# design 1

Fig. 1: design 1, clock network drawn from the DEF
The bar under the picture is 20 um long.
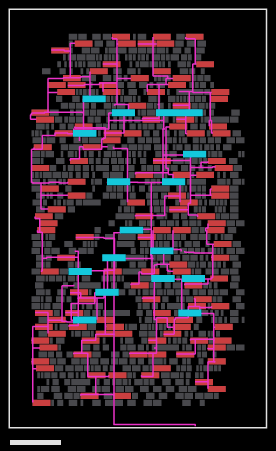
Fig. 2: design 1, sequential cells grouped by signal name
The bar under the picture is 20 um long. Other sequential cells in the stronger gray, the rest of the logic in the fainter gray.
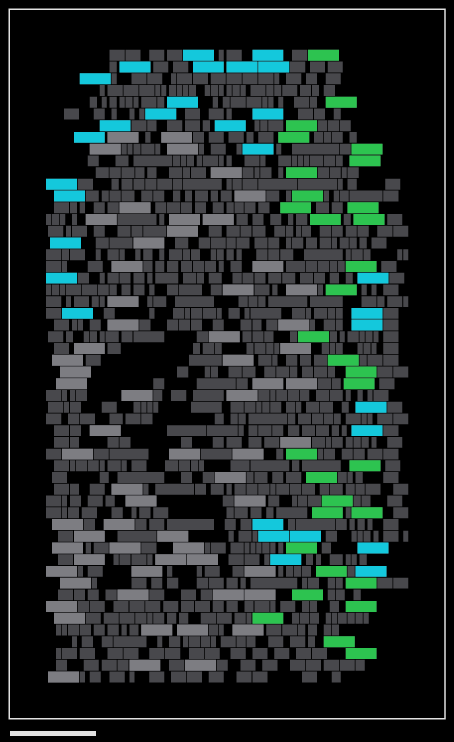
==> src/rtl/if_stage_if.sv <==
// Fetch-side bus: instruction ROM address/data plus the IF/ID pipeline register outputs.
// master = the fetch stage, slave = the ROM/decode side.
interface if_stage_if;
   logic [31:0] imem_addr;
   logic [31:0] imem_data;
   logic [31:0] id_pc;
   logic [31:0] id_instr;
   logic        id_valid;
   logic        id_pred_taken;

   modport master (
      output imem_addr,
      output id_pc,
      output id_instr,
      output id_valid,
      output id_pred_taken,
      input  imem_data
   );

   modport slave (
      input  imem_addr,
      input  id_pc,
      input  id_instr,
      input  id_valid,
      input  id_pred_taken,
      output imem_data
   );
endinterface

==> src/rtl/if_stage.sv <==
// Instruction-fetch stage: owns the PC, fetches from a same-cycle ROM and fills IF/ID.
// Optional static backward-taken branch prediction under macro IF_STATIC_PREDICT_EN.
module if_stage #(
   parameter logic [31:0] RESET_PC  = 32'd0,
   parameter logic [31:0] NOP_INSTR = 32'h0000_0013
) (
   input  logic         i_clk,
   input  logic         i_rst,
   input  logic         i_stall,
   input  logic         i_redirect,
   input  logic [31:0]  i_redirect_pc,
   if_stage_if.master   fetch_bus,
   output logic         o_halted,
   output logic [31:0]  o_fetch_count
);

   logic [31:0] r_pc;
   logic [31:0] r_id_pc;
   logic [31:0] r_id_instr;
   logic        r_id_valid;
   logic        r_id_pred_taken;
   logic        r_halted;
   logic [31:0] r_fetch_count;

   logic [31:0] w_instr;
   logic [31:0] w_seq_pc;
   logic [31:0] w_next_pc;
   logic        w_pred_taken;
   logic        w_zero_word;

   assign w_instr     = fetch_bus.imem_data;
   assign w_seq_pc    = r_pc + 32'd4;
   assign w_zero_word = (w_instr == 32'h0);

`ifdef IF_STATIC_PREDICT_EN
   logic        w_is_branch;
   logic [31:0] w_b_imm;

   // B-type immediate: {imm[12], imm[11], imm[10:5], imm[4:1], 0}, sign-extended.
   assign w_b_imm = {{19{w_instr[31]}}, w_instr[31], w_instr[7], w_instr[30:25],
                     w_instr[11:8], 1'b0};
   assign w_is_branch  = (w_instr[6:0] == 7'b1100011);
   assign w_pred_taken = w_is_branch && w_instr[31];
   assign w_next_pc    = w_pred_taken ? (r_pc + w_b_imm) : w_seq_pc;
`else
   assign w_pred_taken = 1'b0;
   assign w_next_pc    = w_seq_pc;
`endif

   always_ff @(posedge i_clk) begin
      if (i_rst) begin
         r_pc            <= RESET_PC;
         r_id_pc         <= 32'd0;
         r_id_instr      <= NOP_INSTR;
         r_id_valid      <= 1'b0;
         r_id_pred_taken <= 1'b0;
         r_halted        <= 1'b0;
         r_fetch_count   <= 32'd0;
      end else if (i_redirect) begin
         // Redirect wins over stall and clears a halt; IF/ID becomes a bubble.
         r_pc            <= {i_redirect_pc[31:2], 2'b00};
         r_id_instr      <= NOP_INSTR;
         r_id_valid      <= 1'b0;
         r_id_pred_taken <= 1'b0;
         r_halted        <= 1'b0;
      end else if (r_halted || i_stall) begin
         // Hold everything; a halted stage already presents a bubble.
      end else if (w_zero_word) begin
         r_id_instr      <= NOP_INSTR;
         r_id_valid      <= 1'b0;
         r_id_pred_taken <= 1'b0;
         r_halted        <= 1'b1;
      end else begin
         r_pc            <= w_next_pc;
         r_id_pc         <= r_pc;
         r_id_instr      <= w_instr;
         r_id_valid      <= 1'b1;
         r_id_pred_taken <= w_pred_taken;
         r_fetch_count   <= r_fetch_count + 32'd1;
      end
   end

   assign fetch_bus.imem_addr     = r_pc;
   assign fetch_bus.id_pc         = r_id_pc;
   assign fetch_bus.id_instr      = r_id_instr;
   assign fetch_bus.id_valid      = r_id_valid;
   assign fetch_bus.id_pred_taken = r_id_pred_taken;
   assign o_halted                = r_halted;
   assign o_fetch_count           = r_fetch_count;

endmodule

==> src/flat_wrapper.sv <==
// flat-port wrapper written by rule: the top's interface ports become plain ports
module if_stage_flat 
#(
   parameter logic [31:0] RESET_PC  = 32'd0,
   parameter logic [31:0] NOP_INSTR = 32'h0000_0013
)
  (i_clk, i_rst, i_stall, i_redirect, i_redirect_pc, o_halted, o_fetch_count, fetch_bus_imem_addr, fetch_bus_id_pc, fetch_bus_id_instr, fetch_bus_id_valid, fetch_bus_id_pred_taken, fetch_bus_imem_data);
  if_stage_if fetch_bus_i ();
  input  logic i_clk;
  input  logic i_rst;
  input  logic i_stall;
  input  logic i_redirect;
  input  logic [31:0] i_redirect_pc;
  output logic o_halted;
  output logic [31:0] o_fetch_count;
  output wire logic [$bits(fetch_bus_i.imem_addr)-1:0] fetch_bus_imem_addr;
  output wire logic [$bits(fetch_bus_i.id_pc)-1:0] fetch_bus_id_pc;
  output wire logic [$bits(fetch_bus_i.id_instr)-1:0] fetch_bus_id_instr;
  output wire logic [$bits(fetch_bus_i.id_valid)-1:0] fetch_bus_id_valid;
  output wire logic [$bits(fetch_bus_i.id_pred_taken)-1:0] fetch_bus_id_pred_taken;
  input wire logic [$bits(fetch_bus_i.imem_data)-1:0] fetch_bus_imem_data;
  assign fetch_bus_imem_addr = fetch_bus_i.imem_addr;
  assign fetch_bus_id_pc = fetch_bus_i.id_pc;
  assign fetch_bus_id_instr = fetch_bus_i.id_instr;
  assign fetch_bus_id_valid = fetch_bus_i.id_valid;
  assign fetch_bus_id_pred_taken = fetch_bus_i.id_pred_taken;
  assign fetch_bus_i.imem_data = fetch_bus_imem_data;
  if_stage #(.RESET_PC(RESET_PC), .NOP_INSTR(NOP_INSTR)) u_core (.i_clk(i_clk), .i_rst(i_rst), .i_stall(i_stall), .i_redirect(i_redirect), .i_redirect_pc(i_redirect_pc), .fetch_bus(fetch_bus_i), .o_halted(o_halted), .o_fetch_count(o_fetch_count));
endmodule
==> config.mk <==
export PLATFORM = sky130hd
export DESIGN_NAME = if_stage_flat
export DESIGN_NICKNAME = d
export VERILOG_FILES = /design/src/rtl/if_stage_if.sv /design/src/rtl/if_stage.sv /design/src/flat_wrapper.sv
export SDC_FILE = /design/constraint.sdc
export NUM_CORES = 1
export LEC_CHECK = 0
export CAP_MARGIN = 20
export CORE_ASPECT_RATIO = 1.75
export CORE_MARGIN = 8
export CORE_UTILIZATION = 45
export CTS_CLUSTER_DIAMETER = 200
export DETAILED_ROUTE_END_ITERATION = 12
export PLACE_DENSITY = 0.8
export SLEW_MARGIN = 5
export SYNTH_ARGS = -nofsm -noshare
export SYNTH_HDL_FRONTEND = slang
export SYNTH_SLANG_ARGS = --single-unit
==> constraint.sdc <==
create_clock -name i_clk -period 2.2 [get_ports i_clk]
set_input_delay 0.22 -clock i_clk [delete_from_list [all_inputs] [get_ports i_clk]]
set_output_delay 0.22 -clock i_clk [all_outputs]
set_load 0.02 [all_outputs]
==> impl.org <==
#+TITLE: Implementation results

** Outcome
- Outcome :: finished, final reports clean

** Final layout
- The layout report lists the non-clock buffer share of cell area as 29.6%.
- Multi-input combinational cells in the finished layout were counted as 490.
- Final net count :: 1002
- Looking at the area split, the leading class of cells is logic gates.
- The count of cells in the finished layout, fillers not included, comes to about 1100.
- Number of sequential cells :: 126

** Synth
- In the synthesized netlist the dominant register cell turns out to be sky130_fd_sc_hd__dfxtp_1.
- The synthesized netlist devotes 3.10% of its cell area to XOR and XNOR gates.
- Biggest area consumer among synthesized cells :: sky130_fd_sc_hd__dfxtp_1
- Area figure in the yosys stat output :: 5650 um^2
- Per the synthesis report, the AND-OR/OR-AND share of the synthesized area is a little under a quarter.
- Synth top area cells :: sky130_fd_sc_hd__dfxtp_1, sky130_fd_sc_hd__nand2_1, sky130_fd_sc_hd__a21oi_1
- Most numerous cell types in the synthesized netlist :: sky130_fd_sc_hd__dfxtp_1, sky130_fd_sc_hd__nand2_1, sky130_fd_sc_hd__nor2_1

** GRT
- The first global-routing pass estimated 32500 um of wire.
- Per the GRT congestion report, total overflow comes to 0.

** Pwr
- Static leakage power :: 3.21 nW
- Main power group :: the clock network
- Switching power as a share of total power :: 25.3%
- Worst VDD drop :: approximately 0.57 mV
- The flow reports that combinational logic draws 12.6% of the design power.
- After layout, the design draws a total of roughly 6.2 mW.

** Die
- According to the floorplan report, the die height is 164 um.

** STA
- The clock period could shrink to 2.14 ns.
- Timing would allow up to 468 MHz.
- WHS :: 0.0888 ns
- Summed over all failing endpoints, the final setup total negative slack is 0 ns.

** Clock tree
- Number of clock sinks :: about 130
- Insertion delay of the later-clocked pin in the worst-skew pair :: 0.41 ns
- CTS clk-pin slew, worst paths :: 0.06 ns
- The cell sitting at the root of the clock tree is a sky130_fd_sc_hd__clkbuf_16.
- In this run, post-CTS hold repair placed 0 buffers.

** Critical path
- Worst Path Arrival :: 2.48 ns
- Max stage delay on crit path :: 0.42 ns

** Drt
- Wire length on met3 :: 1330 um
- DRC violation count after routing :: 0

** Place
- Counting tap cells, the placed design contains a total of 1079 instances.
- Dpl hpwl :: 15300 um
Notes on Fig. 1 above:
legend:
  cyan:
    item: clock-net drivers
    count: 17
  magenta:
    item: clock wires
    length: 1680 um
  red:
    item: flip-flops
    count: 126
routed clock nets: 18
power of the clock network: 3.03 mW
share of total power in the clock network: 48.5%

Notes on Fig. 2 above:
legend:
  green:
    signal: u_core.o_fetch_count
    sequential_cells: 32
    where: a vertical strip on the right
  cyan:
    signal: u_core.fetch_bus.id_pc
    sequential_cells: 30
    where: spread over the die
fraction of area in registers: 28.0%
sequential cell area: 2520 um^2
power consumed by sequential cells: 2.42 mW


# design 2

File: config.mk
export PLATFORM = sky130hd
export DESIGN_NAME = dense_25d_seq
export DESIGN_NICKNAME = d
export VERILOG_FILES = /design/src/rtl/dense_25d_seq.sv
export SDC_FILE = /design/constraint.sdc
export NUM_CORES = 1
export LEC_CHECK = 0
export ABC_AREA = 0
export ABC_CLOCK_PERIOD_IN_PS = 2550
export CORE_AREA = 2 2 66 68
export DETAILED_ROUTE_END_ITERATION = 12
export DIE_AREA = 0 0 68 70
export PLACE_DENSITY_LB_ADDON = 0.3
export SLEW_MARGIN = 0
export SYNTH_ARGS = -nofsm -noshare
export SYNTH_HDL_FRONTEND = slang
export SYNTH_SLANG_ARGS = --single-unit
File: constraint.sdc
create_clock -name clock -period 2.55 [get_ports clock]
set_clock_uncertainty 0.2 [all_clocks]
set_input_delay 0.255 -clock clock [delete_from_list [all_inputs] [get_ports clock]]
set_output_delay 0.255 -clock clock [all_outputs]
set_load 0.05 [all_outputs]
File: src/rtl/dense_25d_seq.sv
// dense_25d_seq
// Job sequencer for the 2.5D dense datapath. It fills the dense shift
// register with SR_FILL pixel vectors, streams one extra vector per
// additional window, then waits for the PIPE_LAT-deep datapath to drain
// before signalling completion.
//
// Ports
//   clock      rising-edge clock
//   reset      asynchronous, active-low reset
//   start      job request, honoured only in IDLE
//   abort      synchronous job cancel (ignored in IDLE)
//   in_valid   upstream pixel vector present
//   in_ready   sequencer accepts a pixel vector (FILL / STREAM)
//   sr_en      shift enable to the dense shift register (in_valid & in_ready)
//   sr_clr     one-cycle flush pulse on job start and on abort
//   out_valid  datapath output holds a valid result
//   out_idx    window index of the current result
//   busy       high in every state except IDLE
//   done       one-cycle job-complete pulse
module dense_25d_seq #(
    parameter int SR_FILL     = 16,
    parameter int PIPE_LAT    = 7,
    parameter int NUM_WINDOWS = 2,
    parameter int CNT_W       = 16
) (
    input  logic             clock,
    input  logic             reset,
    input  logic             start,
    input  logic             abort,
    input  logic             in_valid,
    output logic             in_ready,
    output logic             sr_en,
    output logic             sr_clr,
    output logic             out_valid,
    output logic [CNT_W-1:0] out_idx,
    output logic             busy,
    output logic             done
);

    localparam logic [2:0] S_IDLE   = 3'd0;
    localparam logic [2:0] S_FILL   = 3'd1;
    localparam logic [2:0] S_STREAM = 3'd2;
    localparam logic [2:0] S_DRAIN  = 3'd3;
    localparam logic [2:0] S_DONE   = 3'd4;

    // Pre-increment pix_cnt values of interest.
    localparam logic [CNT_W-1:0] FILL_LAST = CNT_W'(SR_FILL - 1);
    localparam logic [CNT_W-1:0] ACC_LAST  = CNT_W'(SR_FILL + NUM_WINDOWS - 2);
    localparam logic [CNT_W-1:0] OUT_LAST  = CNT_W'(NUM_WINDOWS - 1);

    logic [2:0]          state;
    logic [2:0]          state_nxt;
    logic [CNT_W-1:0]    pix_cnt;
    logic [CNT_W-1:0]    out_cnt;
    logic [PIPE_LAT-1:0] vld_p;
    logic                accept;
    logic                win_fire;
    logic                last_acc;
    logic                start_job;
    logic                kill;
    logic                clr;

    assign in_ready  = (state == S_FILL) || (state == S_STREAM);
    assign sr_en     = in_valid & in_ready;
    assign accept    = sr_en;
    assign win_fire  = accept && (pix_cnt >= FILL_LAST);
    assign last_acc  = accept && (pix_cnt == ACC_LAST);

    assign start_job = (state == S_IDLE) && start;
    assign kill      = (state != S_IDLE) && abort;
    assign clr       = start_job || kill;

    // start/abort are raw inputs, so the flush pulse is masked while the
    // block is held in reset.
    assign sr_clr    = reset & clr;

    assign busy      = (state != S_IDLE);
    assign done      = (state == S_DONE);
    assign out_valid = vld_p[PIPE_LAT-1];
    assign out_idx   = out_cnt;

    always_comb begin
        state_nxt = state;
        if (kill) begin
            state_nxt = S_IDLE;
        end else begin
            case (state)
                S_IDLE:   if (start) state_nxt = S_FILL;
                // The final-accept check comes first so a one-window job
                // with SR_FILL=1 goes straight from FILL to DRAIN.
                S_FILL: begin
                    if (last_acc)
                        state_nxt = S_DRAIN;
                    else if (accept && (pix_cnt == FILL_LAST))
                        state_nxt = S_STREAM;
                end
                S_STREAM: if (last_acc) state_nxt = S_DRAIN;
                S_DRAIN:  if (out_valid && (out_cnt == OUT_LAST)) state_nxt = S_DONE;
                S_DONE:   state_nxt = S_IDLE;
                default:  state_nxt = S_IDLE;
            endcase
        end
    end

    always_ff @(posedge clock or negedge reset) begin
        if (!reset) begin
            state   <= S_IDLE;
            pix_cnt <= '0;
            out_cnt <= '0;
            vld_p   <= '0;
        end else begin
            state <= state_nxt;
            if (clr) begin
                pix_cnt <= '0;
                out_cnt <= '0;
                vld_p   <= '0;
            end else begin
                if (accept)
                    pix_cnt <= pix_cnt + CNT_W'(1);
                if (out_valid)
                    out_cnt <= out_cnt + CNT_W'(1);
                // Valid pipe: tracks datapath latency, shifts even when stalled.
                vld_p[0] <= win_fire;
                for (int i = 1; i < PIPE_LAT; i++)
                    vld_p[i] <= vld_p[i-1];
            end
        end
    end

endmodule

==> impl.org <==
#+TITLE: Implementation results

** Synth
- Summing the areas of all and, or, nand and nor instances in the mapped netlist gives about a quarter of the synthesized area.
- For this run, the leading register cell type out of synthesis is sky130_fd_sc_hd__dfrtp_1.
- Synthesis produced 224 cells.
- The cell-mix breakdown from Yosys lists the XOR/XNOR area share as 11.2%.
- Post-synth tally of flip-flops with integrated enable :: 0
- After synthesis the netlist holds a flip-flop and latch count of 42.
- Area figure in the yosys stat output :: about 2100 um^2
- The main area contributors are sky130_fd_sc_hd__dfrtp_1, sky130_fd_sc_hd__nor2_1, sky130_fd_sc_hd__xor2_1.

** Critical path
- Capture point of the worst reg-to-reg path :: state[0]
- CP max stage cell :: sky130_fd_sc_hd__clkdlybuf4s50_1
- In this design, the stage delay of the slowest critical-path cell is 0.72 ns.
- STA classifies the critical path endpoint as a primary output.
- Reg2Reg Launch Point :: pix_cnt[0]
- Measured in cells, the most critical reg-to-reg path has a length of 7.
- Following the worst setup path forward leads to its endpoint at busy.
- The report shows a maximum critical-path fanout of 10.

** Clock tree
- Resize count post-CTS :: 0
- Total clock buffers created by CTS :: 5
- The clock tree has to reach 42 sinks.
- Clock tree synthesis selected as its root buffer the cell sky130_fd_sc_hd__clkbuf_8.
- Postcts setup bufs :: 0

** Place
- After legalization and detailed placement, the total HPWL measured roughly 2800 um.
- Worst setup slack before clock tree synthesis :: 0.300 ns
- The count of buffers added on input and output ports is 26.
- GPL Wtd Cong :: between 0.8 and 0.9

** STA
- After layout, the worst path uses 97.0% of the clock period.
- Looking at the max-slew report, the worst-margin pin has a slew of 0.515 ns.
- Timing would allow up to 404 MHz.
- Number of endpoints failing setup at the final stage :: 0
- Slew headroom :: approximately two thirds

** Final layout
- After routing the design area is 2530 um^2.
- Cell class ranked first by area :: flip-flops and latches
- The final layout contains a sequential cell count of ~42.
- Per the final report, the share of cell area in clock cells is 4.34%.
- Total area of multi-input combinational cells :: 961 um^2

** GRT
- Via count of the first global-routing pass :: 1550

** Pwr
- The flow reported a cell area power density of 720 nW/um^2.
- PnR Total Power :: between 1.5 and 2 mW
- Per the OpenROAD power report, switching power amounts to 655 uW.

** Flow run
- The run reported a max-capacitance violation count of 0.

** Outcome
- The run finished with clean final reports.
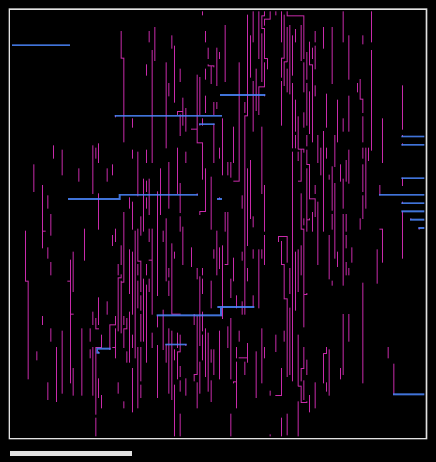
Fig. 3. Signal wires by layer (design 2).
The bar under the picture is 20 um long. Only two layers are drawn.
legend:
  magenta:
    layer: M2
    wire_length: 1850 um
  blue:
    layer: M3
    wire_length: 113 um
total track usage: 19.7%
average wire per standard cell: 13.3 um
final WL: 4070 um
total number of vias: 1611

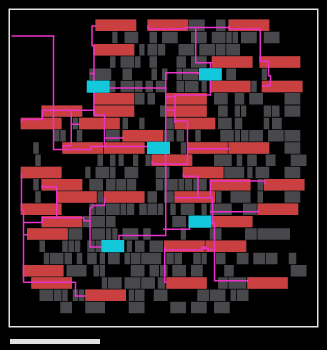
Fig. 4. Clock network drawn from the DEF (design 2).
The bar under the picture is 20 um long.
legend:
  cyan:
    item: clock-net drivers
    count: 5
  magenta:
    item: clock wires
    length: 504 um
  red:
    item: flip-flops
    count: 42
flops lie: spread over the die


# design 3

Fig. 5: design 3, signal wires by layer
The bar under the picture is 50 um long. Only two layers are drawn.
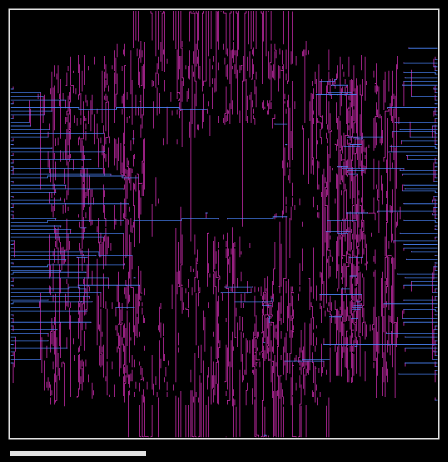
### src/rtl/alu_pkg.sv
// Shared definitions for the execute-stage ALU and the multiply/divide sequencer:
// function codes, sequencer state encoding and MSB-based carry/borrow helpers.
package alu_pkg;

    localparam int DATA_W = 32;
    localparam int ITER   = 32;

    localparam logic [5:0] ALU_AND = 6'd36;
    localparam logic [5:0] ALU_OR  = 6'd37;
    localparam logic [5:0] ALU_ADD = 6'd32;
    localparam logic [5:0] ALU_SUB = 6'd34;
    localparam logic [5:0] ALU_SLT = 6'd42;

    localparam logic [5:0] FUNCT_MULTU = 6'd25;
    localparam logic [5:0] FUNCT_DIVU  = 6'd27;

    typedef enum logic [1:0] {
        IDLE = 2'd0,
        RUN  = 2'd1,
        DONE = 2'd2
    } state_t;

    // The ALU has no carry-out, so recover it from the operand and sum MSBs.
    function automatic logic add_carry(input logic a31, input logic b31, input logic s31);
        return (a31 & b31) | ((a31 | b31) & ~s31);
    endfunction

    function automatic logic sub_borrow(input logic a31, input logic b31, input logic s31);
        return (~a31 & b31) | ((~a31 | b31) & s31);
    endfunction

endpackage

### src/rtl/alu_muldiv_seq.sv
// Sequential 32-bit unsigned MULTU/DIVU that borrows the shared combinational ALU
// for one add (shift-add multiply) or subtract (restoring divide) per cycle.
module alu_muldiv_seq
    import alu_pkg::*;
(
    input  logic              clk,
    input  logic              reset,
    input  logic              start,
    input  logic [5:0]        op,
    input  logic [DATA_W-1:0] src_a,
    input  logic [DATA_W-1:0] src_b,
    output logic              busy,
    output logic              done,
    output logic              err,
    output logic [DATA_W-1:0] hi,
    output logic [DATA_W-1:0] lo,
    output logic [DATA_W-1:0] alu_a,
    output logic [DATA_W-1:0] alu_b,
    output logic [5:0]        alu_signal,
    input  logic [DATA_W-1:0] alu_result
);

    localparam int CNT_W = $clog2(ITER);

    state_t            state;
    state_t            state_nxt;
    logic              is_mul;
    logic [DATA_W-1:0] mcand;
    logic [CNT_W-1:0]  count;
    logic [DATA_W-1:0] step_hi;
    logic [DATA_W-1:0] step_lo;
    logic              carry;
    logic              borrow;
    logic              accept_mul;
    logic              accept_div;
    logic              err_nxt;

    assign accept_mul = (state == IDLE) && start && (op == FUNCT_MULTU);
    assign accept_div = (state == IDLE) && start && (op == FUNCT_DIVU);
    assign err_nxt    = (state == IDLE) && start && !accept_mul && !accept_div;

    assign busy = (state != IDLE);
    assign done = (state == DONE);

    always_comb begin
        state_nxt  = state;
        alu_signal = ALU_ADD;
        alu_a      = '0;
        alu_b      = '0;
        carry      = 1'b0;
        borrow     = 1'b0;
        step_hi    = hi;
        step_lo    = lo;
        case (state)
            IDLE: begin
                if (accept_mul || accept_div) begin
                    state_nxt = RUN;
                end
            end
            RUN: begin
                if (is_mul) begin
                    alu_signal = ALU_ADD;
                    alu_a      = hi;
                    alu_b      = lo[0] ? mcand : '0;
                    carry      = add_carry(alu_a[DATA_W-1], alu_b[DATA_W-1], alu_result[DATA_W-1]);
                    step_hi    = {carry, alu_result[DATA_W-1:1]};
                    step_lo    = {alu_result[0], lo[DATA_W-1:1]};
                end else begin
                    alu_signal = ALU_SUB;
                    alu_a      = {hi[DATA_W-2:0], lo[DATA_W-1]};
                    alu_b      = mcand;
                    borrow     = sub_borrow(alu_a[DATA_W-1], alu_b[DATA_W-1], alu_result[DATA_W-1]);
                    // hi[31] is the 33rd remainder bit: if set, the divisor always fits.
                    if (hi[DATA_W-1] || !borrow) begin
                        step_hi = alu_result;
                        step_lo = {lo[DATA_W-2:0], 1'b1};
                    end else begin
                        step_hi = alu_a;
                        step_lo = {lo[DATA_W-2:0], 1'b0};
                    end
                end
                if (count == CNT_W'(ITER - 1)) begin
                    state_nxt = DONE;
                end
            end
            DONE: begin
                state_nxt = IDLE;
            end
            default: begin
                state_nxt = IDLE;
            end
        endcase
    end

    always_ff @(posedge clk or negedge reset) begin
        if (!reset) begin
            state  <= IDLE;
            is_mul <= 1'b0;
            hi     <= '0;
            lo     <= '0;
            mcand  <= '0;
            count  <= '0;
            err    <= 1'b0;
        end else begin
            state <= state_nxt;
            err   <= err_nxt;
            if (accept_mul) begin
                is_mul <= 1'b1;
                hi     <= '0;
                lo     <= src_b;
                mcand  <= src_a;
                count  <= '0;
            end else if (accept_div) begin
                is_mul <= 1'b0;
                hi     <= '0;
                lo     <= src_a;
                mcand  <= src_b;
                count  <= '0;
            end else if (state == RUN) begin
                hi    <= step_hi;
                lo    <= step_lo;
                count <= count + 1'b1;
            end
        end
    end

endmodule

### config.mk
export PLATFORM = sky130hd
export DESIGN_NAME = alu_muldiv_seq
export DESIGN_NICKNAME = d
export VERILOG_FILES = /design/src/rtl/alu_pkg.sv /design/src/rtl/alu_muldiv_seq.sv
export SDC_FILE = /design/constraint.sdc
export NUM_CORES = 1
export LEC_CHECK = 0
export CAP_MARGIN = 20
export CORE_MARGIN = 10
export CORE_UTILIZATION = 35
export CTS_CLUSTER_DIAMETER = 80
export DETAILED_ROUTE_END_ITERATION = 6
export PLACE_DENSITY = 0.68
export SLEW_MARGIN = 20
export SYNTH_ARGS = -nofsm -noshare
export SYNTH_HDL_FRONTEND = slang
export SYNTH_SLANG_ARGS = --single-unit
### constraint.sdc
create_clock -name clk -period 1.7 [get_ports clk]
set_input_delay 0.34 -clock clk [delete_from_list [all_inputs] [get_ports clk]]
set_output_delay 0.34 -clock clk [all_outputs]
set_load 0.02 [all_outputs]
==> impl.org <==
#+TITLE: Implementation results

** Outcome
- Outcome :: finished with violations
- Violations in the final reports :: negative setup slack

** Die
- During I/O placement, the number of pins put on the boundary was 242.
- Die ar. :: 24700 um^2

** Drt
- After detailed routing, no signal wire sits above met4.
- DRC violation count after routing :: 0

** Final layout
- The finished layout holds 1206 standard cells, fillers aside.
- Comb area share :: 38.3%
- Number of sequential cells :: 105
- Layout non-clock buf frac :: about 30%
- At the end of the flow, the number of nets in the layout was between 1000 and 1500.

** Clock tree
- Maximum buffer depth of the clock tree :: 2
- Hold-fix buffers, CTS :: 1

** Place
- Summed over all nets, the half-perimeter wirelength after detailed placement is 16100 um.

** GRT
- Global route summary, busiest routing layer listed as met2.

** Synth
- Mux contribution to synthesized area :: 19.5%
- According to the Yosys statistics, the synthesized design has a chip area of 6590 um^2.
- Adder and majority cell fraction of the synthesized area :: 0.532%
- The main area contributors are sky130_fd_sc_hd__dfrtp_1, sky130_fd_sc_hd__mux2i_1, sky130_fd_sc_hd__nor2_1.
- Of the total synthesized cell area, the portion taken by XOR and XNOR cells is 0.266%.
- Synthesis inferred about 110 register bits.

** Critical path
- End point of the critical path :: alu_a[31]

** Pwr
- Main power group :: combinational cells
- Portion of total power attributed to combinational logic :: around three fifths
- P_comb :: 10.9 mW

** STA
- Number of endpoints failing setup at the final stage :: 165
- Final worst-path setup slack :: -0.206 ns
## Picture notes: Fig. 5
legend:
  blue:
    layer: M3
    wire_length: 2250 um
  magenta:
    layer: M2
    wire_length: 10300 um
average wire per standard cell: 18.8 um
final WL: 22600 um
total track usage: 17.7%


# design 4

===== src/rtl/ysyx_22040127_mdu_pkg.sv =====
`default_nettype none
// ============================================================================
// Module   : ysyx_22040127_mdu_pkg
// Brief    : Shared types and constants for the iterative multiply/divide unit
// Revision : 1.0 - initial release
// ============================================================================
package ysyx_22040127_mdu_pkg;

    localparam int XLEN = 64;
    localparam int WLEN = 32;
    localparam int CNT_W = 6;

    typedef enum logic [1:0] {
        S_IDLE = 2'd0,
        S_CALC = 2'd1,
        S_FIX  = 2'd2,
        S_DONE = 2'd3
    } mdu_state_t;

    localparam logic [2:0] c_f3_mul    = 3'b000;
    localparam logic [2:0] c_f3_mulh   = 3'b001;
    localparam logic [2:0] c_f3_mulhsu = 3'b010;
    localparam logic [2:0] c_f3_mulhu  = 3'b011;
    localparam logic [2:0] c_f3_div    = 3'b100;
    localparam logic [2:0] c_f3_divu   = 3'b101;
    localparam logic [2:0] c_f3_rem    = 3'b110;
    localparam logic [2:0] c_f3_remu   = 3'b111;

    localparam logic [XLEN-1:0] c_all_ones  = {XLEN{1'b1}};
    localparam logic [XLEN-1:0] c_int64_min = {1'b1, {(XLEN-1){1'b0}}};
    localparam logic [WLEN-1:0] c_int32_min = {1'b1, {(WLEN-1){1'b0}}};

    // Down-counter preload values: iterations minus one
    localparam logic [CNT_W-1:0] c_iter_x = CNT_W'(XLEN - 1);
    localparam logic [CNT_W-1:0] c_iter_w = CNT_W'(WLEN - 1);

    function automatic logic [XLEN-1:0] sext_w(input logic [WLEN-1:0] v);
        return {{(XLEN-WLEN){v[WLEN-1]}}, v};
    endfunction

endpackage
`default_nettype wire


===== src/rtl/ysyx_22040127_mdu_iter.sv =====
`default_nettype none
// ============================================================================
// Module   : ysyx_22040127_mdu_iter
// Brief    : 128-bit accumulator with one shift-add / restoring-divide step
// Revision : 1.0 - initial release
// ============================================================================
module ysyx_22040127_mdu_iter
    import ysyx_22040127_mdu_pkg::*;
(
    input  logic              clk,
    input  logic              rst,
    input  logic              i_load,
    input  logic [2*XLEN-1:0] i_load_acc,
    input  logic [XLEN-1:0]   i_load_opnd,
    input  logic              i_step,
    input  logic              i_is_div,
    output logic [2*XLEN-1:0] o_acc
);

    logic [2*XLEN-1:0] r_acc;
    logic [XLEN-1:0]   r_opnd;

    logic [XLEN:0]     w_mul_sum;
    logic [2*XLEN-1:0] w_mul_next;
    logic [XLEN:0]     w_div_trial;
    logic [2*XLEN-1:0] w_div_next;

    // The carry out of the upper-half add becomes the new MSB after the shift
    assign w_mul_sum  = {1'b0, r_acc[2*XLEN-1:XLEN]} + (r_acc[0] ? {1'b0, r_opnd} : '0);
    assign w_mul_next = {w_mul_sum, r_acc[XLEN-1:1]};

    // Remainder shifted left with the next dividend bit; bit XLEN set means borrow
    assign w_div_trial = r_acc[2*XLEN-1:XLEN-1] - {1'b0, r_opnd};
    assign w_div_next  = w_div_trial[XLEN] ? {r_acc[2*XLEN-2:0], 1'b0}
                                           : {w_div_trial[XLEN-1:0], r_acc[XLEN-2:0], 1'b1};

    always_ff @(posedge clk or posedge rst) begin
        if (rst) begin
            r_acc  <= '0;
            r_opnd <= '0;
        end else if (i_load) begin
            r_acc  <= i_load_acc;
            r_opnd <= i_load_opnd;
        end else if (i_step) begin
            r_acc  <= i_is_div ? w_div_next : w_mul_next;
        end
    end

    assign o_acc = r_acc;

endmodule
`default_nettype wire


===== src/rtl/ysyx_22040127_mdu_seq.sv =====
`default_nettype none
// ============================================================================
// Module   : ysyx_22040127_mdu_seq
// Brief    : Iterative RV64M multiply/divide sequencer with valid/ready I/O
// Revision : 1.0 - initial release
// ============================================================================
module ysyx_22040127_mdu_seq
    import ysyx_22040127_mdu_pkg::*;
(
    input  logic            clk,
    input  logic            rst,
    input  logic            in_valid,
    output logic            in_ready,
    input  logic [3:0]      op,
    input  logic [XLEN-1:0] src1,
    input  logic [XLEN-1:0] src2,
    input  logic            flush,
    output logic            out_valid,
    input  logic            out_ready,
    output logic [XLEN-1:0] result,
    output logic            busy
);

    mdu_state_t        r_state, w_state_nxt;
    logic [3:0]        r_op;
    logic              r_neg;
    logic [CNT_W-1:0]  r_cnt;
    logic [XLEN-1:0]   r_result;
    logic [2*XLEN-1:0] w_acc;

    logic              w_word, w_is_div, w_s1_signed, w_s2_signed;
    logic [2:0]        w_f3;
    logic [XLEN-1:0]   w_a, w_b, w_a_mag, w_b_mag, w_dividend, w_corner_res;
    logic              w_a_neg, w_b_neg, w_div_zero, w_ovf, w_corner, w_res_neg, w_accept;
    logic [2*XLEN-1:0] w_load_acc, w_prod;
    logic [XLEN-1:0]   w_quot, w_rem, w_sel, w_fix_res;

    assign w_word   = op[3];
    assign w_f3     = op[2:0];
    assign w_is_div = w_f3[2];
    assign w_s1_signed = !(w_f3 == c_f3_mulhu || w_f3 == c_f3_divu || w_f3 == c_f3_remu);
    assign w_s2_signed = (w_f3 == c_f3_mul || w_f3 == c_f3_mulh ||
                          w_f3 == c_f3_div || w_f3 == c_f3_rem);

    assign w_a = !w_word ? src1 : (w_s1_signed ? sext_w(src1[WLEN-1:0])
                                               : {{(XLEN-WLEN){1'b0}}, src1[WLEN-1:0]});
    assign w_b = !w_word ? src2 : (w_s2_signed ? sext_w(src2[WLEN-1:0])
                                               : {{(XLEN-WLEN){1'b0}}, src2[WLEN-1:0]});
    assign w_a_neg = w_s1_signed & w_a[XLEN-1];
    assign w_b_neg = w_s2_signed & w_b[XLEN-1];
    assign w_a_mag = w_a_neg ? -w_a : w_a;
    assign w_b_mag = w_b_neg ? -w_b : w_b;

    // Corner cases bypass the loop; W results are the 32-bit answer sign-extended
    assign w_dividend = w_word ? sext_w(src1[WLEN-1:0]) : src1;
    assign w_div_zero = (w_b == '0);
    assign w_ovf      = w_is_div & ~w_f3[0] & (w_b == c_all_ones) &
                        (w_a == (w_word ? sext_w(c_int32_min) : c_int64_min));
    assign w_corner   = w_is_div & (w_div_zero | w_ovf);
    assign w_corner_res = w_div_zero ? (w_f3[1] ? w_dividend : c_all_ones)
                                     : (w_f3[1] ? '0 : w_dividend);

    assign w_res_neg = (w_is_div & w_f3[1]) ? w_a_neg : (w_a_neg ^ w_b_neg);
    // W divides pre-shift the dividend so 32 steps consume exactly its bits
    assign w_load_acc = (w_is_div & w_word) ? {{XLEN{1'b0}}, w_a_mag[WLEN-1:0], {WLEN{1'b0}}}
                                            : {{XLEN{1'b0}}, w_a_mag};
    assign w_accept = (r_state == S_IDLE) & in_valid & ~flush;

    ysyx_22040127_mdu_iter u_iter (
        .clk         (clk),
        .rst         (rst),
        .i_load      (w_accept),
        .i_load_acc  (w_load_acc),
        .i_load_opnd (w_b_mag),
        .i_step      (r_state == S_CALC),
        .i_is_div    (r_op[2]),
        .o_acc       (w_acc)
    );

    always_ff @(posedge clk or posedge rst) begin
        if (rst) r_state <= S_IDLE;
        else     r_state <= w_state_nxt;
    end

    always_comb begin
        w_state_nxt = r_state;
        if (flush) begin
            w_state_nxt = S_IDLE;
        end else begin
            case (r_state)
                S_IDLE:  if (in_valid) w_state_nxt = w_corner ? S_DONE : S_CALC;
                S_CALC:  if (r_cnt == '0) w_state_nxt = S_FIX;
                S_FIX:   w_state_nxt = S_DONE;
                S_DONE:  if (out_ready) w_state_nxt = S_IDLE;
                default: w_state_nxt = S_IDLE;
            endcase
        end
    end

    // W mul product sits in acc[127:32] after 32 steps, so its low word is acc[63:32]
    assign w_prod = r_neg ? -w_acc : w_acc;
    assign w_quot = r_neg ? -w_acc[XLEN-1:0] : w_acc[XLEN-1:0];
    assign w_rem  = r_neg ? -w_acc[2*XLEN-1:XLEN] : w_acc[2*XLEN-1:XLEN];

    always_comb begin
        w_sel = '0;
        case (r_op[2:0])
            c_f3_mul:                          w_sel = r_op[3] ? {{(XLEN-WLEN){1'b0}}, w_prod[XLEN-1:WLEN]}
                                                               : w_prod[XLEN-1:0];
            c_f3_mulh, c_f3_mulhsu, c_f3_mulhu: w_sel = r_op[3] ? '0 : w_prod[2*XLEN-1:XLEN];
            c_f3_div, c_f3_divu:               w_sel = w_quot;
            default:                           w_sel = w_rem;
        endcase
    end
    assign w_fix_res = r_op[3] ? sext_w(w_sel[WLEN-1:0]) : w_sel;

    always_ff @(posedge clk or posedge rst) begin
        if (rst) begin
            r_op     <= '0;
            r_neg    <= 1'b0;
            r_cnt    <= '0;
            r_result <= '0;
        end else begin
            if (w_accept) begin
                r_op  <= op;
                r_neg <= w_res_neg;
                r_cnt <= w_word ? c_iter_w : c_iter_x;
                if (w_corner) r_result <= w_corner_res;
            end
            if (r_state == S_CALC && r_cnt != '0) r_cnt <= r_cnt - 1'b1;
            if (r_state == S_FIX && !flush)       r_result <= w_fix_res;
        end
    end

    assign in_ready  = (r_state == S_IDLE);
    assign busy      = (r_state != S_IDLE);
    assign out_valid = (r_state == S_DONE);
    assign result    = r_result;

endmodule
`default_nettype wire


===== config.mk =====
export PLATFORM = sky130hd
export DESIGN_NAME = ysyx_22040127_mdu_seq
export DESIGN_NICKNAME = d
export VERILOG_FILES = /design/src/rtl/ysyx_22040127_mdu_pkg.sv /design/src/rtl/ysyx_22040127_mdu_iter.sv /design/src/rtl/ysyx_22040127_mdu_seq.sv
export SDC_FILE = /design/constraint.sdc
export NUM_CORES = 2
export LEC_CHECK = 0
export CORE_MARGIN = 3
export CORE_UTILIZATION = 60
export CTS_CLUSTER_SIZE = 40
export DETAILED_ROUTE_END_ITERATION = 12
export PLACE_DENSITY_LB_ADDON = 0.2
export SYNTH_ARGS = -nofsm -noshare
export SYNTH_HDL_FRONTEND = slang
export SYNTH_SLANG_ARGS = --single-unit

===== constraint.sdc =====
create_clock -name clk -period 11.05 [get_ports clk]
set_clock_uncertainty 0.15 [all_clocks]
set_input_delay 1.105 -clock clk [delete_from_list [all_inputs] [get_ports clk]]
set_output_delay 1.105 -clock clk [all_outputs]
set_load 0.01 [all_outputs]

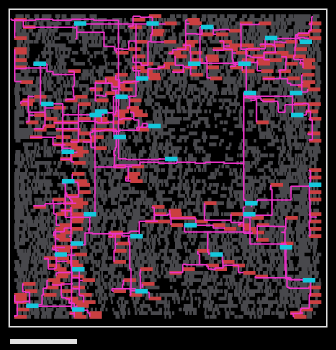
Fig. 6. Clock network drawn from the DEF (design 4).
The bar under the picture is 50 um long.
legend:
  red:
    item: flip-flops
    count: 269
  magenta:
    item: clock wires
    length: 4340 um
  cyan:
    item: clock-net drivers
    count: 36
flops lie: spread over the die
routed clock nets: 37
insertion delay of the later-clocked pin in the worst-skew pair: 0.58 ns
power of the clock network: 1.23 mW
share of total power in the clock network: 10.7%

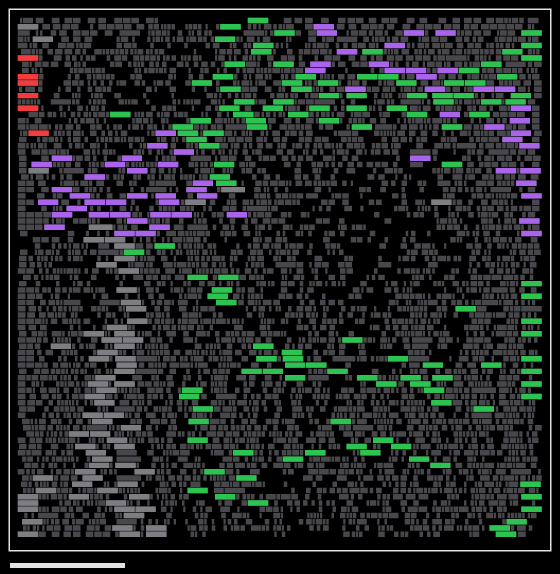
Fig. 7. Sequential cells grouped by signal name (design 4).
The bar under the picture is 50 um long. Other sequential cells in the stronger gray, the rest of the logic in the fainter gray.
legend:
  red:
    signal: r_cnt
    sequential_cells: 6
    where: upper left
  green:
    signal: u_iter.o_acc
    sequential_cells: 128
    where: spread over the die
  purple:
    signal: result
    sequential_cells: 64
fraction of area in registers: 19.5%
final cell utilization of the core: 67.3%
sequential cell area: 6740 um^2
power consumed by sequential cells: 2.35 mW

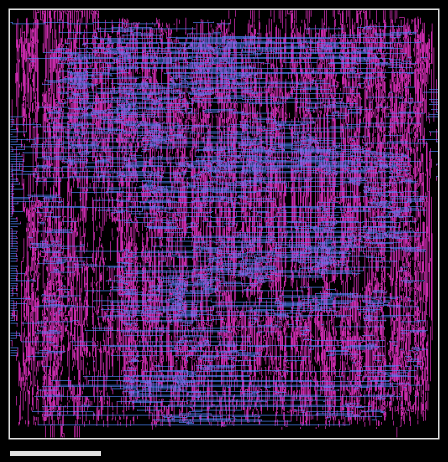
Fig. 8. Signal wires by layer (design 4).
The bar under the picture is 50 um long. Only two layers are drawn.
legend:
  blue:
    layer: M3
    wire_length: 22.8 mm
  magenta:
    layer: M2
    wire_length: 55.1 mm
total number of vias: 36036
final WL: 137000 um
total track usage: 48.1%
average wire per standard cell: 27.1 um

==> impl.org <==
#+TITLE: Implementation results

** Critical path
- For flop-to-flop paths, the worst setup slack is 5.43 ns.
- CP max stage cell :: sky130_fd_sc_hd__buf_4
- Worst Path Arrival :: 5.94 ns
- The data required time reported for the critical path is 11.37 ns.

** STA
- Adding up every negative setup slack in the final design gives 0 ns.
- The final timing report lists a max-slew violation count of 0.
- Shortest clock period the worst path allows after layout :: about 5.6 ns

** Synth
- Synth top area cells :: sky130_fd_sc_hd__dfrtp_1, sky130_fd_sc_hd__o21ai_0, sky130_fd_sc_hd__a21oi_1
- The top cell type by area accounts for 21.5% of the synthesized area.
- Synth Register Bits :: 269
- The synthesized netlist has a Yosys-reported chip area of 31300 um^2.
- XOR Share, Synth :: 9.88%
- The cell area that synthesis handed to floorplanning was 31300 um^2.
- Mux contribution to synthesized area :: 3.44%
- Post-Synthesis Net Count :: 4672
- Yosys mapped a number of flops with a built-in enable equal to 0.
- Cells in synth_stat.txt :: 4394
- Yosys simple share :: between 20% and 30%
- Yosys warning tally :: 0

** Final layout
- In the finished layout, the clock tree contains a buffer count of 49.
- Fillers :: 4528
- Multi-input combinational cell count :: 3649
- Share of post-route cells with drive strength above 1 :: 4.15%
- In the final layout, non-clock buffers account for under 10% of the cell area.

** Drt
- In this run the remaining antenna-violating nets after routing total 0.
- Top layer used by detailed routing :: met5
- For this run, the detailed router reports a per-instance via density of about 7.1.

** Clock tree
- Clock H-tree levels :: 2
- TritonCTS clock tree :: built
- Total clock buffers created by CTS :: 36
- Number of clock sinks :: 269
- Counting along the longest clock path gives a buffer depth of 3.

** Place
- As logged by OpenROAD, the buffers inserted on ports number just over 200.
- RePlAce ended its routability-driven mode at a weighted congestion of 1.09.

** Pwr
- PnR Total Power :: around 12 mW
- Worst VDD drop :: 0.254 mV
- The script extracted a total leakage power of 13.9 nW.
- Per the breakdown, switching nets consume 56.9% of all power.

** GRT
- Global route hottest layer :: met2
- Wire length of the first global-routing pass :: 201000 um

** Outcome
- Outcome :: finished, final reports clean

# design 5

## src/rtl/gf256_pkg.sv

```systemverilog
// Shared GF(2^8) definitions for the Frobenius-power unit: field width, default
// reduction polynomial, FSM states and the polynomial-basis squaring function.
package gf256_pkg;

  localparam logic [7:0] GF_POLY_AES = 8'h1B;
  localparam int         GF_W        = 8;

  typedef enum logic [1:0] {
    IDLE = 2'd0,
    BUSY = 2'd1,
    HOLD = 2'd2
  } gf_state_e;

  // Spread a_i to bit 2i, then fold bits 14..8 back down using x^8 = poly.
  function automatic logic [GF_W-1:0] gf_sq(input logic [GF_W-1:0] a,
                                            input logic [GF_W-1:0] poly);
    logic [15:0] p;
    p = '0;
    for (int i = 0; i < GF_W; i++) p[2*i] = a[i];
    for (int i = 14; i >= GF_W; i--) begin
      if (p[i]) p = p ^ ({8'h00, poly} << (i - GF_W)) ^ (16'h0001 << i);
    end
    return p[GF_W-1:0];
  endfunction

endpackage

```

## src/rtl/gf256_sq.sv

```systemverilog
// Combinational GF(2^8) squarer in polynomial basis (XOR network only).
module gf256_sq
  import gf256_pkg::*;
#(
  parameter logic [GF_W-1:0] POLY = GF_POLY_AES
) (
  input  logic [GF_W-1:0] i_a,
  output logic [GF_W-1:0] o_sq
);

  assign o_sq = gf_sq(i_a, POLY);

endmodule

```

## src/rtl/gf256_frob_iter.sv

```systemverilog
// GF(2^8) Frobenius power out = in^(2^K) by K squarings, one operation in flight.
// Build option GF_FROB_ONESHOT_EN: unrolled K-squarer chain, result in one edge.
module gf256_frob_iter
  import gf256_pkg::*;
#(
  parameter logic [GF_W-1:0] POLY = GF_POLY_AES,
  parameter int              K    = 7
) (
  input  logic            clk,
  input  logic            rst,
  input  logic            in_valid,
  output logic            in_ready,
  input  logic [GF_W-1:0] in_data,
  output logic            out_valid,
  input  logic            out_ready,
  output logic [GF_W-1:0] out_data,
  output logic            busy
);

  if (K < 0 || K > 15) begin : g_bad_k
    $error("gf256_frob_iter: K must be in 0..15");
  end

  gf_state_e       r_state, w_state_nxt;
  logic [GF_W-1:0] r_acc, w_acc_nxt;
  logic            w_accept;

  assign in_ready  = (r_state == IDLE) & ~rst;
  assign out_valid = (r_state == HOLD);
  assign out_data  = out_valid ? r_acc : '0;
  assign busy      = (r_state != IDLE);
  assign w_accept  = in_valid & in_ready;

`ifdef GF_FROB_ONESHOT_EN
  logic [GF_W-1:0] w_chain [0:K];

  assign w_chain[0] = in_data;
  for (genvar g = 0; g < K; g++) begin : g_sq
    gf256_sq #(.POLY(POLY)) u_sq (.i_a(w_chain[g]), .o_sq(w_chain[g+1]));
  end

  always_comb begin
    w_state_nxt = r_state;
    w_acc_nxt   = r_acc;
    case (r_state)
      IDLE: if (w_accept) begin
        w_acc_nxt   = w_chain[K];
        w_state_nxt = HOLD;
      end
      HOLD:    if (out_ready) w_state_nxt = IDLE;
      default: w_state_nxt = IDLE;
    endcase
  end

  always_ff @(posedge clk) begin
    if (rst) begin
      r_state <= IDLE;
      r_acc   <= '0;
    end else begin
      r_state <= w_state_nxt;
      r_acc   <= w_acc_nxt;
    end
  end
`else
  // Last BUSY count; unused when K==0 since BUSY is never entered.
  localparam logic [3:0] KM1 = (K == 0) ? 4'd0 : 4'(K - 1);

  logic [3:0]      r_cnt, w_cnt_nxt;
  logic [GF_W-1:0] w_sq;

  gf256_sq #(.POLY(POLY)) u_sq (.i_a(r_acc), .o_sq(w_sq));

  always_comb begin
    w_state_nxt = r_state;
    w_acc_nxt   = r_acc;
    w_cnt_nxt   = r_cnt;
    case (r_state)
      IDLE: if (w_accept) begin
        w_acc_nxt   = in_data;
        w_cnt_nxt   = '0;
        w_state_nxt = (K == 0) ? HOLD : BUSY;
      end
      BUSY: begin
        w_acc_nxt = w_sq;
        w_cnt_nxt = r_cnt + 4'd1;
        if (r_cnt == KM1) w_state_nxt = HOLD;
      end
      HOLD:    if (out_ready) w_state_nxt = IDLE;
      default: w_state_nxt = IDLE;
    endcase
  end

  always_ff @(posedge clk) begin
    if (rst) begin
      r_state <= IDLE;
      r_acc   <= '0;
      r_cnt   <= '0;
    end else begin
      r_state <= w_state_nxt;
      r_acc   <= w_acc_nxt;
      r_cnt   <= w_cnt_nxt;
    end
  end
`endif

endmodule

```

## config.mk

```make
export PLATFORM = sky130hd
export DESIGN_NAME = gf256_frob_iter
export DESIGN_NICKNAME = d
export VERILOG_FILES = /design/src/rtl/gf256_pkg.sv /design/src/rtl/gf256_sq.sv /design/src/rtl/gf256_frob_iter.sv
export SDC_FILE = /design/constraint.sdc
export NUM_CORES = 1
export LEC_CHECK = 0
export ABC_CLOCK_PERIOD_IN_PS = 1700
export CAP_MARGIN = 20
export CELL_PAD_IN_SITES_DETAIL_PLACEMENT = 2
export CELL_PAD_IN_SITES_GLOBAL_PLACEMENT = 2
export CORE_MARGIN = 4
export CORE_UTILIZATION = 26
export CTS_CLUSTER_SIZE = 16
export DETAILED_ROUTE_END_ITERATION = 16
export PLACE_DENSITY = 0.82
export SETUP_SLACK_MARGIN = 0.1
export SYNTH_ARGS = -nofsm -noshare
export SYNTH_HDL_FRONTEND = slang
export SYNTH_SLANG_ARGS = --single-unit
```

## constraint.sdc

```tcl
create_clock -name clk -period 1.7 [get_ports clk]
set_input_delay 0.17 -clock clk [delete_from_list [all_inputs] [get_ports clk]]
set_output_delay 0.17 -clock clk [all_outputs]
set_load 0.03 [all_outputs]
```

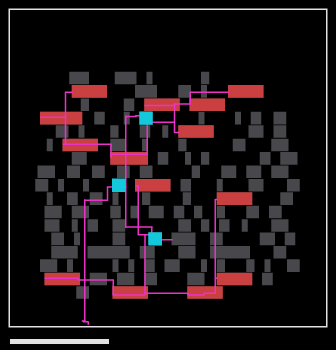
Fig. 9. Clock network drawn from the DEF (design 5).
The bar under the picture is 20 um long.
legend:
  red:
    item: flip-flops
    count: 14
  magenta:
    item: clock wires
    length: 232 um
  cyan:
    item: clock-net drivers
    count: 3
routed clock nets: 4
insertion delay of the later-clocked pin in the worst-skew pair: 0.29 ns
Worst Skew: 0.00341 ns

==> impl.org <==
#+TITLE: Implementation results

** Outcome
- The flow ran to the end, and the final reports show no timing, DRC or antenna violations.

** Synth
- Measured against the total synthesized area, the mux share comes to under 10%.
- Post-Synthesis Net Count :: 112
- The cell-mix breakdown from Yosys lists the XOR/XNOR area share as 9.17%.

** STA
- Setup repair after global routing left no endpoint under its margin.

** Clock tree
- The registers of the reported paths see a clock transition of roughly 0.09 ns.
- Number of clock sinks :: 14

** Drt
- Average vias per placed instance :: 4.86

** Hold path
- The worst hold path was traced through 3 stages.

** Final layout
- Area of all placed cells without fillers :: 1120 um^2

** Critical path
- Per STA, the worst path is made up of or2_2, dlygate4sd2_1.

** Pwr
- Share of total power in the clock network :: between 20 and 30%
- P_comb :: between 200 and 250 uW

** GRT
- The first global-routing pass estimated 4350 um of wire.

** Die
- Across the placement rows, the number of tap cells is between 40 and 50.

** Place
- After detailed placement, the design holds a cell count of 163.

# design 6

Fig. 10: design 6, sequential cells grouped by signal name
The bar under the picture is 50 um long. Other sequential cells in the stronger gray, the rest of the logic in the fainter gray.
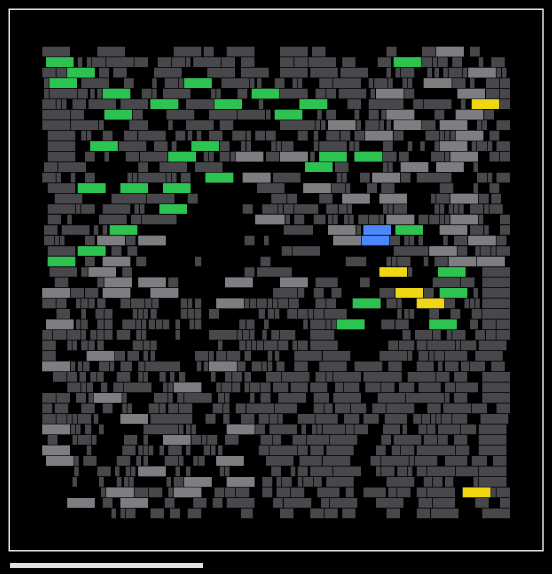
Fig. 11: design 6, signal wires by layer
The bar under the picture is 50 um long. Only two layers are drawn.
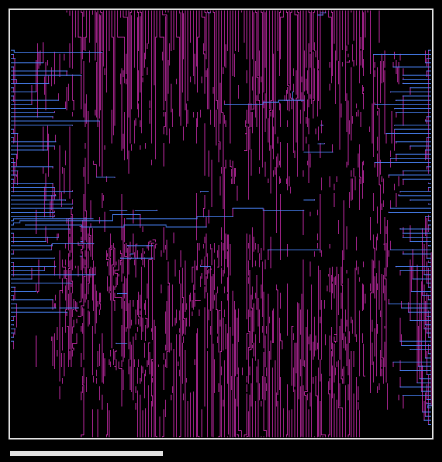
Fig. 12: design 6, clock network drawn from the DEF
The bar under the picture is 50 um long.
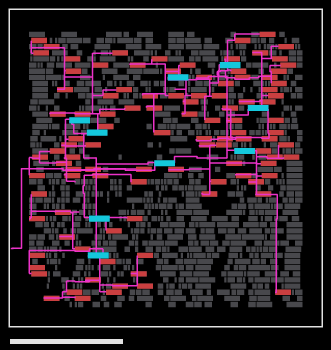
## src/rtl/mem_access_pkg.sv

```systemverilog
// Shared RV32I core definitions: writeback selects, load/store funct3 codes,
// memory-stage FSM encoding and the Writeback register bundle.
package cpu_defs;

  localparam logic [1:0] WB_ALU_SEL = 2'd0;
  localparam logic [1:0] WB_MEM_SEL = 2'd1;
  localparam logic [1:0] WB_PC4_SEL = 2'd2;

  localparam logic [2:0] LB  = 3'b000;
  localparam logic [2:0] LH  = 3'b001;
  localparam logic [2:0] LW  = 3'b010;
  localparam logic [2:0] LBU = 3'b100;
  localparam logic [2:0] LHU = 3'b101;
  localparam logic [2:0] SB  = 3'b000;
  localparam logic [2:0] SH  = 3'b001;
  localparam logic [2:0] SW  = 3'b010;

  typedef enum logic {
    MEM_IDLE = 1'b0,
    MEM_WAIT = 1'b1
  } mem_state_e;

  typedef struct packed {
    logic [4:0]  rd_addr;
    logic        reg_write;
    logic [1:0]  wb_mux;
    logic [31:0] alu_out;
    logic [31:0] mem_data;
    logic [31:0] pc;
  } wb_regs_t;

  // funct3[1:0] encodes access width: 00 byte, 01 halfword, 10 word.
  function automatic logic is_misaligned(input logic [2:0] funct3, input logic [1:0] off);
    case (funct3[1:0])
      2'b01:   return off[0];
      2'b10:   return off != 2'b00;
      default: return 1'b0;
    endcase
  endfunction

endpackage

```

## src/rtl/mem_access_if.sv

```systemverilog
// Request/ready data-memory port between the memory-access stage (master)
// and the data memory (slave).
interface mem_access_if;
  logic        req;
  logic        we;
  logic [31:0] addr;
  logic [31:0] wdata;
  logic [3:0]  be;
  logic [31:0] rdata;
  logic        ready;

  modport master (
    output req, we, addr, wdata, be,
    input  rdata, ready
  );

  modport slave (
    input  req, we, addr, wdata, be,
    output rdata, ready
  );
endinterface

```

## src/rtl/mem_access_load_align.sv

```systemverilog
// Selects the addressed byte/halfword from a 32-bit read word and sign- or
// zero-extends it according to the load funct3.
module load_align
  import cpu_defs::*;
(
  input  logic [31:0] rdata,
  input  logic [1:0]  off,
  input  logic [2:0]  funct3,
  output logic [31:0] data
);

  logic [7:0]  byte_sel;
  logic [15:0] half_sel;

  // Halfwords come from aligned lanes only, so an odd offset truncates.
  always_comb begin
    byte_sel = 8'h00;
    case (off)
      2'd0: byte_sel = rdata[7:0];
      2'd1: byte_sel = rdata[15:8];
      2'd2: byte_sel = rdata[23:16];
      2'd3: byte_sel = rdata[31:24];
      default: byte_sel = 8'h00;
    endcase
    half_sel = off[1] ? rdata[31:16] : rdata[15:0];
  end

  always_comb begin
    data = rdata;
    case (funct3)
      LB:      data = {{24{byte_sel[7]}}, byte_sel};
      LH:      data = {{16{half_sel[15]}}, half_sel};
      LBU:     data = {24'h000000, byte_sel};
      LHU:     data = {16'h0000, half_sel};
      default: data = rdata;
    endcase
  end

endmodule

```

## src/rtl/mem_access.sv

```systemverilog
// RV32I memory-access stage: drives the data-memory port, stalls while an
// access is outstanding and registers results for Writeback.
// Optional feature: MEM_MISALIGN_TRAP_EN adds misaligned-access fault reporting.
module mem_access
  import cpu_defs::*;
(
  input  logic        clk,
  input  logic        reset,
  input  logic [31:0] alu_result,
  input  logic [31:0] rs2_data,
  input  logic [4:0]  rd_addr,
  input  logic        reg_write,
  input  logic        mem_write,
  input  logic [2:0]  funct3,
  input  logic [1:0]  wb_mux,
  input  logic [31:0] pc,
  output logic [31:0] forward_mem,
  output logic        stall,
  mem_access_if.master dmem,
  output logic [4:0]  rd_addr_out,
  output logic        reg_write_out,
  output logic [1:0]  wb_mux_out,
  output logic [31:0] alu_out_out,
  output logic [31:0] mem_data_out,
`ifdef MEM_MISALIGN_TRAP_EN
  output logic        misalign_fault,
`endif
  output logic [31:0] pc_out
);

  mem_state_e  state_q, state_d;
  wb_regs_t    wb_q, wb_d;
  logic [1:0]  off;
  logic        mem_op;
  logic        misaligned;
  logic        access;
  logic        req;
  logic [31:0] load_data;

  assign off         = alu_result[1:0];
  assign mem_op      = mem_write | (wb_mux == WB_MEM_SEL);
  assign forward_mem = alu_result;

`ifdef MEM_MISALIGN_TRAP_EN
  assign misaligned = mem_op & is_misaligned(funct3, off);
`else
  assign misaligned = 1'b0;
`endif

  assign access = mem_op & ~misaligned;

  // Request/stall are gated by reset so an abandoned access never lingers.
  always_comb begin
    state_d = state_q;
    req     = 1'b0;
    stall   = 1'b0;
    if (!reset) begin
      case (state_q)
        MEM_IDLE: begin
          req = access;
          if (access && !dmem.ready) begin
            stall   = 1'b1;
            state_d = MEM_WAIT;
          end
        end
        MEM_WAIT: begin
          req = 1'b1;
          if (dmem.ready) begin
            state_d = MEM_IDLE;
          end else begin
            stall = 1'b1;
          end
        end
        default: state_d = MEM_IDLE;
      endcase
    end
  end

  assign dmem.req  = req;
  assign dmem.we   = req & mem_write;
  assign dmem.addr = {alu_result[31:2], 2'b00};

  always_comb begin
    dmem.be    = 4'b1111;
    dmem.wdata = rs2_data;
    if (mem_write) begin
      case (funct3)
        SB: begin
          dmem.be    = 4'b0001 << off;
          dmem.wdata = {4{rs2_data[7:0]}};
        end
        SH: begin
          dmem.be    = 4'b0011 << off;
          dmem.wdata = {2{rs2_data[15:0]}};
        end
        SW: begin
          dmem.be    = 4'b1111;
          dmem.wdata = rs2_data;
        end
        default: begin
          dmem.be    = 4'b0000;
          dmem.wdata = rs2_data;
        end
      endcase
    end
  end

  load_align u_load_align (
    .rdata  (dmem.rdata),
    .off    (off),
    .funct3 (funct3),
    .data   (load_data)
  );

  // A stalled cycle writes a bubble so Writeback never sees a half-done access.
  always_comb begin
    wb_d.rd_addr   = rd_addr;
    wb_d.reg_write = reg_write & ~misaligned;
    wb_d.wb_mux    = wb_mux;
    wb_d.alu_out   = alu_result;
    wb_d.mem_data  = load_data;
    wb_d.pc        = pc;
    if (stall) begin
      wb_d.reg_write = 1'b0;
      wb_d.wb_mux    = 2'b00;
    end
  end

  always_ff @(posedge clk) begin
    if (reset) begin
      state_q <= MEM_IDLE;
      wb_q    <= '0;
    end else begin
      state_q <= state_d;
      wb_q    <= wb_d;
    end
  end

`ifdef MEM_MISALIGN_TRAP_EN
  logic misalign_fault_q, misalign_fault_d;

  assign misalign_fault_d = misaligned;

  always_ff @(posedge clk) begin
    if (reset) begin
      misalign_fault_q <= 1'b0;
    end else begin
      misalign_fault_q <= misalign_fault_d;
    end
  end

  assign misalign_fault = misalign_fault_q;
`endif

  assign rd_addr_out   = wb_q.rd_addr;
  assign reg_write_out = wb_q.reg_write;
  assign wb_mux_out    = wb_q.wb_mux;
  assign alu_out_out   = wb_q.alu_out;
  assign mem_data_out  = wb_q.mem_data;
  assign pc_out        = wb_q.pc;

endmodule

```

## src/flat_wrapper.sv

```systemverilog
// flat-port wrapper written by rule: the top's interface ports become plain ports
module mem_access_flat import cpu_defs::*;
  (clk, reset, alu_result, rs2_data, rd_addr, reg_write, mem_write, funct3, wb_mux, pc, forward_mem, stall, rd_addr_out, reg_write_out, wb_mux_out, alu_out_out, mem_data_out, pc_out, dmem_req, dmem_we, dmem_addr, dmem_wdata, dmem_be, dmem_rdata, dmem_ready);
  mem_access_if dmem_i ();
  input  logic clk;
  input  logic reset;
  input  logic [31:0] alu_result;
  input  logic [31:0] rs2_data;
  input  logic [4:0] rd_addr;
  input  logic reg_write;
  input  logic mem_write;
  input  logic [2:0] funct3;
  input  logic [1:0] wb_mux;
  input  logic [31:0] pc;
  output logic [31:0] forward_mem;
  output logic stall;
  output logic [4:0] rd_addr_out;
  output logic reg_write_out;
  output logic [1:0] wb_mux_out;
  output logic [31:0] alu_out_out;
  output logic [31:0] mem_data_out;
  output logic [31:0] pc_out;
  output wire logic [$bits(dmem_i.req)-1:0] dmem_req;
  output wire logic [$bits(dmem_i.we)-1:0] dmem_we;
  output wire logic [$bits(dmem_i.addr)-1:0] dmem_addr;
  output wire logic [$bits(dmem_i.wdata)-1:0] dmem_wdata;
  output wire logic [$bits(dmem_i.be)-1:0] dmem_be;
  input wire logic [$bits(dmem_i.rdata)-1:0] dmem_rdata;
  input wire logic [$bits(dmem_i.ready)-1:0] dmem_ready;
  assign dmem_req = dmem_i.req;
  assign dmem_we = dmem_i.we;
  assign dmem_addr = dmem_i.addr;
  assign dmem_wdata = dmem_i.wdata;
  assign dmem_be = dmem_i.be;
  assign dmem_i.rdata = dmem_rdata;
  assign dmem_i.ready = dmem_ready;
  mem_access u_core (.clk(clk), .reset(reset), .alu_result(alu_result), .rs2_data(rs2_data), .rd_addr(rd_addr), .reg_write(reg_write), .mem_write(mem_write), .funct3(funct3), .wb_mux(wb_mux), .pc(pc), .forward_mem(forward_mem), .stall(stall), .dmem(dmem_i), .rd_addr_out(rd_addr_out), .reg_write_out(reg_write_out), .wb_mux_out(wb_mux_out), .alu_out_out(alu_out_out), .mem_data_out(mem_data_out), .pc_out(pc_out));
endmodule
```

## config.mk

```make
export PLATFORM = sky130hd
export DESIGN_NAME = mem_access_flat
export DESIGN_NICKNAME = d
export VERILOG_FILES = /design/src/rtl/mem_access_pkg.sv /design/src/rtl/mem_access_if.sv /design/src/rtl/mem_access_load_align.sv /design/src/rtl/mem_access.sv /design/src/flat_wrapper.sv
export SDC_FILE = /design/constraint.sdc
export NUM_CORES = 1
export LEC_CHECK = 0
export ABC_AREA = 1
export ABC_CLOCK_PERIOD_IN_PS = 1700
export CORE_AREA = 8 8 130 132
export DETAILED_ROUTE_END_ITERATION = 6
export DIE_AREA = 0 0 138 140
export PLACE_DENSITY_LB_ADDON = 0.05
export SETUP_SLACK_MARGIN = 0.15
export SLEW_MARGIN = 40
export SYNTH_ARGS = -nofsm -noshare
export SYNTH_HDL_FRONTEND = slang
export SYNTH_SLANG_ARGS = --single-unit
```

## constraint.sdc

```tcl
create_clock -name clk -period 1.7 [get_ports clk]
set_input_delay 0.34 -clock clk [delete_from_list [all_inputs] [get_ports clk]]
set_output_delay 0.34 -clock clk [all_outputs]
set_load 0.05 [all_outputs]
```

==> impl.org <==
#+TITLE: Implementation results

** Critical path
- The OpenROAD report gives the critical path a data arrival time of 1.47 ns.
- The worst setup path is launched from an input pin.
- Max stage delay on crit path :: 0.16 ns
- End point of the critical path :: dmem_wdata[11]
- According to the timing report, the critical path is launched from funct3[1].

** Hold path
- STA reports the tightest min-delay check as being of type in2reg.

** Final layout
- The layout stage reports a final design area of roughly 9800 um^2.
- Fill cells in the final layout number about 1200.
- Area grow syn2layout :: 112%
- Layout non-clock buf frac :: between 40 and 50%
- Cell class ranked first by area :: buffers

** STA
- Achievable frequency :: between 500 and 600 MHz
- Number of endpoints failing setup at the final stage :: 27
- Setup slack on the critical path of the routed design comes to -0.109 ns.
- On the final layout, the worst hold slack is 0.313 ns.

** Clock tree
- Maximum buffer depth of the clock tree :: 2

** Synth
- In the synthesized netlist, mux cells make up 0% of the area.
- Sequential share of the synthesized area :: between 40 and 50%
- Most frequent cell after synthesis :: sky130_fd_sc_hd__inv_1
- Cells in synth_stat.txt :: 617
- Area figure in the yosys stat output :: about 4600 um^2

** Die
- Core area :: 14900 um^2

** GRT
- The number of global-route vias before repair was between 5000 and 6000.

** Drt
- Wire segments on met3 add up to 1580 um in the final route.

** Outcome
- Outcome :: finished with violations
- Violations in the final reports :: negative setup slack
About Fig. 10:
legend:
  yellow:
    signal: u_core.rd_addr_out
    sequential_cells: 5
  green:
    signal: u_core.alu_out_out
    sequential_cells: 32
  blue:
    signal: u_core.wb_mux_out
    sequential_cells: 2

About Fig. 11:
legend:
  magenta:
    layer: M2
    wire_length: 10900 um
  blue:
    layer: M3
    wire_length: 1580 um
total track usage: 20.2%
total number of vias: 4881
final WL: 20200 um
average wire per standard cell: 17.8 um

About Fig. 12:
legend:
  cyan:
    item: clock-net drivers
    count: 9
  magenta:
    item: clock wires
    length: 1400 um
  red:
    item: flip-flops
    count: 105
flops lie: spread over the die
routed clock nets: 10
power of the clock network: 2.15 mW
insertion delay of the later-clocked pin in the worst-skew pair: 0.35 ns
share of total power in the clock network: 27.4%
Worst Skew: 0.00764 ns


# design 7

Fig. 13: design 7, signal wires on met1
The bar under the picture is 20 um long. Cells faint in the background.
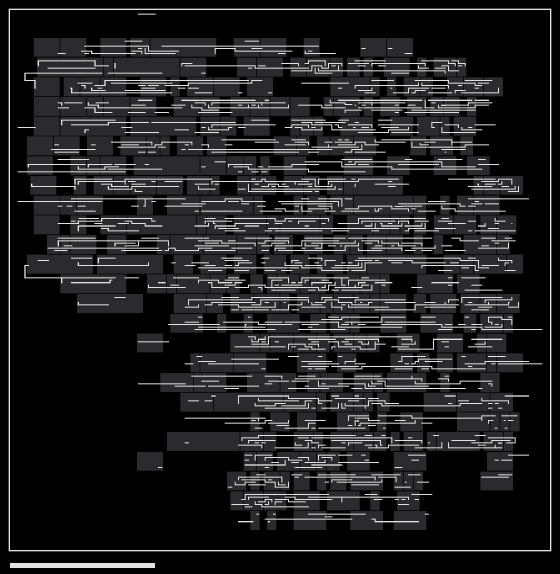
Fig. 14: design 7, cells colored by class
Fill, decap, tap and diode cells in gray.
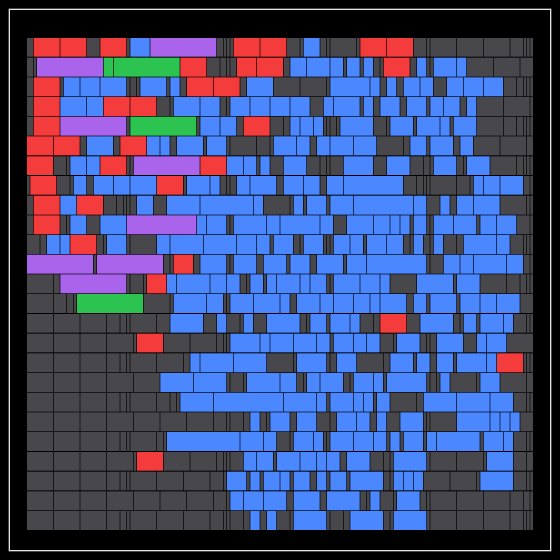
===== src/rtl/rr_arb_mux.sv =====
// Registered N-input round-robin arbitrating mux with valid/ready on every port.
// Optional RR_ARB_MUX_FORCE_EN adds force_en/force_sel to pin the grant to one channel.
module rr_arb_mux #(
  parameter int N_IN = 5,
  parameter int W    = 3,
  localparam int SELW = (N_IN > 2) ? $clog2(N_IN) : 1
) (
  input  logic                 clk,
  input  logic                 rst_n,
  input  logic [N_IN*W-1:0]    in_data,
  input  logic [N_IN-1:0]      in_valid,
  output logic [N_IN-1:0]      in_ready,
`ifdef RR_ARB_MUX_FORCE_EN
  input  logic                 force_en,
  input  logic [SELW-1:0]      force_sel,
`endif
  output logic [W-1:0]         out_data,
  output logic [SELW-1:0]      out_sel,
  output logic                 out_valid,
  input  logic                 out_ready
);

  logic [SELW-1:0] ptr;
  logic [SELW-1:0] winner;
  logic            found;
  logic            load;
  logic [W-1:0]    sel_data;
  int              idx;

  assign load = !out_valid || out_ready;

  // Walk from the farthest offset back to ptr+1 so the nearest valid channel wins last.
  always_comb begin
    found  = 1'b0;
    winner = '0;
    idx    = 0;
`ifdef RR_ARB_MUX_FORCE_EN
    if (force_en) begin
      for (int i = 0; i < N_IN; i++) begin
        if (force_sel == SELW'(i) && in_valid[i]) begin
          found  = 1'b1;
          winner = SELW'(i);
        end
      end
    end else
`endif
    begin
      for (int k = N_IN; k >= 1; k--) begin
        idx = (int'(ptr) + k) % N_IN;
        if (in_valid[idx]) begin
          found  = 1'b1;
          winner = SELW'(idx);
        end
      end
    end
  end

  always_comb begin
    in_ready = '0;
    sel_data = '0;
    for (int i = 0; i < N_IN; i++) begin
      if (winner == SELW'(i)) begin
        in_ready[i] = load && found;
        sel_data    = in_data[i*W +: W];
      end
    end
  end

  // Output register stage: holds on stall, refills or empties on load.
  always_ff @(posedge clk or negedge rst_n) begin
    if (!rst_n) begin
      out_valid <= 1'b0;
      out_data  <= '0;
      out_sel   <= '0;
      ptr       <= SELW'(N_IN - 1);
    end else if (load) begin
      if (found) begin
        out_valid <= 1'b1;
        out_data  <= sel_data;
        out_sel   <= winner;
        ptr       <= winner;
      end else begin
        out_valid <= 1'b0;
      end
    end
  end

endmodule

===== config.mk =====
export PLATFORM = sky130hd
export DESIGN_NAME = rr_arb_mux
export DESIGN_NICKNAME = d
export VERILOG_FILES = /design/src/rtl/rr_arb_mux.sv
export SDC_FILE = /design/constraint.sdc
export NUM_CORES = 1
export LEC_CHECK = 0
export CORE_MARGIN = 2
export CORE_UTILIZATION = 50
export CTS_BUF_LIST = sky130_fd_sc_hd__clkbuf_16
export CTS_CLUSTER_SIZE = 20
export DETAILED_ROUTE_END_ITERATION = 16
export PLACE_DENSITY = 0.86
export SYNTH_ARGS = -nofsm -noshare
export SYNTH_HDL_FRONTEND = slang
export SYNTH_SLANG_ARGS = --single-unit
export TNS_END_PERCENT = 5

===== constraint.sdc =====
create_clock -name clk -period 9.15 [get_ports clk]
set_clock_uncertainty 0.05 [all_clocks]
set_input_delay 2.2875 -clock clk [delete_from_list [all_inputs] [get_ports clk]]
set_output_delay 2.2875 -clock clk [all_outputs]
set_load 0.005 [all_outputs]

==> impl.org <==
#+TITLE: Implementation results

** Synth
- The cell-mix breakdown from Yosys lists the XOR/XNOR area share as 4.58%.
- Sequential cells were found to cover 8.10% of the synthesized design area.
- After synthesis, the netlist uses 79 different library cells.

** Final layout
- Clock buf count :: 3

** GRT
- met2 is the most crowded layer.
- Wire length of the first global-routing pass :: 11100 um

** Drt
- Drt first pass iters :: 5
- The script parses the final routing iteration and logs DRC violations as 0.
- The routed design uses approximately 3300 um of met2 wire.

** Clock tree
- On the worst setup and hold paths after CTS, the clock-pin slew comes to approximately 0.040 ns.

** STA
- Static timing analysis puts the maximum clock frequency at 121 MHz.
- Subtracting the final worst setup slack from the clock period gives 8.29 ns.
- The final hold violation count recorded for this run is 0.

** Critical path
- Delay-heaviest family, CP :: AND-OR/OR-AND gates

** Outcome
- The run finished with clean final reports.

** Die
- Top-level I/O count :: 35

** Place
- The final weighted congestion recorded by global placement is around 0.92.
## Picture notes: Fig. 13
main direction: horizontal
share of all routed wire: 44%
nets with wire on the layer: 355
longest straight run: 21.6 um

## Picture notes: Fig. 14
legend:
  blue:
    class: remaining logic cells
    cells: 290
  purple:
    class: registers
    cells: 8
  green:
    class: clock drivers and dummy loads
    cells: 4
  red:
    class: remaining buffers and delay cells
    cells: 37


# design 8

Fig. 15: design 8, cells colored by class
Fill, decap, tap and diode cells in gray.
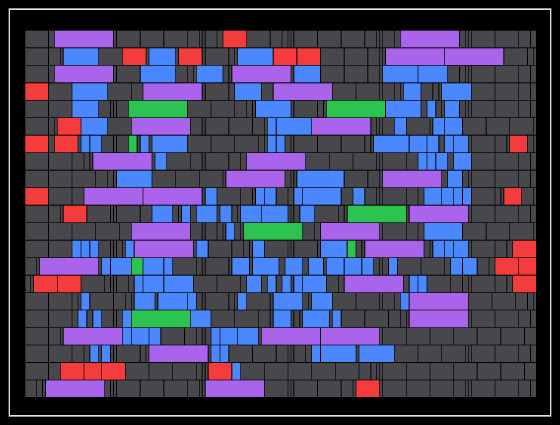
Fig. 16: design 8, sequential cells grouped by signal name
The bar under the picture is 20 um long. Other sequential cells in the stronger gray, the rest of the logic in the fainter gray.
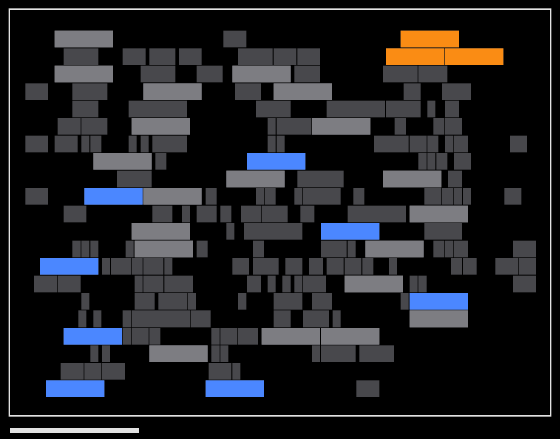
## src/rtl/count_uart_pkg.sv

```systemverilog
// Shared types and frame-length constants for the counter-to-UART transmitter.
// COUNT_UART_PARITY_EN selects the frame format with an even-parity bit.
package count_uart_pkg;

    typedef enum logic [2:0] {
        IDLE,
        START,
        DATA,
        PARITY,
        STOP
    } state_t;

    // Bits added around the data word: start + stop, plus parity when enabled.
    localparam int FRAME_OVERHEAD_PLAIN  = 2;
    localparam int FRAME_OVERHEAD_PARITY = 3;

`ifdef COUNT_UART_PARITY_EN
    localparam int FRAME_OVERHEAD = FRAME_OVERHEAD_PARITY;
`else
    localparam int FRAME_OVERHEAD = FRAME_OVERHEAD_PLAIN;
`endif

    function automatic int frame_bits(input int data_w);
        return data_w + FRAME_OVERHEAD;
    endfunction

endpackage

```

## src/rtl/count_uart_baud.sv

```systemverilog
// Bit-period counter: loads the divider, counts down, and flags the last
// cycle of each bit period when it reaches zero.
module count_uart_baud #(
    parameter int DIV_W = 8
) (
    input  logic             clk,
    input  logic             rst_n,
    input  logic             load,
    input  logic [DIV_W-1:0] load_val,
    output logic             tick
);

    logic [DIV_W-1:0] cnt;

    always_ff @(posedge clk or negedge rst_n) begin
        if (!rst_n) begin
            cnt <= '0;
        end else if (load) begin
            cnt <= load_val;
        end else if (cnt != '0) begin
            cnt <= cnt - 1'b1;
        end
    end

    assign tick = (cnt == '0);

endmodule

```

## src/rtl/count_uart_tx.sv

```systemverilog
// Serialises words from the upstream counter onto a UART line, LSB first.
// Define COUNT_UART_PARITY_EN to append an even-parity bit before the stop bit.
module count_uart_tx
    import count_uart_pkg::*;
#(
    parameter int DATA_W = 8,
    parameter int DIV_W  = 8
) (
    input  logic              clk,
    input  logic              rst_n,
    input  logic              ena,
    input  logic [DATA_W-1:0] data_in,
    input  logic              data_valid,
    output logic              data_ready,
    input  logic [DIV_W-1:0]  baud_div,
    output logic              tx,
    output logic              busy,
    output logic              frame_done
);

    localparam int BIT_W = (DATA_W > 1) ? $clog2(DATA_W) : 1;
    localparam logic [BIT_W-1:0] LAST_BIT = BIT_W'(DATA_W - 1);

    state_t            state, state_nxt;
    logic [DATA_W-1:0] shreg;
    logic [BIT_W-1:0]  bit_cnt;
    logic [DIV_W-1:0]  div_q;
    logic              out_of_reset;
    logic              accept;
    logic              bit_tick;
    logic              last_bit;
    logic              baud_load;
`ifdef COUNT_UART_PARITY_EN
    logic              par_q;
`endif

    // data_ready stays low during reset even though the state already reads IDLE.
    assign data_ready = out_of_reset && (state == IDLE) && ena;
    assign accept     = data_ready && data_valid;
    assign busy       = (state != IDLE);
    assign last_bit   = (bit_cnt == LAST_BIT);
    assign baud_load  = accept || (busy && bit_tick);

    count_uart_baud #(
        .DIV_W(DIV_W)
    ) u_baud (
        .clk     (clk),
        .rst_n   (rst_n),
        .load    (baud_load),
        .load_val(accept ? baud_div : div_q),
        .tick    (bit_tick)
    );

    always_ff @(posedge clk or negedge rst_n) begin
        if (!rst_n) begin
            state        <= IDLE;
            out_of_reset <= 1'b0;
        end else begin
            state        <= state_nxt;
            out_of_reset <= 1'b1;
        end
    end

    always_comb begin
        state_nxt  = state;
        tx         = 1'b1;
        frame_done = 1'b0;
        case (state)
            IDLE: begin
                if (accept) state_nxt = START;
            end
            START: begin
                tx = 1'b0;
                if (bit_tick) state_nxt = DATA;
            end
            DATA: begin
                tx = shreg[0];
                if (bit_tick && last_bit) begin
`ifdef COUNT_UART_PARITY_EN
                    state_nxt = PARITY;
`else
                    state_nxt = STOP;
`endif
                end
            end
            PARITY: begin
`ifdef COUNT_UART_PARITY_EN
                tx = par_q;
`endif
                if (bit_tick) state_nxt = STOP;
            end
            STOP: begin
                if (bit_tick) begin
                    frame_done = 1'b1;
                    state_nxt  = IDLE;
                end
            end
            default: state_nxt = IDLE;
        endcase
    end

    // Frame inputs are captured once at acceptance so the frame ignores later changes.
    always_ff @(posedge clk or negedge rst_n) begin
        if (!rst_n) begin
            shreg   <= '0;
            bit_cnt <= '0;
            div_q   <= '0;
`ifdef COUNT_UART_PARITY_EN
            par_q   <= 1'b0;
`endif
        end else if (accept) begin
            shreg   <= data_in;
            bit_cnt <= '0;
            div_q   <= baud_div;
`ifdef COUNT_UART_PARITY_EN
            par_q   <= ^data_in;
`endif
        end else if (state == DATA && bit_tick) begin
            shreg   <= shreg >> 1;
            bit_cnt <= last_bit ? '0 : bit_cnt + 1'b1;
        end
    end

endmodule

```

## config.mk

```make
export PLATFORM = sky130hd
export DESIGN_NAME = count_uart_tx
export DESIGN_NICKNAME = d
export VERILOG_FILES = /design/src/rtl/count_uart_pkg.sv /design/src/rtl/count_uart_baud.sv /design/src/rtl/count_uart_tx.sv
export SDC_FILE = /design/constraint.sdc
export NUM_CORES = 1
export LEC_CHECK = 0
export CAP_MARGIN = 10
export CORE_AREA = 2 2 82 61
export CTS_BUF_LIST = sky130_fd_sc_hd__clkbuf_16
export DETAILED_ROUTE_END_ITERATION = 12
export DIE_AREA = 0 0 84 63
export HOLD_SLACK_MARGIN = 0.1
export PLACE_DENSITY_LB_ADDON = 0.05
export REMOVE_ABC_BUFFERS = 1
export SKIP_CTS_REPAIR_TIMING = 1
export SYNTH_ARGS = -nofsm -noshare
export SYNTH_HDL_FRONTEND = slang
export SYNTH_SLANG_ARGS = --single-unit
export TNS_END_PERCENT = 20
```

## constraint.sdc

```tcl
create_clock -name clk -period 3.5 [get_ports clk]
set_input_delay 0.35 -clock clk [delete_from_list [all_inputs] [get_ports clk]]
set_output_delay 0.35 -clock clk [all_outputs]
set_load 0.1 [all_outputs]
```

==> impl.org <==
#+TITLE: Implementation results

** Outcome
- The flow ran to the end, and the final reports show no timing, DRC or antenna violations.

** Critical path
- According to the timing report, the critical path is launched from state[0].
- Worst R2R Path Depth :: 5
- STA classifies the critical path endpoint as a primary output.
- Critical path depth in cells :: 3

** Pwr
- The report lists the power per cell area as roughly 810 nW/um^2.
- The clock network power reported by the tool is 401 uW.
- PnR Total Power :: 1.73 mW
- Share of total power in the clock network :: 23.2%

** Flow run
- In this run the maximum-capacitance check reported violations numbering 0.

** Drt
- Average vias per placed instance :: 5.23
- Total number of vias :: 1276

** Clock tree
- CTS clk-pin slew, worst paths :: 0.05 ns
- TritonCTS built the clock tree.
- The clock H-tree reported by CTS has 2 levels.

** Hold path
- Hold crit path type :: in2async

** Final layout
- Count of non-CTS inverters in the layout :: 4
- Most common logic cells in the final layout :: sky130_fd_sc_hd__dfrtp_1, sky130_fd_sc_hd__nand2_1, sky130_fd_sc_hd__clkdlybuf4s50_1, sky130_fd_sc_hd__mux2_4, sky130_fd_sc_hd__nor2_1
- The area taken by multi-input combinational cells is reported as 900 um^2.

** STA
- The pin closest to its max-slew limit shows a slew of 0.967 ns.

** Synth
- The mapped netlist covers between 1500 and 2000 um^2.
- Summing the areas of all compound-gate instances in the mapped netlist gives between 10 and 15% of the synthesized area.

** Die
- According to the tapcell log, the count of inserted taps is 57.
Notes on Fig. 15 above:
legend:
  green:
    class: clock drivers and dummy loads
    cells: 8
  blue:
    class: remaining logic cells
    cells: 124
  purple:
    class: registers
    cells: 31
  red:
    class: remaining buffers and delay cells
    cells: 24

Notes on Fig. 16 above:
legend:
  blue:
    signal: div_q
    sequential_cells: 8
  orange:
    signal: bit_cnt
    sequential_cells: 3
not colored: 20
sequential cell area: 776 um^2
final cell utilization of the core: 46.8%
fraction of area in registers: 36.4%
power consumed by sequential cells: 653 uW


# design 9

Fig. 17: design 9, clock network drawn from the DEF
The bar under the picture is 20 um long.
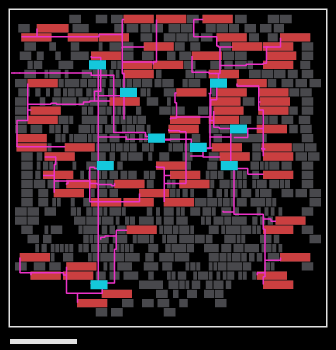
Fig. 18: design 9, clock wiring as the flow saved it
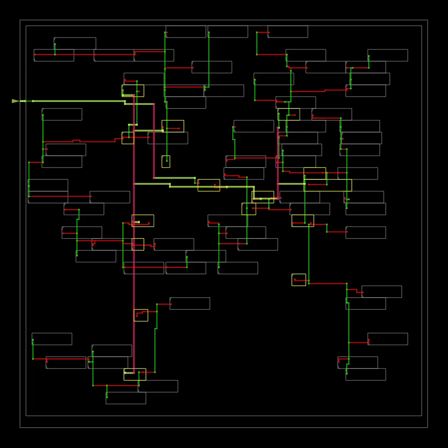
`config.mk`:
```
export PLATFORM = sky130hd
export DESIGN_NAME = calc_entry
export DESIGN_NICKNAME = d
export VERILOG_FILES = /design/src/rtl/calc_entry.sv
export SDC_FILE = /design/constraint.sdc
export NUM_CORES = 1
export LEC_CHECK = 0
export CORE_UTILIZATION = 50
export CTS_CLUSTER_DIAMETER = 40
export CTS_CLUSTER_SIZE = 8
export DETAILED_ROUTE_END_ITERATION = 8
export PLACE_DENSITY = 0.81
export REMOVE_ABC_BUFFERS = 1
export SLEW_MARGIN = 20
export SYNTH_ARGS = -nofsm -noshare
export SYNTH_HDL_FRONTEND = slang
export SYNTH_SLANG_ARGS = --single-unit
export TNS_END_PERCENT = 100
```
`constraint.sdc`:
```
create_clock -name clk -period 6.2 [get_ports clk]
set_clock_uncertainty 0.15 [all_clocks]
set_input_delay 0.62 -clock clk [delete_from_list [all_inputs] [get_ports clk]]
set_output_delay 0.62 -clock clk [all_outputs]
set_load 0.05 [all_outputs]
```
`src/rtl/calc_entry.sv`:
```
// Keypad-driven calculator entry: builds two decimal operands and an operator, hands them to the ALU
// over valid/ready and routes the result to the display. Optional macro: CALC_CHAIN_EN.
module calc_entry #(
  parameter int DIGITS = 4,
  parameter int WIDTH  = 14,
  parameter int RWIDTH = 27
) (
  input  logic              clk,
  input  logic              rst_n,
  input  logic              pressed,
  input  logic              released,
  input  logic [3:0]        digits,
  input  logic [3:0]        opers,
  output logic              alu_valid,
  input  logic              alu_ready,
  output logic [WIDTH-1:0]  alu_a,
  output logic [WIDTH-1:0]  alu_b,
  output logic [1:0]        alu_op,
  input  logic              res_valid,
  input  logic [RWIDTH-1:0] res_value,
  input  logic              res_neg,
  input  logic              res_err,
  output logic [RWIDTH-1:0] disp_value,
  output logic              disp_neg,
  output logic              disp_err,
  output logic              busy,
  output logic              key_strobe
);
  localparam int CW = $clog2(DIGITS + 1);

  typedef enum logic [2:0] {S_ENTER_A, S_ENTER_B, S_REQ, S_WAIT, S_SHOW, S_ERR} state_t;

  state_t              r_state, w_state_n;
  logic                r_pressed_q, r_armed, r_key_strobe;
  logic [WIDTH-1:0]    r_a, r_b, w_a_n, w_b_n;
  logic [CW-1:0]       r_cnt, w_cnt_n;
  logic [1:0]          r_op, w_op_n;
  logic [RWIDTH-1:0]   r_disp, w_disp_n;
  logic                r_neg, r_err, w_neg_n, w_err_n, w_zero;

  logic                w_busy, w_acc, w_dig, w_op, w_clr, w_eq, w_dig_ok, w_lead0;
  logic [WIDTH-1:0]    w_cur, w_x_new;
  logic [WIDTH+3:0]    w_mac;
  logic [CW-1:0]       w_cnt_new;
  logic [1:0]          w_opc;

  assign w_busy = (r_state == S_REQ) || (r_state == S_WAIT);
  // Rising edge of the held level, once per release; keys during a transaction are dropped.
  assign w_acc  = pressed & ~r_pressed_q & r_armed & ~w_busy;
  assign w_dig  = w_acc && (opers == 4'd0);
  assign w_op   = w_acc && (opers >= 4'd1) && (opers <= 4'd4);
  assign w_clr  = w_acc && (opers == 4'd5);
  assign w_eq   = w_acc && (opers == 4'd6);
  assign w_opc  = 2'(opers - 4'd1);

  assign w_cur     = (r_state == S_ENTER_B) ? r_b : r_a;
  assign w_mac     = {4'd0, w_cur} * (WIDTH+4)'(10) + {{WIDTH{1'b0}}, digits};
  assign w_dig_ok  = r_cnt < CW'(DIGITS);
  assign w_lead0   = (r_cnt == '0) && (digits == 4'd0);
  assign w_x_new   = w_lead0 ? w_cur : w_mac[WIDTH-1:0];
  assign w_cnt_new = w_lead0 ? r_cnt : r_cnt + CW'(1);

`ifdef CALC_CHAIN_EN
  localparam logic [RWIDTH-1:0] LIMIT = RWIDTH'(10**DIGITS);
`endif

  always_comb begin
    w_state_n = r_state;
    w_a_n     = r_a;
    w_b_n     = r_b;
    w_cnt_n   = r_cnt;
    w_op_n    = r_op;
    w_disp_n  = r_disp;
    w_neg_n   = r_neg;
    w_err_n   = r_err;
    w_zero    = 1'b0;
    case (r_state)
      S_ENTER_A: begin
        if (w_dig && w_dig_ok) begin
          w_a_n    = w_x_new;
          w_cnt_n  = w_cnt_new;
          w_disp_n = RWIDTH'(w_x_new);
        end else if (w_op) begin
          w_op_n    = w_opc;
          w_b_n     = '0;
          w_cnt_n   = '0;
          w_state_n = S_ENTER_B;
        end else if (w_clr) begin
          w_zero = 1'b1;
        end
      end
      S_ENTER_B: begin
        if (w_dig && w_dig_ok) begin
          w_b_n    = w_x_new;
          w_cnt_n  = w_cnt_new;
          w_disp_n = RWIDTH'(w_x_new);
        end else if (w_op) begin
          w_op_n = w_opc;
        end else if (w_eq) begin
          w_state_n = S_REQ;
        end else if (w_clr) begin
          w_zero = 1'b1;
        end
      end
      S_REQ:  if (alu_ready) w_state_n = S_WAIT;
      S_WAIT: begin
        if (res_valid) begin
          if (res_err) begin
            w_disp_n  = '0;
            w_neg_n   = 1'b0;
            w_err_n   = 1'b1;
            w_state_n = S_ERR;
          end else begin
            w_disp_n  = res_value;
            w_neg_n   = res_neg;
            w_state_n = S_SHOW;
          end
        end
      end
      S_SHOW: begin
        if (w_dig) begin
          w_a_n     = WIDTH'(digits);
          w_cnt_n   = CW'(digits != 4'd0);
          w_disp_n  = RWIDTH'(digits);
          w_neg_n   = 1'b0;
          w_state_n = S_ENTER_A;
        end else if (w_clr) begin
          w_zero = 1'b1;
        end
`ifdef CALC_CHAIN_EN
        else if (w_op) begin
          // Result becomes operand A only if it fits an operand; otherwise it is an overflow.
          if (!r_neg && (r_disp < LIMIT)) begin
            w_a_n     = r_disp[WIDTH-1:0];
            w_op_n    = w_opc;
            w_b_n     = '0;
            w_cnt_n   = '0;
            w_state_n = S_ENTER_B;
          end else begin
            w_disp_n  = '0;
            w_neg_n   = 1'b0;
            w_err_n   = 1'b1;
            w_state_n = S_ERR;
          end
        end
`endif
      end
      S_ERR:   if (w_clr) w_zero = 1'b1;
      default: w_state_n = S_ENTER_A;
    endcase
    if (w_zero) begin
      w_a_n     = '0;
      w_b_n     = '0;
      w_cnt_n   = '0;
      w_op_n    = '0;
      w_disp_n  = '0;
      w_neg_n   = 1'b0;
      w_err_n   = 1'b0;
      w_state_n = S_ENTER_A;
    end
  end

  always_ff @(posedge clk or negedge rst_n) begin
    if (!rst_n) begin
      r_state      <= S_ENTER_A;
      r_pressed_q  <= 1'b0;
      r_armed      <= 1'b1;
      r_key_strobe <= 1'b0;
      r_a          <= '0;
      r_b          <= '0;
      r_cnt        <= '0;
      r_op         <= '0;
      r_disp       <= '0;
      r_neg        <= 1'b0;
      r_err        <= 1'b0;
    end else begin
      r_state      <= w_state_n;
      r_pressed_q  <= pressed;
      r_key_strobe <= w_acc;
      if (w_acc)         r_armed <= released;
      else if (released) r_armed <= 1'b1;
      r_a    <= w_a_n;
      r_b    <= w_b_n;
      r_cnt  <= w_cnt_n;
      r_op   <= w_op_n;
      r_disp <= w_disp_n;
      r_neg  <= w_neg_n;
      r_err  <= w_err_n;
    end
  end

  assign alu_valid  = (r_state == S_REQ);
  assign alu_a      = r_a;
  assign alu_b      = r_b;
  assign alu_op     = r_op;
  assign busy       = w_busy;
  assign disp_value = r_disp;
  assign disp_neg   = r_neg;
  assign disp_err   = r_err;
  assign key_strobe = r_key_strobe;
endmodule
```
==> impl.org <==
#+TITLE: Implementation results

** Pwr
- The power report attributes to the combinational group a share of around three fifths.
- In this run the VDD rail shows a maximum IR drop of 0.290 mV.
- PnR Total Power :: 2.84 mW

** GRT
- The first global-routing pass estimated about 19000 um of wire.
- Global route hottest layer :: met2

** Final layout
- By instance count after routing, the leading logic cell types are sky130_fd_sc_hd__clkdlybuf4s50_1, sky130_fd_sc_hd__nand2_1, sky130_fd_sc_hd__dfrtp_1, sky130_fd_sc_hd__nor2_1, sky130_fd_sc_hd__o21ai_0.
- For the completed layout, the total cell area is recorded as ~5500 um^2.
- Multi-input gates account for a little over two fifths of the area.
- Clock buf count :: 9
- Count of non-CTS inverters in the layout :: 16

** Place
- GPL Wtd Cong :: 0.923
- Buffers placed on the I/O ports in this run total about 100.
- After detailed placement, the design holds a cell count of 659.

** STA
- Setup violations remaining at the end of the flow were counted as 0.
- Tightest Pin Transition :: 0.952 ns

** Critical path
- The timing report notes that buffer and inverter cells on the critical path total 1.
- STA classifies the critical path endpoint as a flip-flop.
- In this run the worst path has a maximum fanout of 23.
- By startpoint and endpoint, the worst setup path is classified as reg2reg.
- The longest incremental delay of any stage on the critical path is reported as 0.78 ns.
- The worst register-to-register path has a depth of 14.
- For the worst reg-to-reg path, the endpoint reported by OpenROAD is alu_a[13].

** Drt
- The DRC violation total left in the routed layout is recorded as 0.
- Top layer used by detailed routing :: met4
- The first routing iteration left 251 violations.
- Average vias per placed instance :: 5.95
- Summed over all layers, the routed wires come to 11500 um.

** Outcome
- The flow ran to the end, and the final reports show no timing, DRC or antenna violations.

** Synth
- Yosys simple share :: around a fifth
- After technology mapping, the gate count stands at approximately 460.
- Yosys reports that the most numerous cell types are sky130_fd_sc_hd__nand2_1, sky130_fd_sc_hd__dfrtp_1, sky130_fd_sc_hd__nor2_1.
- Synth Area in Compound Gates :: 21.5%
- Distinct cells, synth :: 59
- The synthesized netlist was found by Yosys to have approximately 460 cells.

** Flow run
- The stage logs contain a warning count of 28.

** Clock tree
- Resize count post-CTS :: 0
- TritonCTS built the clock tree.
About Fig. 17:
legend:
  cyan:
    item: clock-net drivers
    count: 9
  magenta:
    item: clock wires
    length: 840 um
  red:
    item: flip-flops
    count: 68
routed clock nets: 10
flops lie: spread over the die

About Fig. 18:
power of the clock network: 371 uW
total clock buffers created by CTS: 9
insertion delay of the later-clocked pin in the worst-skew pair: 0.35 ns


# design 10

Fig. 19: design 10, cells colored by class
Fill, decap, tap and diode cells in gray.
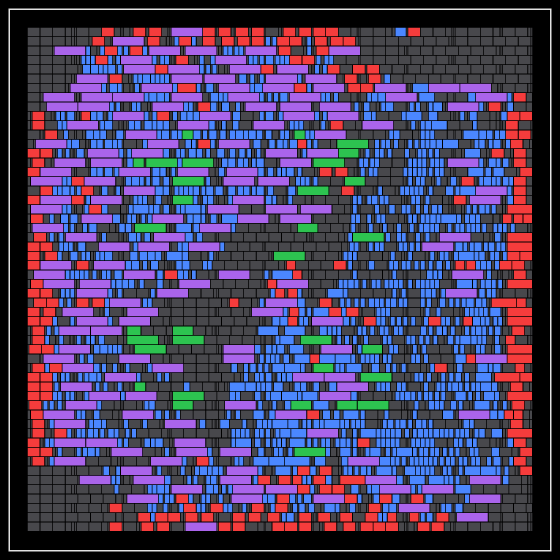
Fig. 20: design 10, signal wires on met1
The bar under the picture is 50 um long. Cells faint in the background.
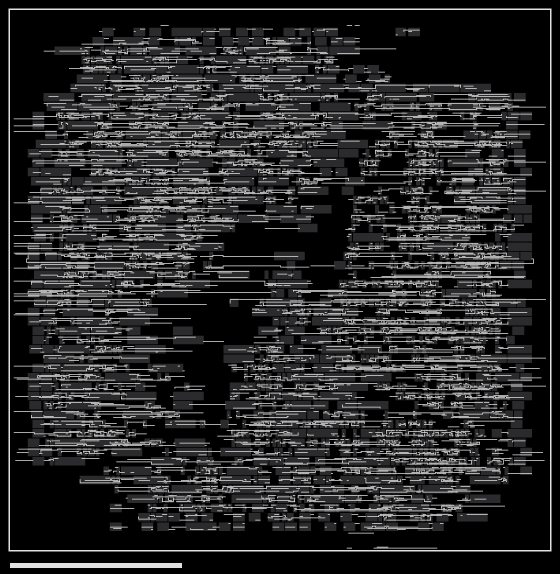
<file path="src/rtl/mem_ctrl_pkg.sv">
// mem_ctrl_pkg: shared state encodings, size codes and defaults for mem_ctrl
package mem_ctrl_pkg;
  typedef enum logic [1:0] {IDLE, IF_RD, LS_RD, LS_WR} state_t;
  localparam logic [1:0] SZ_B = 2'd0;
  localparam logic [1:0] SZ_H = 2'd1;
  localparam logic [1:0] SZ_W = 2'd2;
  localparam logic [1:0] IO_HI_DEF = 2'b11;
  localparam int ADDR_W_DEF = 32;
  function automatic logic [2:0] nbytes(input logic [1:0] s);
    return s == SZ_B ? 3'd1 : s == SZ_H ? 3'd2 : 3'd4;
  endfunction
endpackage

</file>
<file path="src/rtl/mem_byte_pack.sv">
// mem_byte_pack: write byte-lane select and little-endian read assembly
module mem_byte_pack (
  input  logic [31:0] word,
  input  logic [7:0]  din,
  input  logic [31:0] wdata,
  input  logic [1:0]  idx,
  output logic [31:0] word_nx,
  output logic [7:0]  dout
);
  always_comb begin
    word_nx = word;
    word_nx[{idx, 3'b000} +: 8] = din;
  end
  assign dout = wdata[{idx, 3'b000} +: 8];
endmodule

</file>
<file path="src/rtl/mem_ctrl.sv">
// mem_ctrl: arbitrates fetch and load/store ports onto a byte-wide single-port RAM
module mem_ctrl
  import mem_ctrl_pkg::*;
#(
  parameter int         ADDR_W = ADDR_W_DEF,
  parameter logic [1:0] IO_HI  = IO_HI_DEF
) (
  input  logic              clk_in,
  input  logic              rst_in,
  input  logic              rdy_in,
  input  logic [7:0]        mem_din,
  output logic [7:0]        mem_dout,
  output logic [ADDR_W-1:0] mem_a,
  output logic              mem_wr,
  input  logic              io_buffer_full,
  input  logic              if_req,
  input  logic [ADDR_W-1:0] if_addr,
  output logic              if_done,
  output logic [31:0]       if_data,
  input  logic              ls_req,
  input  logic              ls_we,
  input  logic [1:0]        ls_size,
  input  logic [ADDR_W-1:0] ls_addr,
  input  logic [31:0]       ls_wdata,
  output logic              ls_done,
  output logic [31:0]       ls_rdata,
  input  logic              clear
);
  state_t state, state_n;
  logic [2:0] cnt, nb;
  logic [ADDR_W-1:0] addr_q;
  logic [1:0] size_q, idx;
  logic [31:0] wdata_q, word_q, word_nx;
  logic last_ls, ifr, idle_ok, g_ls, g_if, reading, flush, rd_step, rd_last, wr_fire, wr_last, back;
  assign nb = nbytes(size_q);
  assign ifr = if_req && !clear;
  assign idle_ok = state == IDLE && rdy_in && !if_done && !ls_done;
  assign g_ls = idle_ok && ls_req && !(last_ls && ifr);
  assign g_if = idle_ok && ifr && !g_ls;
  assign reading = state == IF_RD || state == LS_RD;
  assign flush = state == IF_RD && rdy_in && clear;
  assign rd_step = reading && rdy_in && !flush;
  assign rd_last = cnt == nb;
  assign wr_fire = state == LS_WR && rdy_in && !(addr_q[17:16] == IO_HI && io_buffer_full);
  assign wr_last = cnt == nb - 3'd1;
  // while frozen, re-present the previous read address so mem_din still holds byte cnt-1 on resume
  assign back = reading && !rdy_in && cnt != 3'd0;
  always_ff @(posedge clk_in or posedge rst_in)
    if (rst_in) state <= IDLE;
    else state <= state_n;
  always_comb begin
    state_n = state == IDLE ? (g_ls ? (ls_we ? LS_WR : LS_RD) : g_if ? IF_RD : IDLE)
            : (flush || (rd_step && rd_last) || (wr_fire && wr_last)) ? IDLE : state;
  end
  always_comb begin
    mem_a = addr_q + ADDR_W'(cnt) - ADDR_W'(back);
    mem_wr = wr_fire;
    idx = state == LS_WR ? cnt[1:0] : cnt[1:0] - 2'd1;
  end
  mem_byte_pack u_pack (
    .word(word_q), .din(mem_din), .wdata(wdata_q), .idx(idx), .word_nx(word_nx), .dout(mem_dout)
  );
  always_ff @(posedge clk_in or posedge rst_in)
    if (rst_in) begin
      cnt <= 3'd0;
      last_ls <= 1'b0;
      addr_q <= '0;
      size_q <= SZ_B;
      wdata_q <= '0;
      word_q <= '0;
      if_data <= '0;
      ls_rdata <= '0;
      if_done <= 1'b0;
      ls_done <= 1'b0;
    end else begin
      if_done <= rd_step && rd_last && state == IF_RD;
      ls_done <= (rd_step && rd_last && state == LS_RD) || (wr_fire && wr_last);
      if (g_ls || g_if) begin
        addr_q <= g_ls ? ls_addr : if_addr;
        size_q <= g_ls ? ls_size : SZ_W;
        wdata_q <= ls_wdata;
        word_q <= '0;
        cnt <= 3'd0;
        last_ls <= g_ls;
      end else if (rd_step) begin
        if (cnt != 3'd0) word_q <= word_nx;
        cnt <= rd_last ? 3'd0 : cnt + 3'd1;
        if (rd_last && state == IF_RD) if_data <= word_nx;
        if (rd_last && state == LS_RD) ls_rdata <= word_nx;
      end else if (wr_fire) cnt <= wr_last ? 3'd0 : cnt + 3'd1;
      else if (flush) cnt <= 3'd0;
    end
endmodule

</file>
<file path="config.mk">
export PLATFORM = sky130hd
export DESIGN_NAME = mem_ctrl
export DESIGN_NICKNAME = d
export VERILOG_FILES = /design/src/rtl/mem_ctrl_pkg.sv /design/src/rtl/mem_byte_pack.sv /design/src/rtl/mem_ctrl.sv
export SDC_FILE = /design/constraint.sdc
export NUM_CORES = 1
export LEC_CHECK = 0
export ABC_AREA = 1
export CAP_MARGIN = 20
export CORE_MARGIN = 5
export CORE_UTILIZATION = 47
export CTS_CLUSTER_SIZE = 40
export DETAILED_ROUTE_END_ITERATION = 10
export PLACE_DENSITY = 0.85
export SKIP_LAST_GASP = 1
export SYNTH_ARGS = -nofsm -noshare
export SYNTH_HDL_FRONTEND = slang
export SYNTH_SLANG_ARGS = --single-unit
</file>
<file path="constraint.sdc">
create_clock -name clk_in -period 6.7 [get_ports clk_in]
set_clock_uncertainty 0.2 [all_clocks]
set_input_delay 1.675 -clock clk_in [delete_from_list [all_inputs] [get_ports clk_in]]
set_output_delay 1.675 -clock clk_in [all_outputs]
set_load 0.05 [all_outputs]
</file>
==> impl.org <==
#+TITLE: Implementation results

** Final layout
- Area grow syn2layout :: 30.8%
- Layout non-clock buf frac :: 17.9%
- Number of sequential cells :: 170
- Fillers :: roughly 1900
- The finished cells cover 13300 um^2.

** Die
- Top-level I/O count :: approximately 220
- The core region is 21600 um^2.

** Drt
- Top layer used by detailed routing :: met5

** GRT
- Leftover overflow at the end of global routing :: 0

** STA
- Post-route period utilization is reported as 95.1%.
- Looking at the max-slew report, the worst-margin pin has a slew of a little over 0.9 ns.
- Final hold vios :: 0

** Synth
- Distinct cells, synth :: 33

** Outcome
- The flow ran to the end, and the final reports show no timing, DRC or antenna violations.

** Pwr
Notes on Fig. 19 above:
legend:
  purple:
    class: registers
    cells: 170
  blue:
    class: remaining logic cells
    cells: 1226
  red:
    class: remaining buffers and delay cells
    cells: 232
  green:
    class: clock drivers and dummy loads
    cells: 32

Notes on Fig. 20 above:
nets with wire on the layer: 1660
main direction: horizontal
met1 usage in global routing: 34.1%
final WL: 31900 um
total number of vias: 10327
Power figures are unreliable (inflated default activity).


# design 11

Fig. 21: design 11, clock wiring as the flow saved it
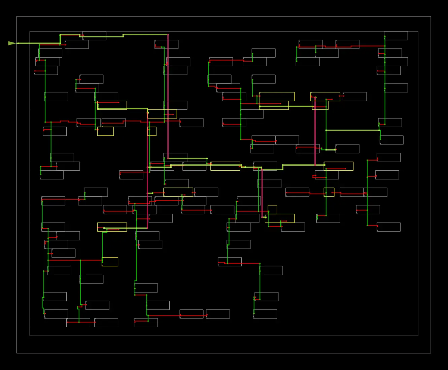
Fig. 22: design 11, signal wires by layer
The bar under the picture is 50 um long. Only two layers are drawn.
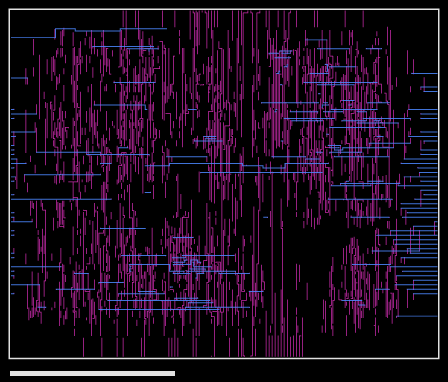
===== src/rtl/pipeline_hazard_controller_if.sv =====
// Pipeline-side bundle for the hazard controller: stage status toward the controller,
// latch/PC enables, flushes and performance counters back to the pipeline.
interface pipeline_hazard_controller_if #(
  parameter int CNT_W = 32,
  parameter int REG_W = 4
);
  logic             of_valid;
  logic [REG_W-1:0] of_rs1;
  logic [REG_W-1:0] of_rs2;
  logic             of_uses_rs1;
  logic             of_uses_rs2;
  logic             of_is_halt;
  logic             ex_valid;
  logic             ma_valid;
  logic             wb_valid;
  logic [REG_W-1:0] ex_rd;
  logic [REG_W-1:0] ma_rd;
  logic [REG_W-1:0] wb_rd;
  logic             ex_is_wb;
  logic             ma_is_wb;
  logic             wb_is_wb;
  logic             ex_is_branch_taken;
  logic             resume;

  logic             pc_en;
  logic             if_of_en;
  logic             if_of_flush;
  logic             of_ex_flush;
  logic             halted;
  logic [CNT_W-1:0] cycle_count;
  logic [CNT_W-1:0] retire_count;
  logic [CNT_W-1:0] stall_count;

  modport master (
    output of_valid, of_rs1, of_rs2, of_uses_rs1, of_uses_rs2, of_is_halt,
    output ex_valid, ma_valid, wb_valid, ex_rd, ma_rd, wb_rd,
    output ex_is_wb, ma_is_wb, wb_is_wb, ex_is_branch_taken, resume,
    input  pc_en, if_of_en, if_of_flush, of_ex_flush, halted,
    input  cycle_count, retire_count, stall_count
  );

  modport slave (
    input  of_valid, of_rs1, of_rs2, of_uses_rs1, of_uses_rs2, of_is_halt,
    input  ex_valid, ma_valid, wb_valid, ex_rd, ma_rd, wb_rd,
    input  ex_is_wb, ma_is_wb, wb_is_wb, ex_is_branch_taken, resume,
    output pc_en, if_of_en, if_of_flush, of_ex_flush, halted,
    output cycle_count, retire_count, stall_count
  );
endinterface


===== src/rtl/pipeline_hazard_controller.sv =====
// RAW-hazard stall, taken-branch flush and halt/drain/resume sequencing for a
// forwarding-less 5-stage pipeline; controls are combinational, state/counters registered.
module pipeline_hazard_controller #(
  parameter int CNT_W = 32,
  parameter int REG_W = 4
) (
  input logic                         clk,
  input logic                         reset_n,
  pipeline_hazard_controller_if.slave bus
);

  typedef enum logic [1:0] {RUN, DRAIN, HALTED} state_t;

  state_t           state_q, state_d;
  logic [1:0]       drain_q, drain_d;
  logic             halted_q;
  logic [CNT_W-1:0] cycle_q, retire_q, stall_q;
  logic             cycle_inc, stall_inc;

  logic [REG_W-1:0] rs1, rs2;
  logic             hit_rs1, hit_rs2, hz, br;

  assign rs1 = bus.of_rs1;
  assign rs2 = bus.of_rs2;

  // WB producers still count: the register file writes at the same edge OF would advance.
  assign hit_rs1 = (bus.ex_valid & bus.ex_is_wb & (bus.ex_rd == rs1)) |
                   (bus.ma_valid & bus.ma_is_wb & (bus.ma_rd == rs1)) |
                   (bus.wb_valid & bus.wb_is_wb & (bus.wb_rd == rs1));
  assign hit_rs2 = (bus.ex_valid & bus.ex_is_wb & (bus.ex_rd == rs2)) |
                   (bus.ma_valid & bus.ma_is_wb & (bus.ma_rd == rs2)) |
                   (bus.wb_valid & bus.wb_is_wb & (bus.wb_rd == rs2));
  assign hz = bus.of_valid & ((bus.of_uses_rs1 & hit_rs1) | (bus.of_uses_rs2 & hit_rs2));
  assign br = bus.ex_valid & bus.ex_is_branch_taken;

  always_comb begin
    state_d         = state_q;
    drain_d         = drain_q;
    bus.pc_en       = 1'b0;
    bus.if_of_en    = 1'b0;
    bus.if_of_flush = 1'b0;
    bus.of_ex_flush = 1'b1;
    cycle_inc       = 1'b0;
    stall_inc       = 1'b0;
    if (!reset_n) begin
      bus.if_of_flush = 1'b1;
    end else begin
      case (state_q)
        RUN: begin
          cycle_inc = 1'b1;
          if (br) begin
            bus.pc_en       = 1'b1;
            bus.if_of_en    = 1'b1;
            bus.if_of_flush = 1'b1;
          end else if (hz) begin
            stall_inc = 1'b1;
          end else if (bus.of_valid && bus.of_is_halt) begin
            // PC stays put so a later resume refetches the instruction after the halt.
            bus.if_of_en    = 1'b1;
            bus.if_of_flush = 1'b1;
            state_d         = DRAIN;
            drain_d         = 2'd3;
          end else begin
            bus.pc_en       = 1'b1;
            bus.if_of_en    = 1'b1;
            bus.of_ex_flush = 1'b0;
          end
        end
        DRAIN: begin
          cycle_inc = 1'b1;
          drain_d   = drain_q - 2'd1;
          if (drain_q == 2'd1) state_d = HALTED;
        end
        HALTED: begin
          if (bus.resume) state_d = RUN;
        end
        default: state_d = RUN;
      endcase
    end
  end

  always_ff @(posedge clk) begin
    if (!reset_n) begin
      state_q  <= RUN;
      drain_q  <= 2'd0;
      halted_q <= 1'b0;
      cycle_q  <= '0;
      retire_q <= '0;
      stall_q  <= '0;
    end else begin
      state_q  <= state_d;
      drain_q  <= drain_d;
      halted_q <= (state_d == HALTED);
      if (cycle_inc && (cycle_q != '1))     cycle_q  <= cycle_q + 1'b1;
      if (bus.wb_valid && (retire_q != '1)) retire_q <= retire_q + 1'b1;
      if (stall_inc && (stall_q != '1))     stall_q  <= stall_q + 1'b1;
    end
  end

  assign bus.halted       = halted_q;
  assign bus.cycle_count  = cycle_q;
  assign bus.retire_count = retire_q;
  assign bus.stall_count  = stall_q;

endmodule


===== src/flat_wrapper.sv =====
// flat-port wrapper written by rule: the top's interface ports become plain ports
module pipeline_hazard_controller_flat 
#(
  parameter int CNT_W = 32,
  parameter int REG_W = 4
)
  (clk, reset_n, bus_of_valid, bus_of_rs1, bus_of_rs2, bus_of_uses_rs1, bus_of_uses_rs2, bus_of_is_halt, bus_ex_valid, bus_ma_valid, bus_wb_valid, bus_ex_rd, bus_ma_rd, bus_wb_rd, bus_ex_is_wb, bus_ma_is_wb, bus_wb_is_wb, bus_ex_is_branch_taken, bus_resume, bus_pc_en, bus_if_of_en, bus_if_of_flush, bus_of_ex_flush, bus_halted, bus_cycle_count, bus_retire_count, bus_stall_count);
  pipeline_hazard_controller_if #(.CNT_W(CNT_W), .REG_W(REG_W)) bus_i ();
  input logic clk;
  input logic reset_n;
  input wire logic [$bits(bus_i.of_valid)-1:0] bus_of_valid;
  input wire logic [$bits(bus_i.of_rs1)-1:0] bus_of_rs1;
  input wire logic [$bits(bus_i.of_rs2)-1:0] bus_of_rs2;
  input wire logic [$bits(bus_i.of_uses_rs1)-1:0] bus_of_uses_rs1;
  input wire logic [$bits(bus_i.of_uses_rs2)-1:0] bus_of_uses_rs2;
  input wire logic [$bits(bus_i.of_is_halt)-1:0] bus_of_is_halt;
  input wire logic [$bits(bus_i.ex_valid)-1:0] bus_ex_valid;
  input wire logic [$bits(bus_i.ma_valid)-1:0] bus_ma_valid;
  input wire logic [$bits(bus_i.wb_valid)-1:0] bus_wb_valid;
  input wire logic [$bits(bus_i.ex_rd)-1:0] bus_ex_rd;
  input wire logic [$bits(bus_i.ma_rd)-1:0] bus_ma_rd;
  input wire logic [$bits(bus_i.wb_rd)-1:0] bus_wb_rd;
  input wire logic [$bits(bus_i.ex_is_wb)-1:0] bus_ex_is_wb;
  input wire logic [$bits(bus_i.ma_is_wb)-1:0] bus_ma_is_wb;
  input wire logic [$bits(bus_i.wb_is_wb)-1:0] bus_wb_is_wb;
  input wire logic [$bits(bus_i.ex_is_branch_taken)-1:0] bus_ex_is_branch_taken;
  input wire logic [$bits(bus_i.resume)-1:0] bus_resume;
  output wire logic [$bits(bus_i.pc_en)-1:0] bus_pc_en;
  output wire logic [$bits(bus_i.if_of_en)-1:0] bus_if_of_en;
  output wire logic [$bits(bus_i.if_of_flush)-1:0] bus_if_of_flush;
  output wire logic [$bits(bus_i.of_ex_flush)-1:0] bus_of_ex_flush;
  output wire logic [$bits(bus_i.halted)-1:0] bus_halted;
  output wire logic [$bits(bus_i.cycle_count)-1:0] bus_cycle_count;
  output wire logic [$bits(bus_i.retire_count)-1:0] bus_retire_count;
  output wire logic [$bits(bus_i.stall_count)-1:0] bus_stall_count;
  assign bus_i.of_valid = bus_of_valid;
  assign bus_i.of_rs1 = bus_of_rs1;
  assign bus_i.of_rs2 = bus_of_rs2;
  assign bus_i.of_uses_rs1 = bus_of_uses_rs1;
  assign bus_i.of_uses_rs2 = bus_of_uses_rs2;
  assign bus_i.of_is_halt = bus_of_is_halt;
  assign bus_i.ex_valid = bus_ex_valid;
  assign bus_i.ma_valid = bus_ma_valid;
  assign bus_i.wb_valid = bus_wb_valid;
  assign bus_i.ex_rd = bus_ex_rd;
  assign bus_i.ma_rd = bus_ma_rd;
  assign bus_i.wb_rd = bus_wb_rd;
  assign bus_i.ex_is_wb = bus_ex_is_wb;
  assign bus_i.ma_is_wb = bus_ma_is_wb;
  assign bus_i.wb_is_wb = bus_wb_is_wb;
  assign bus_i.ex_is_branch_taken = bus_ex_is_branch_taken;
  assign bus_i.resume = bus_resume;
  assign bus_pc_en = bus_i.pc_en;
  assign bus_if_of_en = bus_i.if_of_en;
  assign bus_if_of_flush = bus_i.if_of_flush;
  assign bus_of_ex_flush = bus_i.of_ex_flush;
  assign bus_halted = bus_i.halted;
  assign bus_cycle_count = bus_i.cycle_count;
  assign bus_retire_count = bus_i.retire_count;
  assign bus_stall_count = bus_i.stall_count;
  pipeline_hazard_controller #(.CNT_W(CNT_W), .REG_W(REG_W)) u_core (.clk(clk), .reset_n(reset_n), .bus(bus_i));
endmodule

===== config.mk =====
export PLATFORM = sky130hd
export DESIGN_NAME = pipeline_hazard_controller_flat
export DESIGN_NICKNAME = d
export VERILOG_FILES = /design/src/rtl/pipeline_hazard_controller_if.sv /design/src/rtl/pipeline_hazard_controller.sv /design/src/flat_wrapper.sv
export SDC_FILE = /design/constraint.sdc
export NUM_CORES = 1
export LEC_CHECK = 0
export ABC_AREA = 1
export CAP_MARGIN = 20
export CORE_ASPECT_RATIO = 0.8
export CORE_MARGIN = 4
export CORE_UTILIZATION = 52
export DETAILED_ROUTE_END_ITERATION = 12
export GPL_ROUTABILITY_DRIVEN = 0
export GPL_TIMING_DRIVEN = 0
export PLACE_DENSITY = 0.81
export REMOVE_ABC_BUFFERS = 1
export SLEW_MARGIN = 20
export SYNTH_ARGS = -nofsm -noshare
export SYNTH_HDL_FRONTEND = slang
export SYNTH_SLANG_ARGS = --single-unit

===== constraint.sdc =====
create_clock -name clk -period 2.45 [get_ports clk]
set_input_delay 0.3675 -clock clk [delete_from_list [all_inputs] [get_ports clk]]
set_output_delay 0.3675 -clock clk [all_outputs]
set_load 0.005 [all_outputs]

==> impl.org <==
#+TITLE: Implementation results

** Critical path
- The worst setup path is captured at a primary output.
- The number of buffers and inverters on the critical path is 4.
- The critical path endpoint has a required time of 2.08 ns.
- The worst register-to-register path has a depth of 12.
- End point of the critical path :: bus_pc_en
- Data on the critical path arrives at its endpoint at 1.95 ns.
- The launch point of the critical path was reported as bus_ma_valid.

** Synth
- Synth Area in Compound Gates :: 10.9%
- Largest family of logic cells by area :: simple AND/OR/NAND/NOR gates
- The synthesized instance count is 959.
- Dominant register cell in the synthesized netlist :: sky130_fd_sc_hd__dfxtp_1
- The main area contributors are sky130_fd_sc_hd__dfxtp_1, sky130_fd_sc_hd__nand2_1, sky130_fd_sc_hd__inv_1.

** Final layout
- The number of multi-input combinational cells in the layout is 708.
- The layout has approximately 130 inverters outside the clock class.
- Ant diodes :: 0
- Sequential cell area :: 2020 um^2
- Per the cell usage report, the commonest logic cell in the layout is sky130_fd_sc_hd__nand2_1.

** Outcome
- The flow ran to the end, and the final reports show no timing, DRC or antenna violations.

** STA
- Number of endpoints failing setup at the final stage :: 0
- Slew headroom :: 62.2%
- Total Neg Setup Slack :: 0 ns
- Final worst-path setup slack :: 0.133 ns
- The pin closest to its max-slew limit shows a slew of 0.562 ns.

** Clock tree
- Per the CTS log, the buffer count on the longest clock path is 2.
- In this run, post-CTS hold repair placed 0 buffers.

** Pwr
- Internal power :: 2.66 mW
- The script extracted a net switching power of 806 uW.
- Portion of total power attributed to combinational logic :: 8.4%
- Static leakage power :: 3.00 nW

** Drt
- In the detailed route, the total length drawn on met3 is between 1000 and 1500 um.
- Average vias per placed instance :: roughly 5.3
- The detailed router put a total of 7830 um of wire on met1.
- Average wire per standard cell :: 13.6 um

** Flow run
- Tool warnings :: 25

** GRT
- Global route hottest layer :: met2
- The number of global-route vias before repair was around 6100.

** Hold path
- Looking at hold timing, the worst path starts from reset_n.

** Place
- Placed cell count :: 1223
## Picture notes: Fig. 21
number of clock sinks: 101
total clock buffers created by CTS: 9
power of the clock network: 1.50 mW
Worst Skew: 0.00793 ns
insertion delay of the later-clocked pin in the worst-skew pair: 0.34 ns

## Picture notes: Fig. 22
legend:
  blue:
    layer: M3
    wire_length: 1450 um
  magenta:
    layer: M2
    wire_length: 7550 um


# design 12

Fig. 23: design 12, clock wiring as the flow saved it
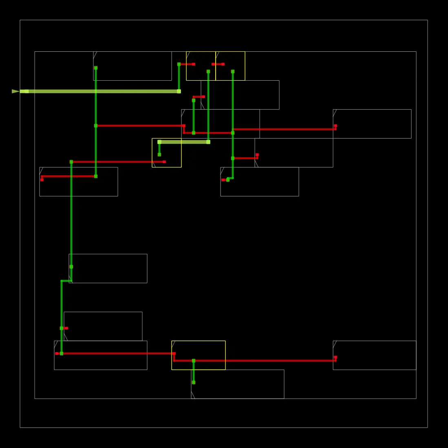
Fig. 24: design 12, sequential cells grouped by signal name
The bar under the picture is 10 um long. Other sequential cells in the stronger gray, the rest of the logic in the fainter gray.
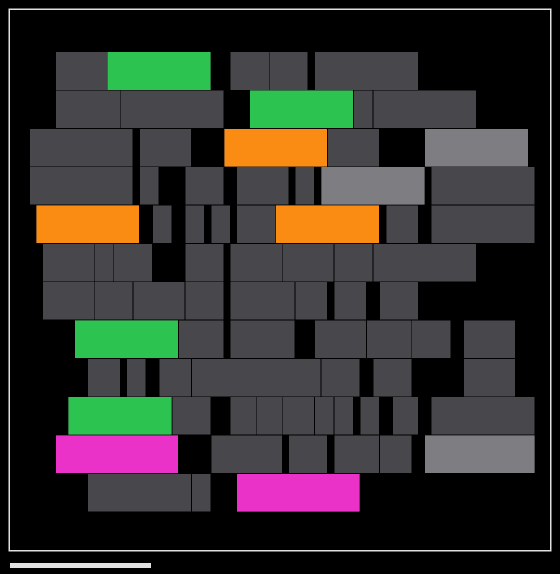
**config.mk**
```make
export PLATFORM = sky130hd
export DESIGN_NAME = tdm_demux4_flat
export DESIGN_NICKNAME = d
export VERILOG_FILES = /design/src/rtl/tdm_demux4_if.sv /design/src/rtl/tdm_demux4.sv /design/src/flat_wrapper.sv
export SDC_FILE = /design/constraint.sdc
export NUM_CORES = 1
export LEC_CHECK = 0
export ABC_CLOCK_PERIOD_IN_PS = 1250
export CORE_UTILIZATION = 40
export DETAILED_ROUTE_END_ITERATION = 6
export PLACE_DENSITY = 0.79
export SLEW_MARGIN = 20
export SYNTH_ARGS = -nofsm -noshare
export SYNTH_HDL_FRONTEND = slang
export SYNTH_SLANG_ARGS = --single-unit
```
**constraint.sdc**
```tcl
create_clock -name clk -period 1.25 [get_ports clk]
set_input_delay 0.25 -clock clk [delete_from_list [all_inputs] [get_ports clk]]
set_output_delay 0.25 -clock clk [all_outputs]
set_load 0.05 [all_outputs]
```
**src/rtl/tdm_demux4_if.sv**
```systemverilog
// Slot-stream bus into the TDM demultiplexer and its parallel channel bank out.
interface tdm_demux4_if #(
  parameter int WIDTH = 1
);
  logic [WIDTH-1:0]   din;
  logic               din_valid;
  logic               frame_sync;
  logic [4*WIDTH-1:0] j;
  logic               frame_valid;
  logic [1:0]         sel;
  logic               locked;
  logic               sync_err;

  // master: the serial link source, slave: the demultiplexer
  modport master (
    output din, din_valid, frame_sync,
    input  j, frame_valid, sel, locked, sync_err
  );

  modport slave (
    input  din, din_valid, frame_sync,
    output j, frame_valid, sel, locked, sync_err
  );
endinterface

```
**src/rtl/tdm_demux4.sv**
```systemverilog
// Four-slot TDM demultiplexer: acquires frame alignment from a sync marker,
// assembles each frame in a shadow bank and publishes it whole on the channel bank.
module tdm_demux4 #(
  parameter int WIDTH = 1
) (
  input  logic         clk,
  input  logic         rst_n,
  tdm_demux4_if.slave  bus
);

  typedef enum logic {
    HUNT   = 1'b0,
    LOCKED = 1'b1
  } state_t;

  state_t             state_p1, state_nx;
  logic [1:0]         sel_p1, sel_nx;
  logic [WIDTH-1:0]   shadow_p1 [0:3];
  logic [4*WIDTH-1:0] j_p1;
  logic               fv_p1;
  logic               err_p1;

  logic               wr_en;
  logic [1:0]         wr_idx;
  logic               complete;
  logic               misalign;

  always_comb begin
    state_nx = state_p1;
    sel_nx   = sel_p1;
    wr_en    = 1'b0;
    wr_idx   = sel_p1;
    complete = 1'b0;
    misalign = 1'b0;
    if (bus.din_valid) begin
      unique case (state_p1)
        HUNT: begin
          if (bus.frame_sync) begin
            wr_en    = 1'b1;
            wr_idx   = 2'd0;
            sel_nx   = 2'd1;
            state_nx = LOCKED;
          end
        end
        LOCKED: begin
          if (bus.frame_sync && (sel_p1 != 2'd0)) begin
            // Sync arrived mid-frame: drop the partial frame and realign here.
            misalign = 1'b1;
            wr_en    = 1'b1;
            wr_idx   = 2'd0;
            sel_nx   = 2'd1;
          end else begin
            wr_en    = 1'b1;
            wr_idx   = sel_p1;
            sel_nx   = sel_p1 + 2'd1;
            complete = (sel_p1 == 2'd3);
          end
        end
        default: state_nx = HUNT;
      endcase
    end
  end

  // Stage p1: state, shadow capture and output bank
  always_ff @(posedge clk) begin
    if (!rst_n) begin
      state_p1 <= HUNT;
      sel_p1   <= 2'd0;
      j_p1     <= '0;
      fv_p1    <= 1'b0;
      err_p1   <= 1'b0;
      for (int k = 0; k < 4; k++) shadow_p1[k] <= '0;
    end else begin
      state_p1 <= state_nx;
      sel_p1   <= sel_nx;
      fv_p1    <= complete;
      err_p1   <= misalign;
      if (wr_en) shadow_p1[wr_idx] <= bus.din;
      // Slot 3 bypasses the shadow so the frame is published on its capture edge.
      if (complete) j_p1 <= {bus.din, shadow_p1[2], shadow_p1[1], shadow_p1[0]};
    end
  end

  assign bus.j           = j_p1;
  assign bus.frame_valid = fv_p1;
  assign bus.sel         = sel_p1;
  assign bus.locked      = (state_p1 == LOCKED);
  assign bus.sync_err    = err_p1;

endmodule

```
**src/flat_wrapper.sv**
```systemverilog
// flat-port wrapper written by rule: the top's interface ports become plain ports
module tdm_demux4_flat 
#(
  parameter int WIDTH = 1
)
  (clk, rst_n, bus_din, bus_din_valid, bus_frame_sync, bus_j, bus_frame_valid, bus_sel, bus_locked, bus_sync_err);
  tdm_demux4_if #(.WIDTH(WIDTH)) bus_i ();
  input  logic clk;
  input  logic rst_n;
  input wire logic [$bits(bus_i.din)-1:0] bus_din;
  input wire logic [$bits(bus_i.din_valid)-1:0] bus_din_valid;
  input wire logic [$bits(bus_i.frame_sync)-1:0] bus_frame_sync;
  output wire logic [$bits(bus_i.j)-1:0] bus_j;
  output wire logic [$bits(bus_i.frame_valid)-1:0] bus_frame_valid;
  output wire logic [$bits(bus_i.sel)-1:0] bus_sel;
  output wire logic [$bits(bus_i.locked)-1:0] bus_locked;
  output wire logic [$bits(bus_i.sync_err)-1:0] bus_sync_err;
  assign bus_i.din = bus_din;
  assign bus_i.din_valid = bus_din_valid;
  assign bus_i.frame_sync = bus_frame_sync;
  assign bus_j = bus_i.j;
  assign bus_frame_valid = bus_i.frame_valid;
  assign bus_sel = bus_i.sel;
  assign bus_locked = bus_i.locked;
  assign bus_sync_err = bus_i.sync_err;
  tdm_demux4 #(.WIDTH(WIDTH)) u_core (.clk(clk), .rst_n(rst_n), .bus(bus_i));
endmodule
```
==> impl.org <==
#+TITLE: Implementation results

** Place
- Input and output buffers added on the ports amount to 13.

** Pwr
- Total power density per cell area :: 945 nW/um^2
- Main power group :: sequential cells
- Reg power frac :: a little under half

** Critical path
- Counting both buffers and inverters, the worst setup path holds a total of 1.
- Worst setup EP type :: flip-flop
- Reg2Reg Launch Point :: u_core.bus.sel[1]
- Delay-heaviest family, CP :: simple AND/OR/NAND/NOR gates

** GRT
- Via count of the first global-routing pass :: 485

** STA
- Final worst-path setup slack :: -0.0553 ns
- For this run, the final setup violation count is recorded as 6.
- After routing, the total negative slack on setup checks comes to -0.157 ns.
- Final hold vios :: 0
- The final timing report derives a shortest allowable period of around 1.3 ns.
- Setup repair after global routing missed its margin :: true

** Final layout
- Sequential cells make up 27.5% of the cell area.
- Ranked by total area, the top cell class in this layout is buffers.
- For this run, the share of the core covered by cells in the final layout is 77.4%.
- Total area of multi-input combinational cells :: 284 um^2
- Ant diodes :: 0
- Buffers outside the clock tree occupy roughly a third of the routed design's cell area.

** Flow run
- Tool warnings :: 30

** Clock tree
- Clock-pin slew was measured on the worst setup and hold paths at around 0.080 ns.

** Drt
- The detailed router reported a total wirelength of 1280 um.
- Wire length on met3 :: 51 um
- Average vias per placed instance :: 4.97

** Outcome
- Violations in the final reports :: negative setup slack
- The flow ran to the end, but the final reports show violations.

** Synth
- Dominant register cell in the synthesized netlist :: sky130_fd_sc_hd__dfxtp_1
- Ranked by instance count, the synthesized netlist is headed by sky130_fd_sc_hd__dfxtp_1, sky130_fd_sc_hd__nand2_1, sky130_fd_sc_hd__mux2i_1.

** Die
- Die boundary width :: between 30 and 40 um
Notes on Fig. 23 above:
total clock buffers created by CTS: 3
number of sequential cells: 12

Notes on Fig. 24 above:
legend:
  magenta:
    signal: u_core.bus.sel
    sequential_cells: 2
  green:
    signal: u_core.bus.j
    sequential_cells: 4
  orange:
    signal: u_core.shadow_p1
    sequential_cells: 3
sequential cell area: 249 um^2
power consumed by sequential cells: 398 uW



==> notes/layouts.md <==
Pictures saved along the way, in no particular order.

Clock wiring as the flow saved it.
shot_01.png
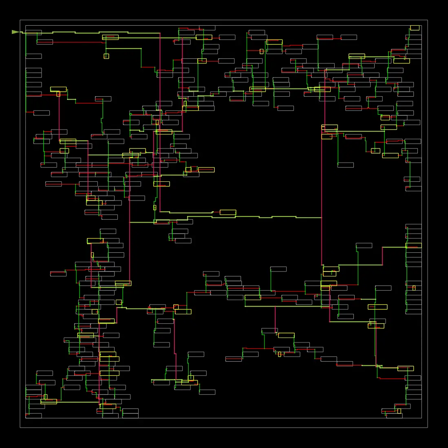
shot_02.png
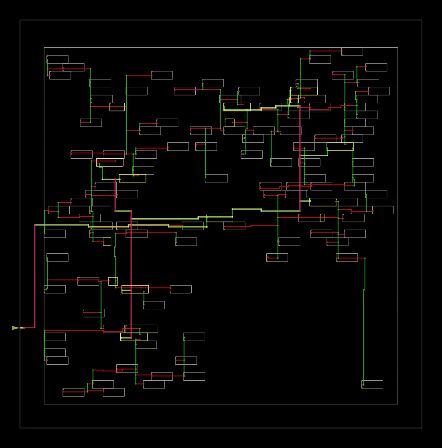
shot_03.png
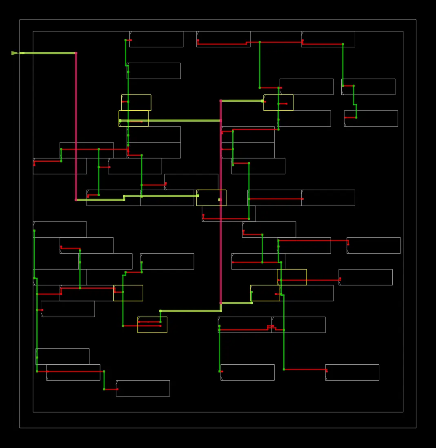
shot_04.png
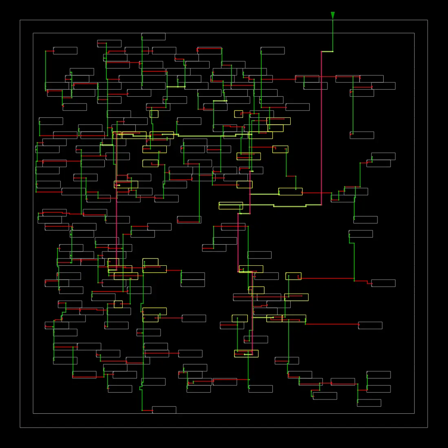
shot_05.png
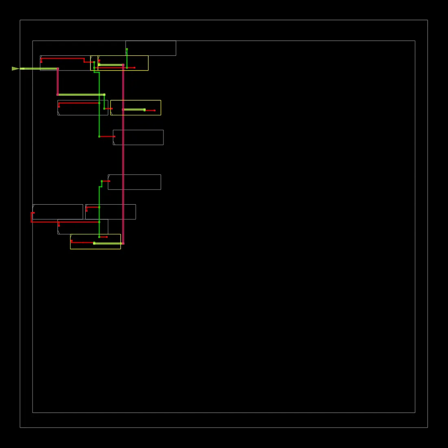
shot_06.png
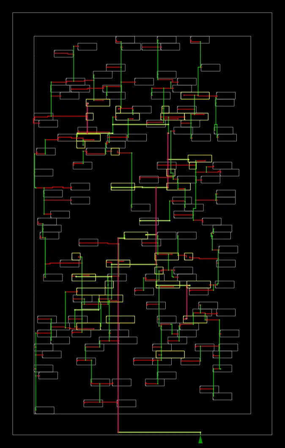
The one with the most sequential cells is shot_01.png.
shot_04.png -> design 10
shot_05.png -> design 7
shot_01.png -> design 4
shot_06.png -> design 1
shot_02.png -> design 6
shot_03.png -> design 2


==> screenshots <==
Signal wires by layer.
image #1
The bar under the picture is 50 um long. Only two layers are drawn.
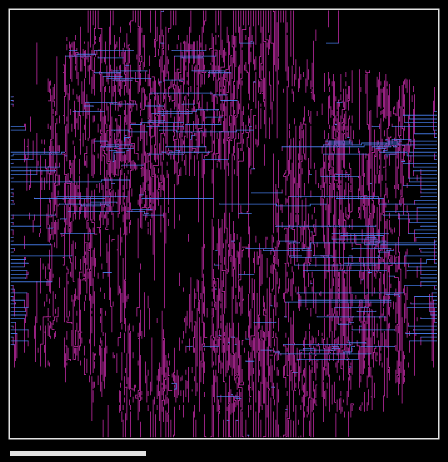
image #2
The bar under the picture is 10 um long. Only two layers are drawn.
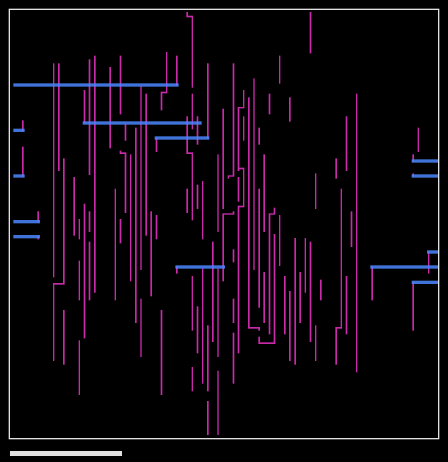
image #3
The bar under the picture is 20 um long. Only two layers are drawn.
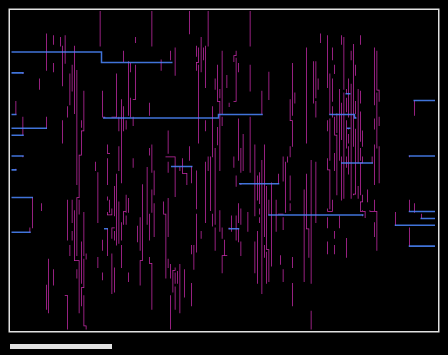
image #4
The bar under the picture is 20 um long. Only two layers are drawn.
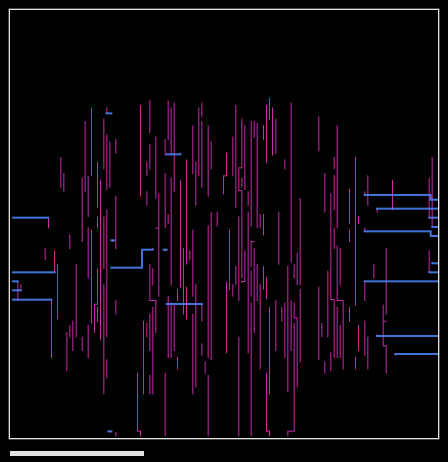
image #5
The bar under the picture is 20 um long. Only two layers are drawn.
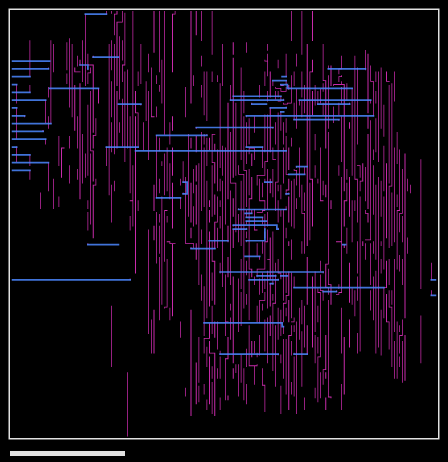
image #6
The bar under the picture is 20 um long. Only two layers are drawn.
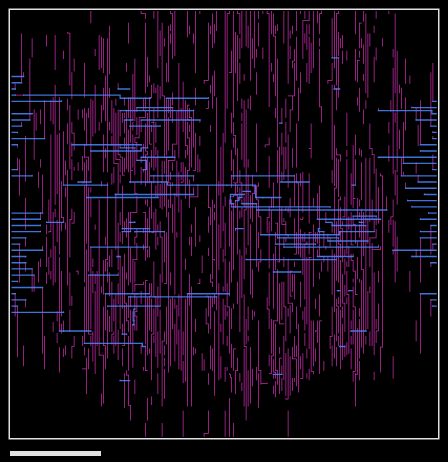
Of these, least wire: image #2
Of these, largest die: image #1
| picture | from |
|---|---|
| image #6 | design 9 |
| image #5 | design 7 |
| image #2 | design 12 |
| image #1 | design 10 |
| image #4 | design 5 |
| image #3 | design 8 |

Key to image #5:
legend:
  blue:
    layer: M3
    wire_length: 386 um
  magenta:
    layer: M2
    wire_length: 3260 um

Power figures rest on the tool's default switching activity, not on a simulated workload.
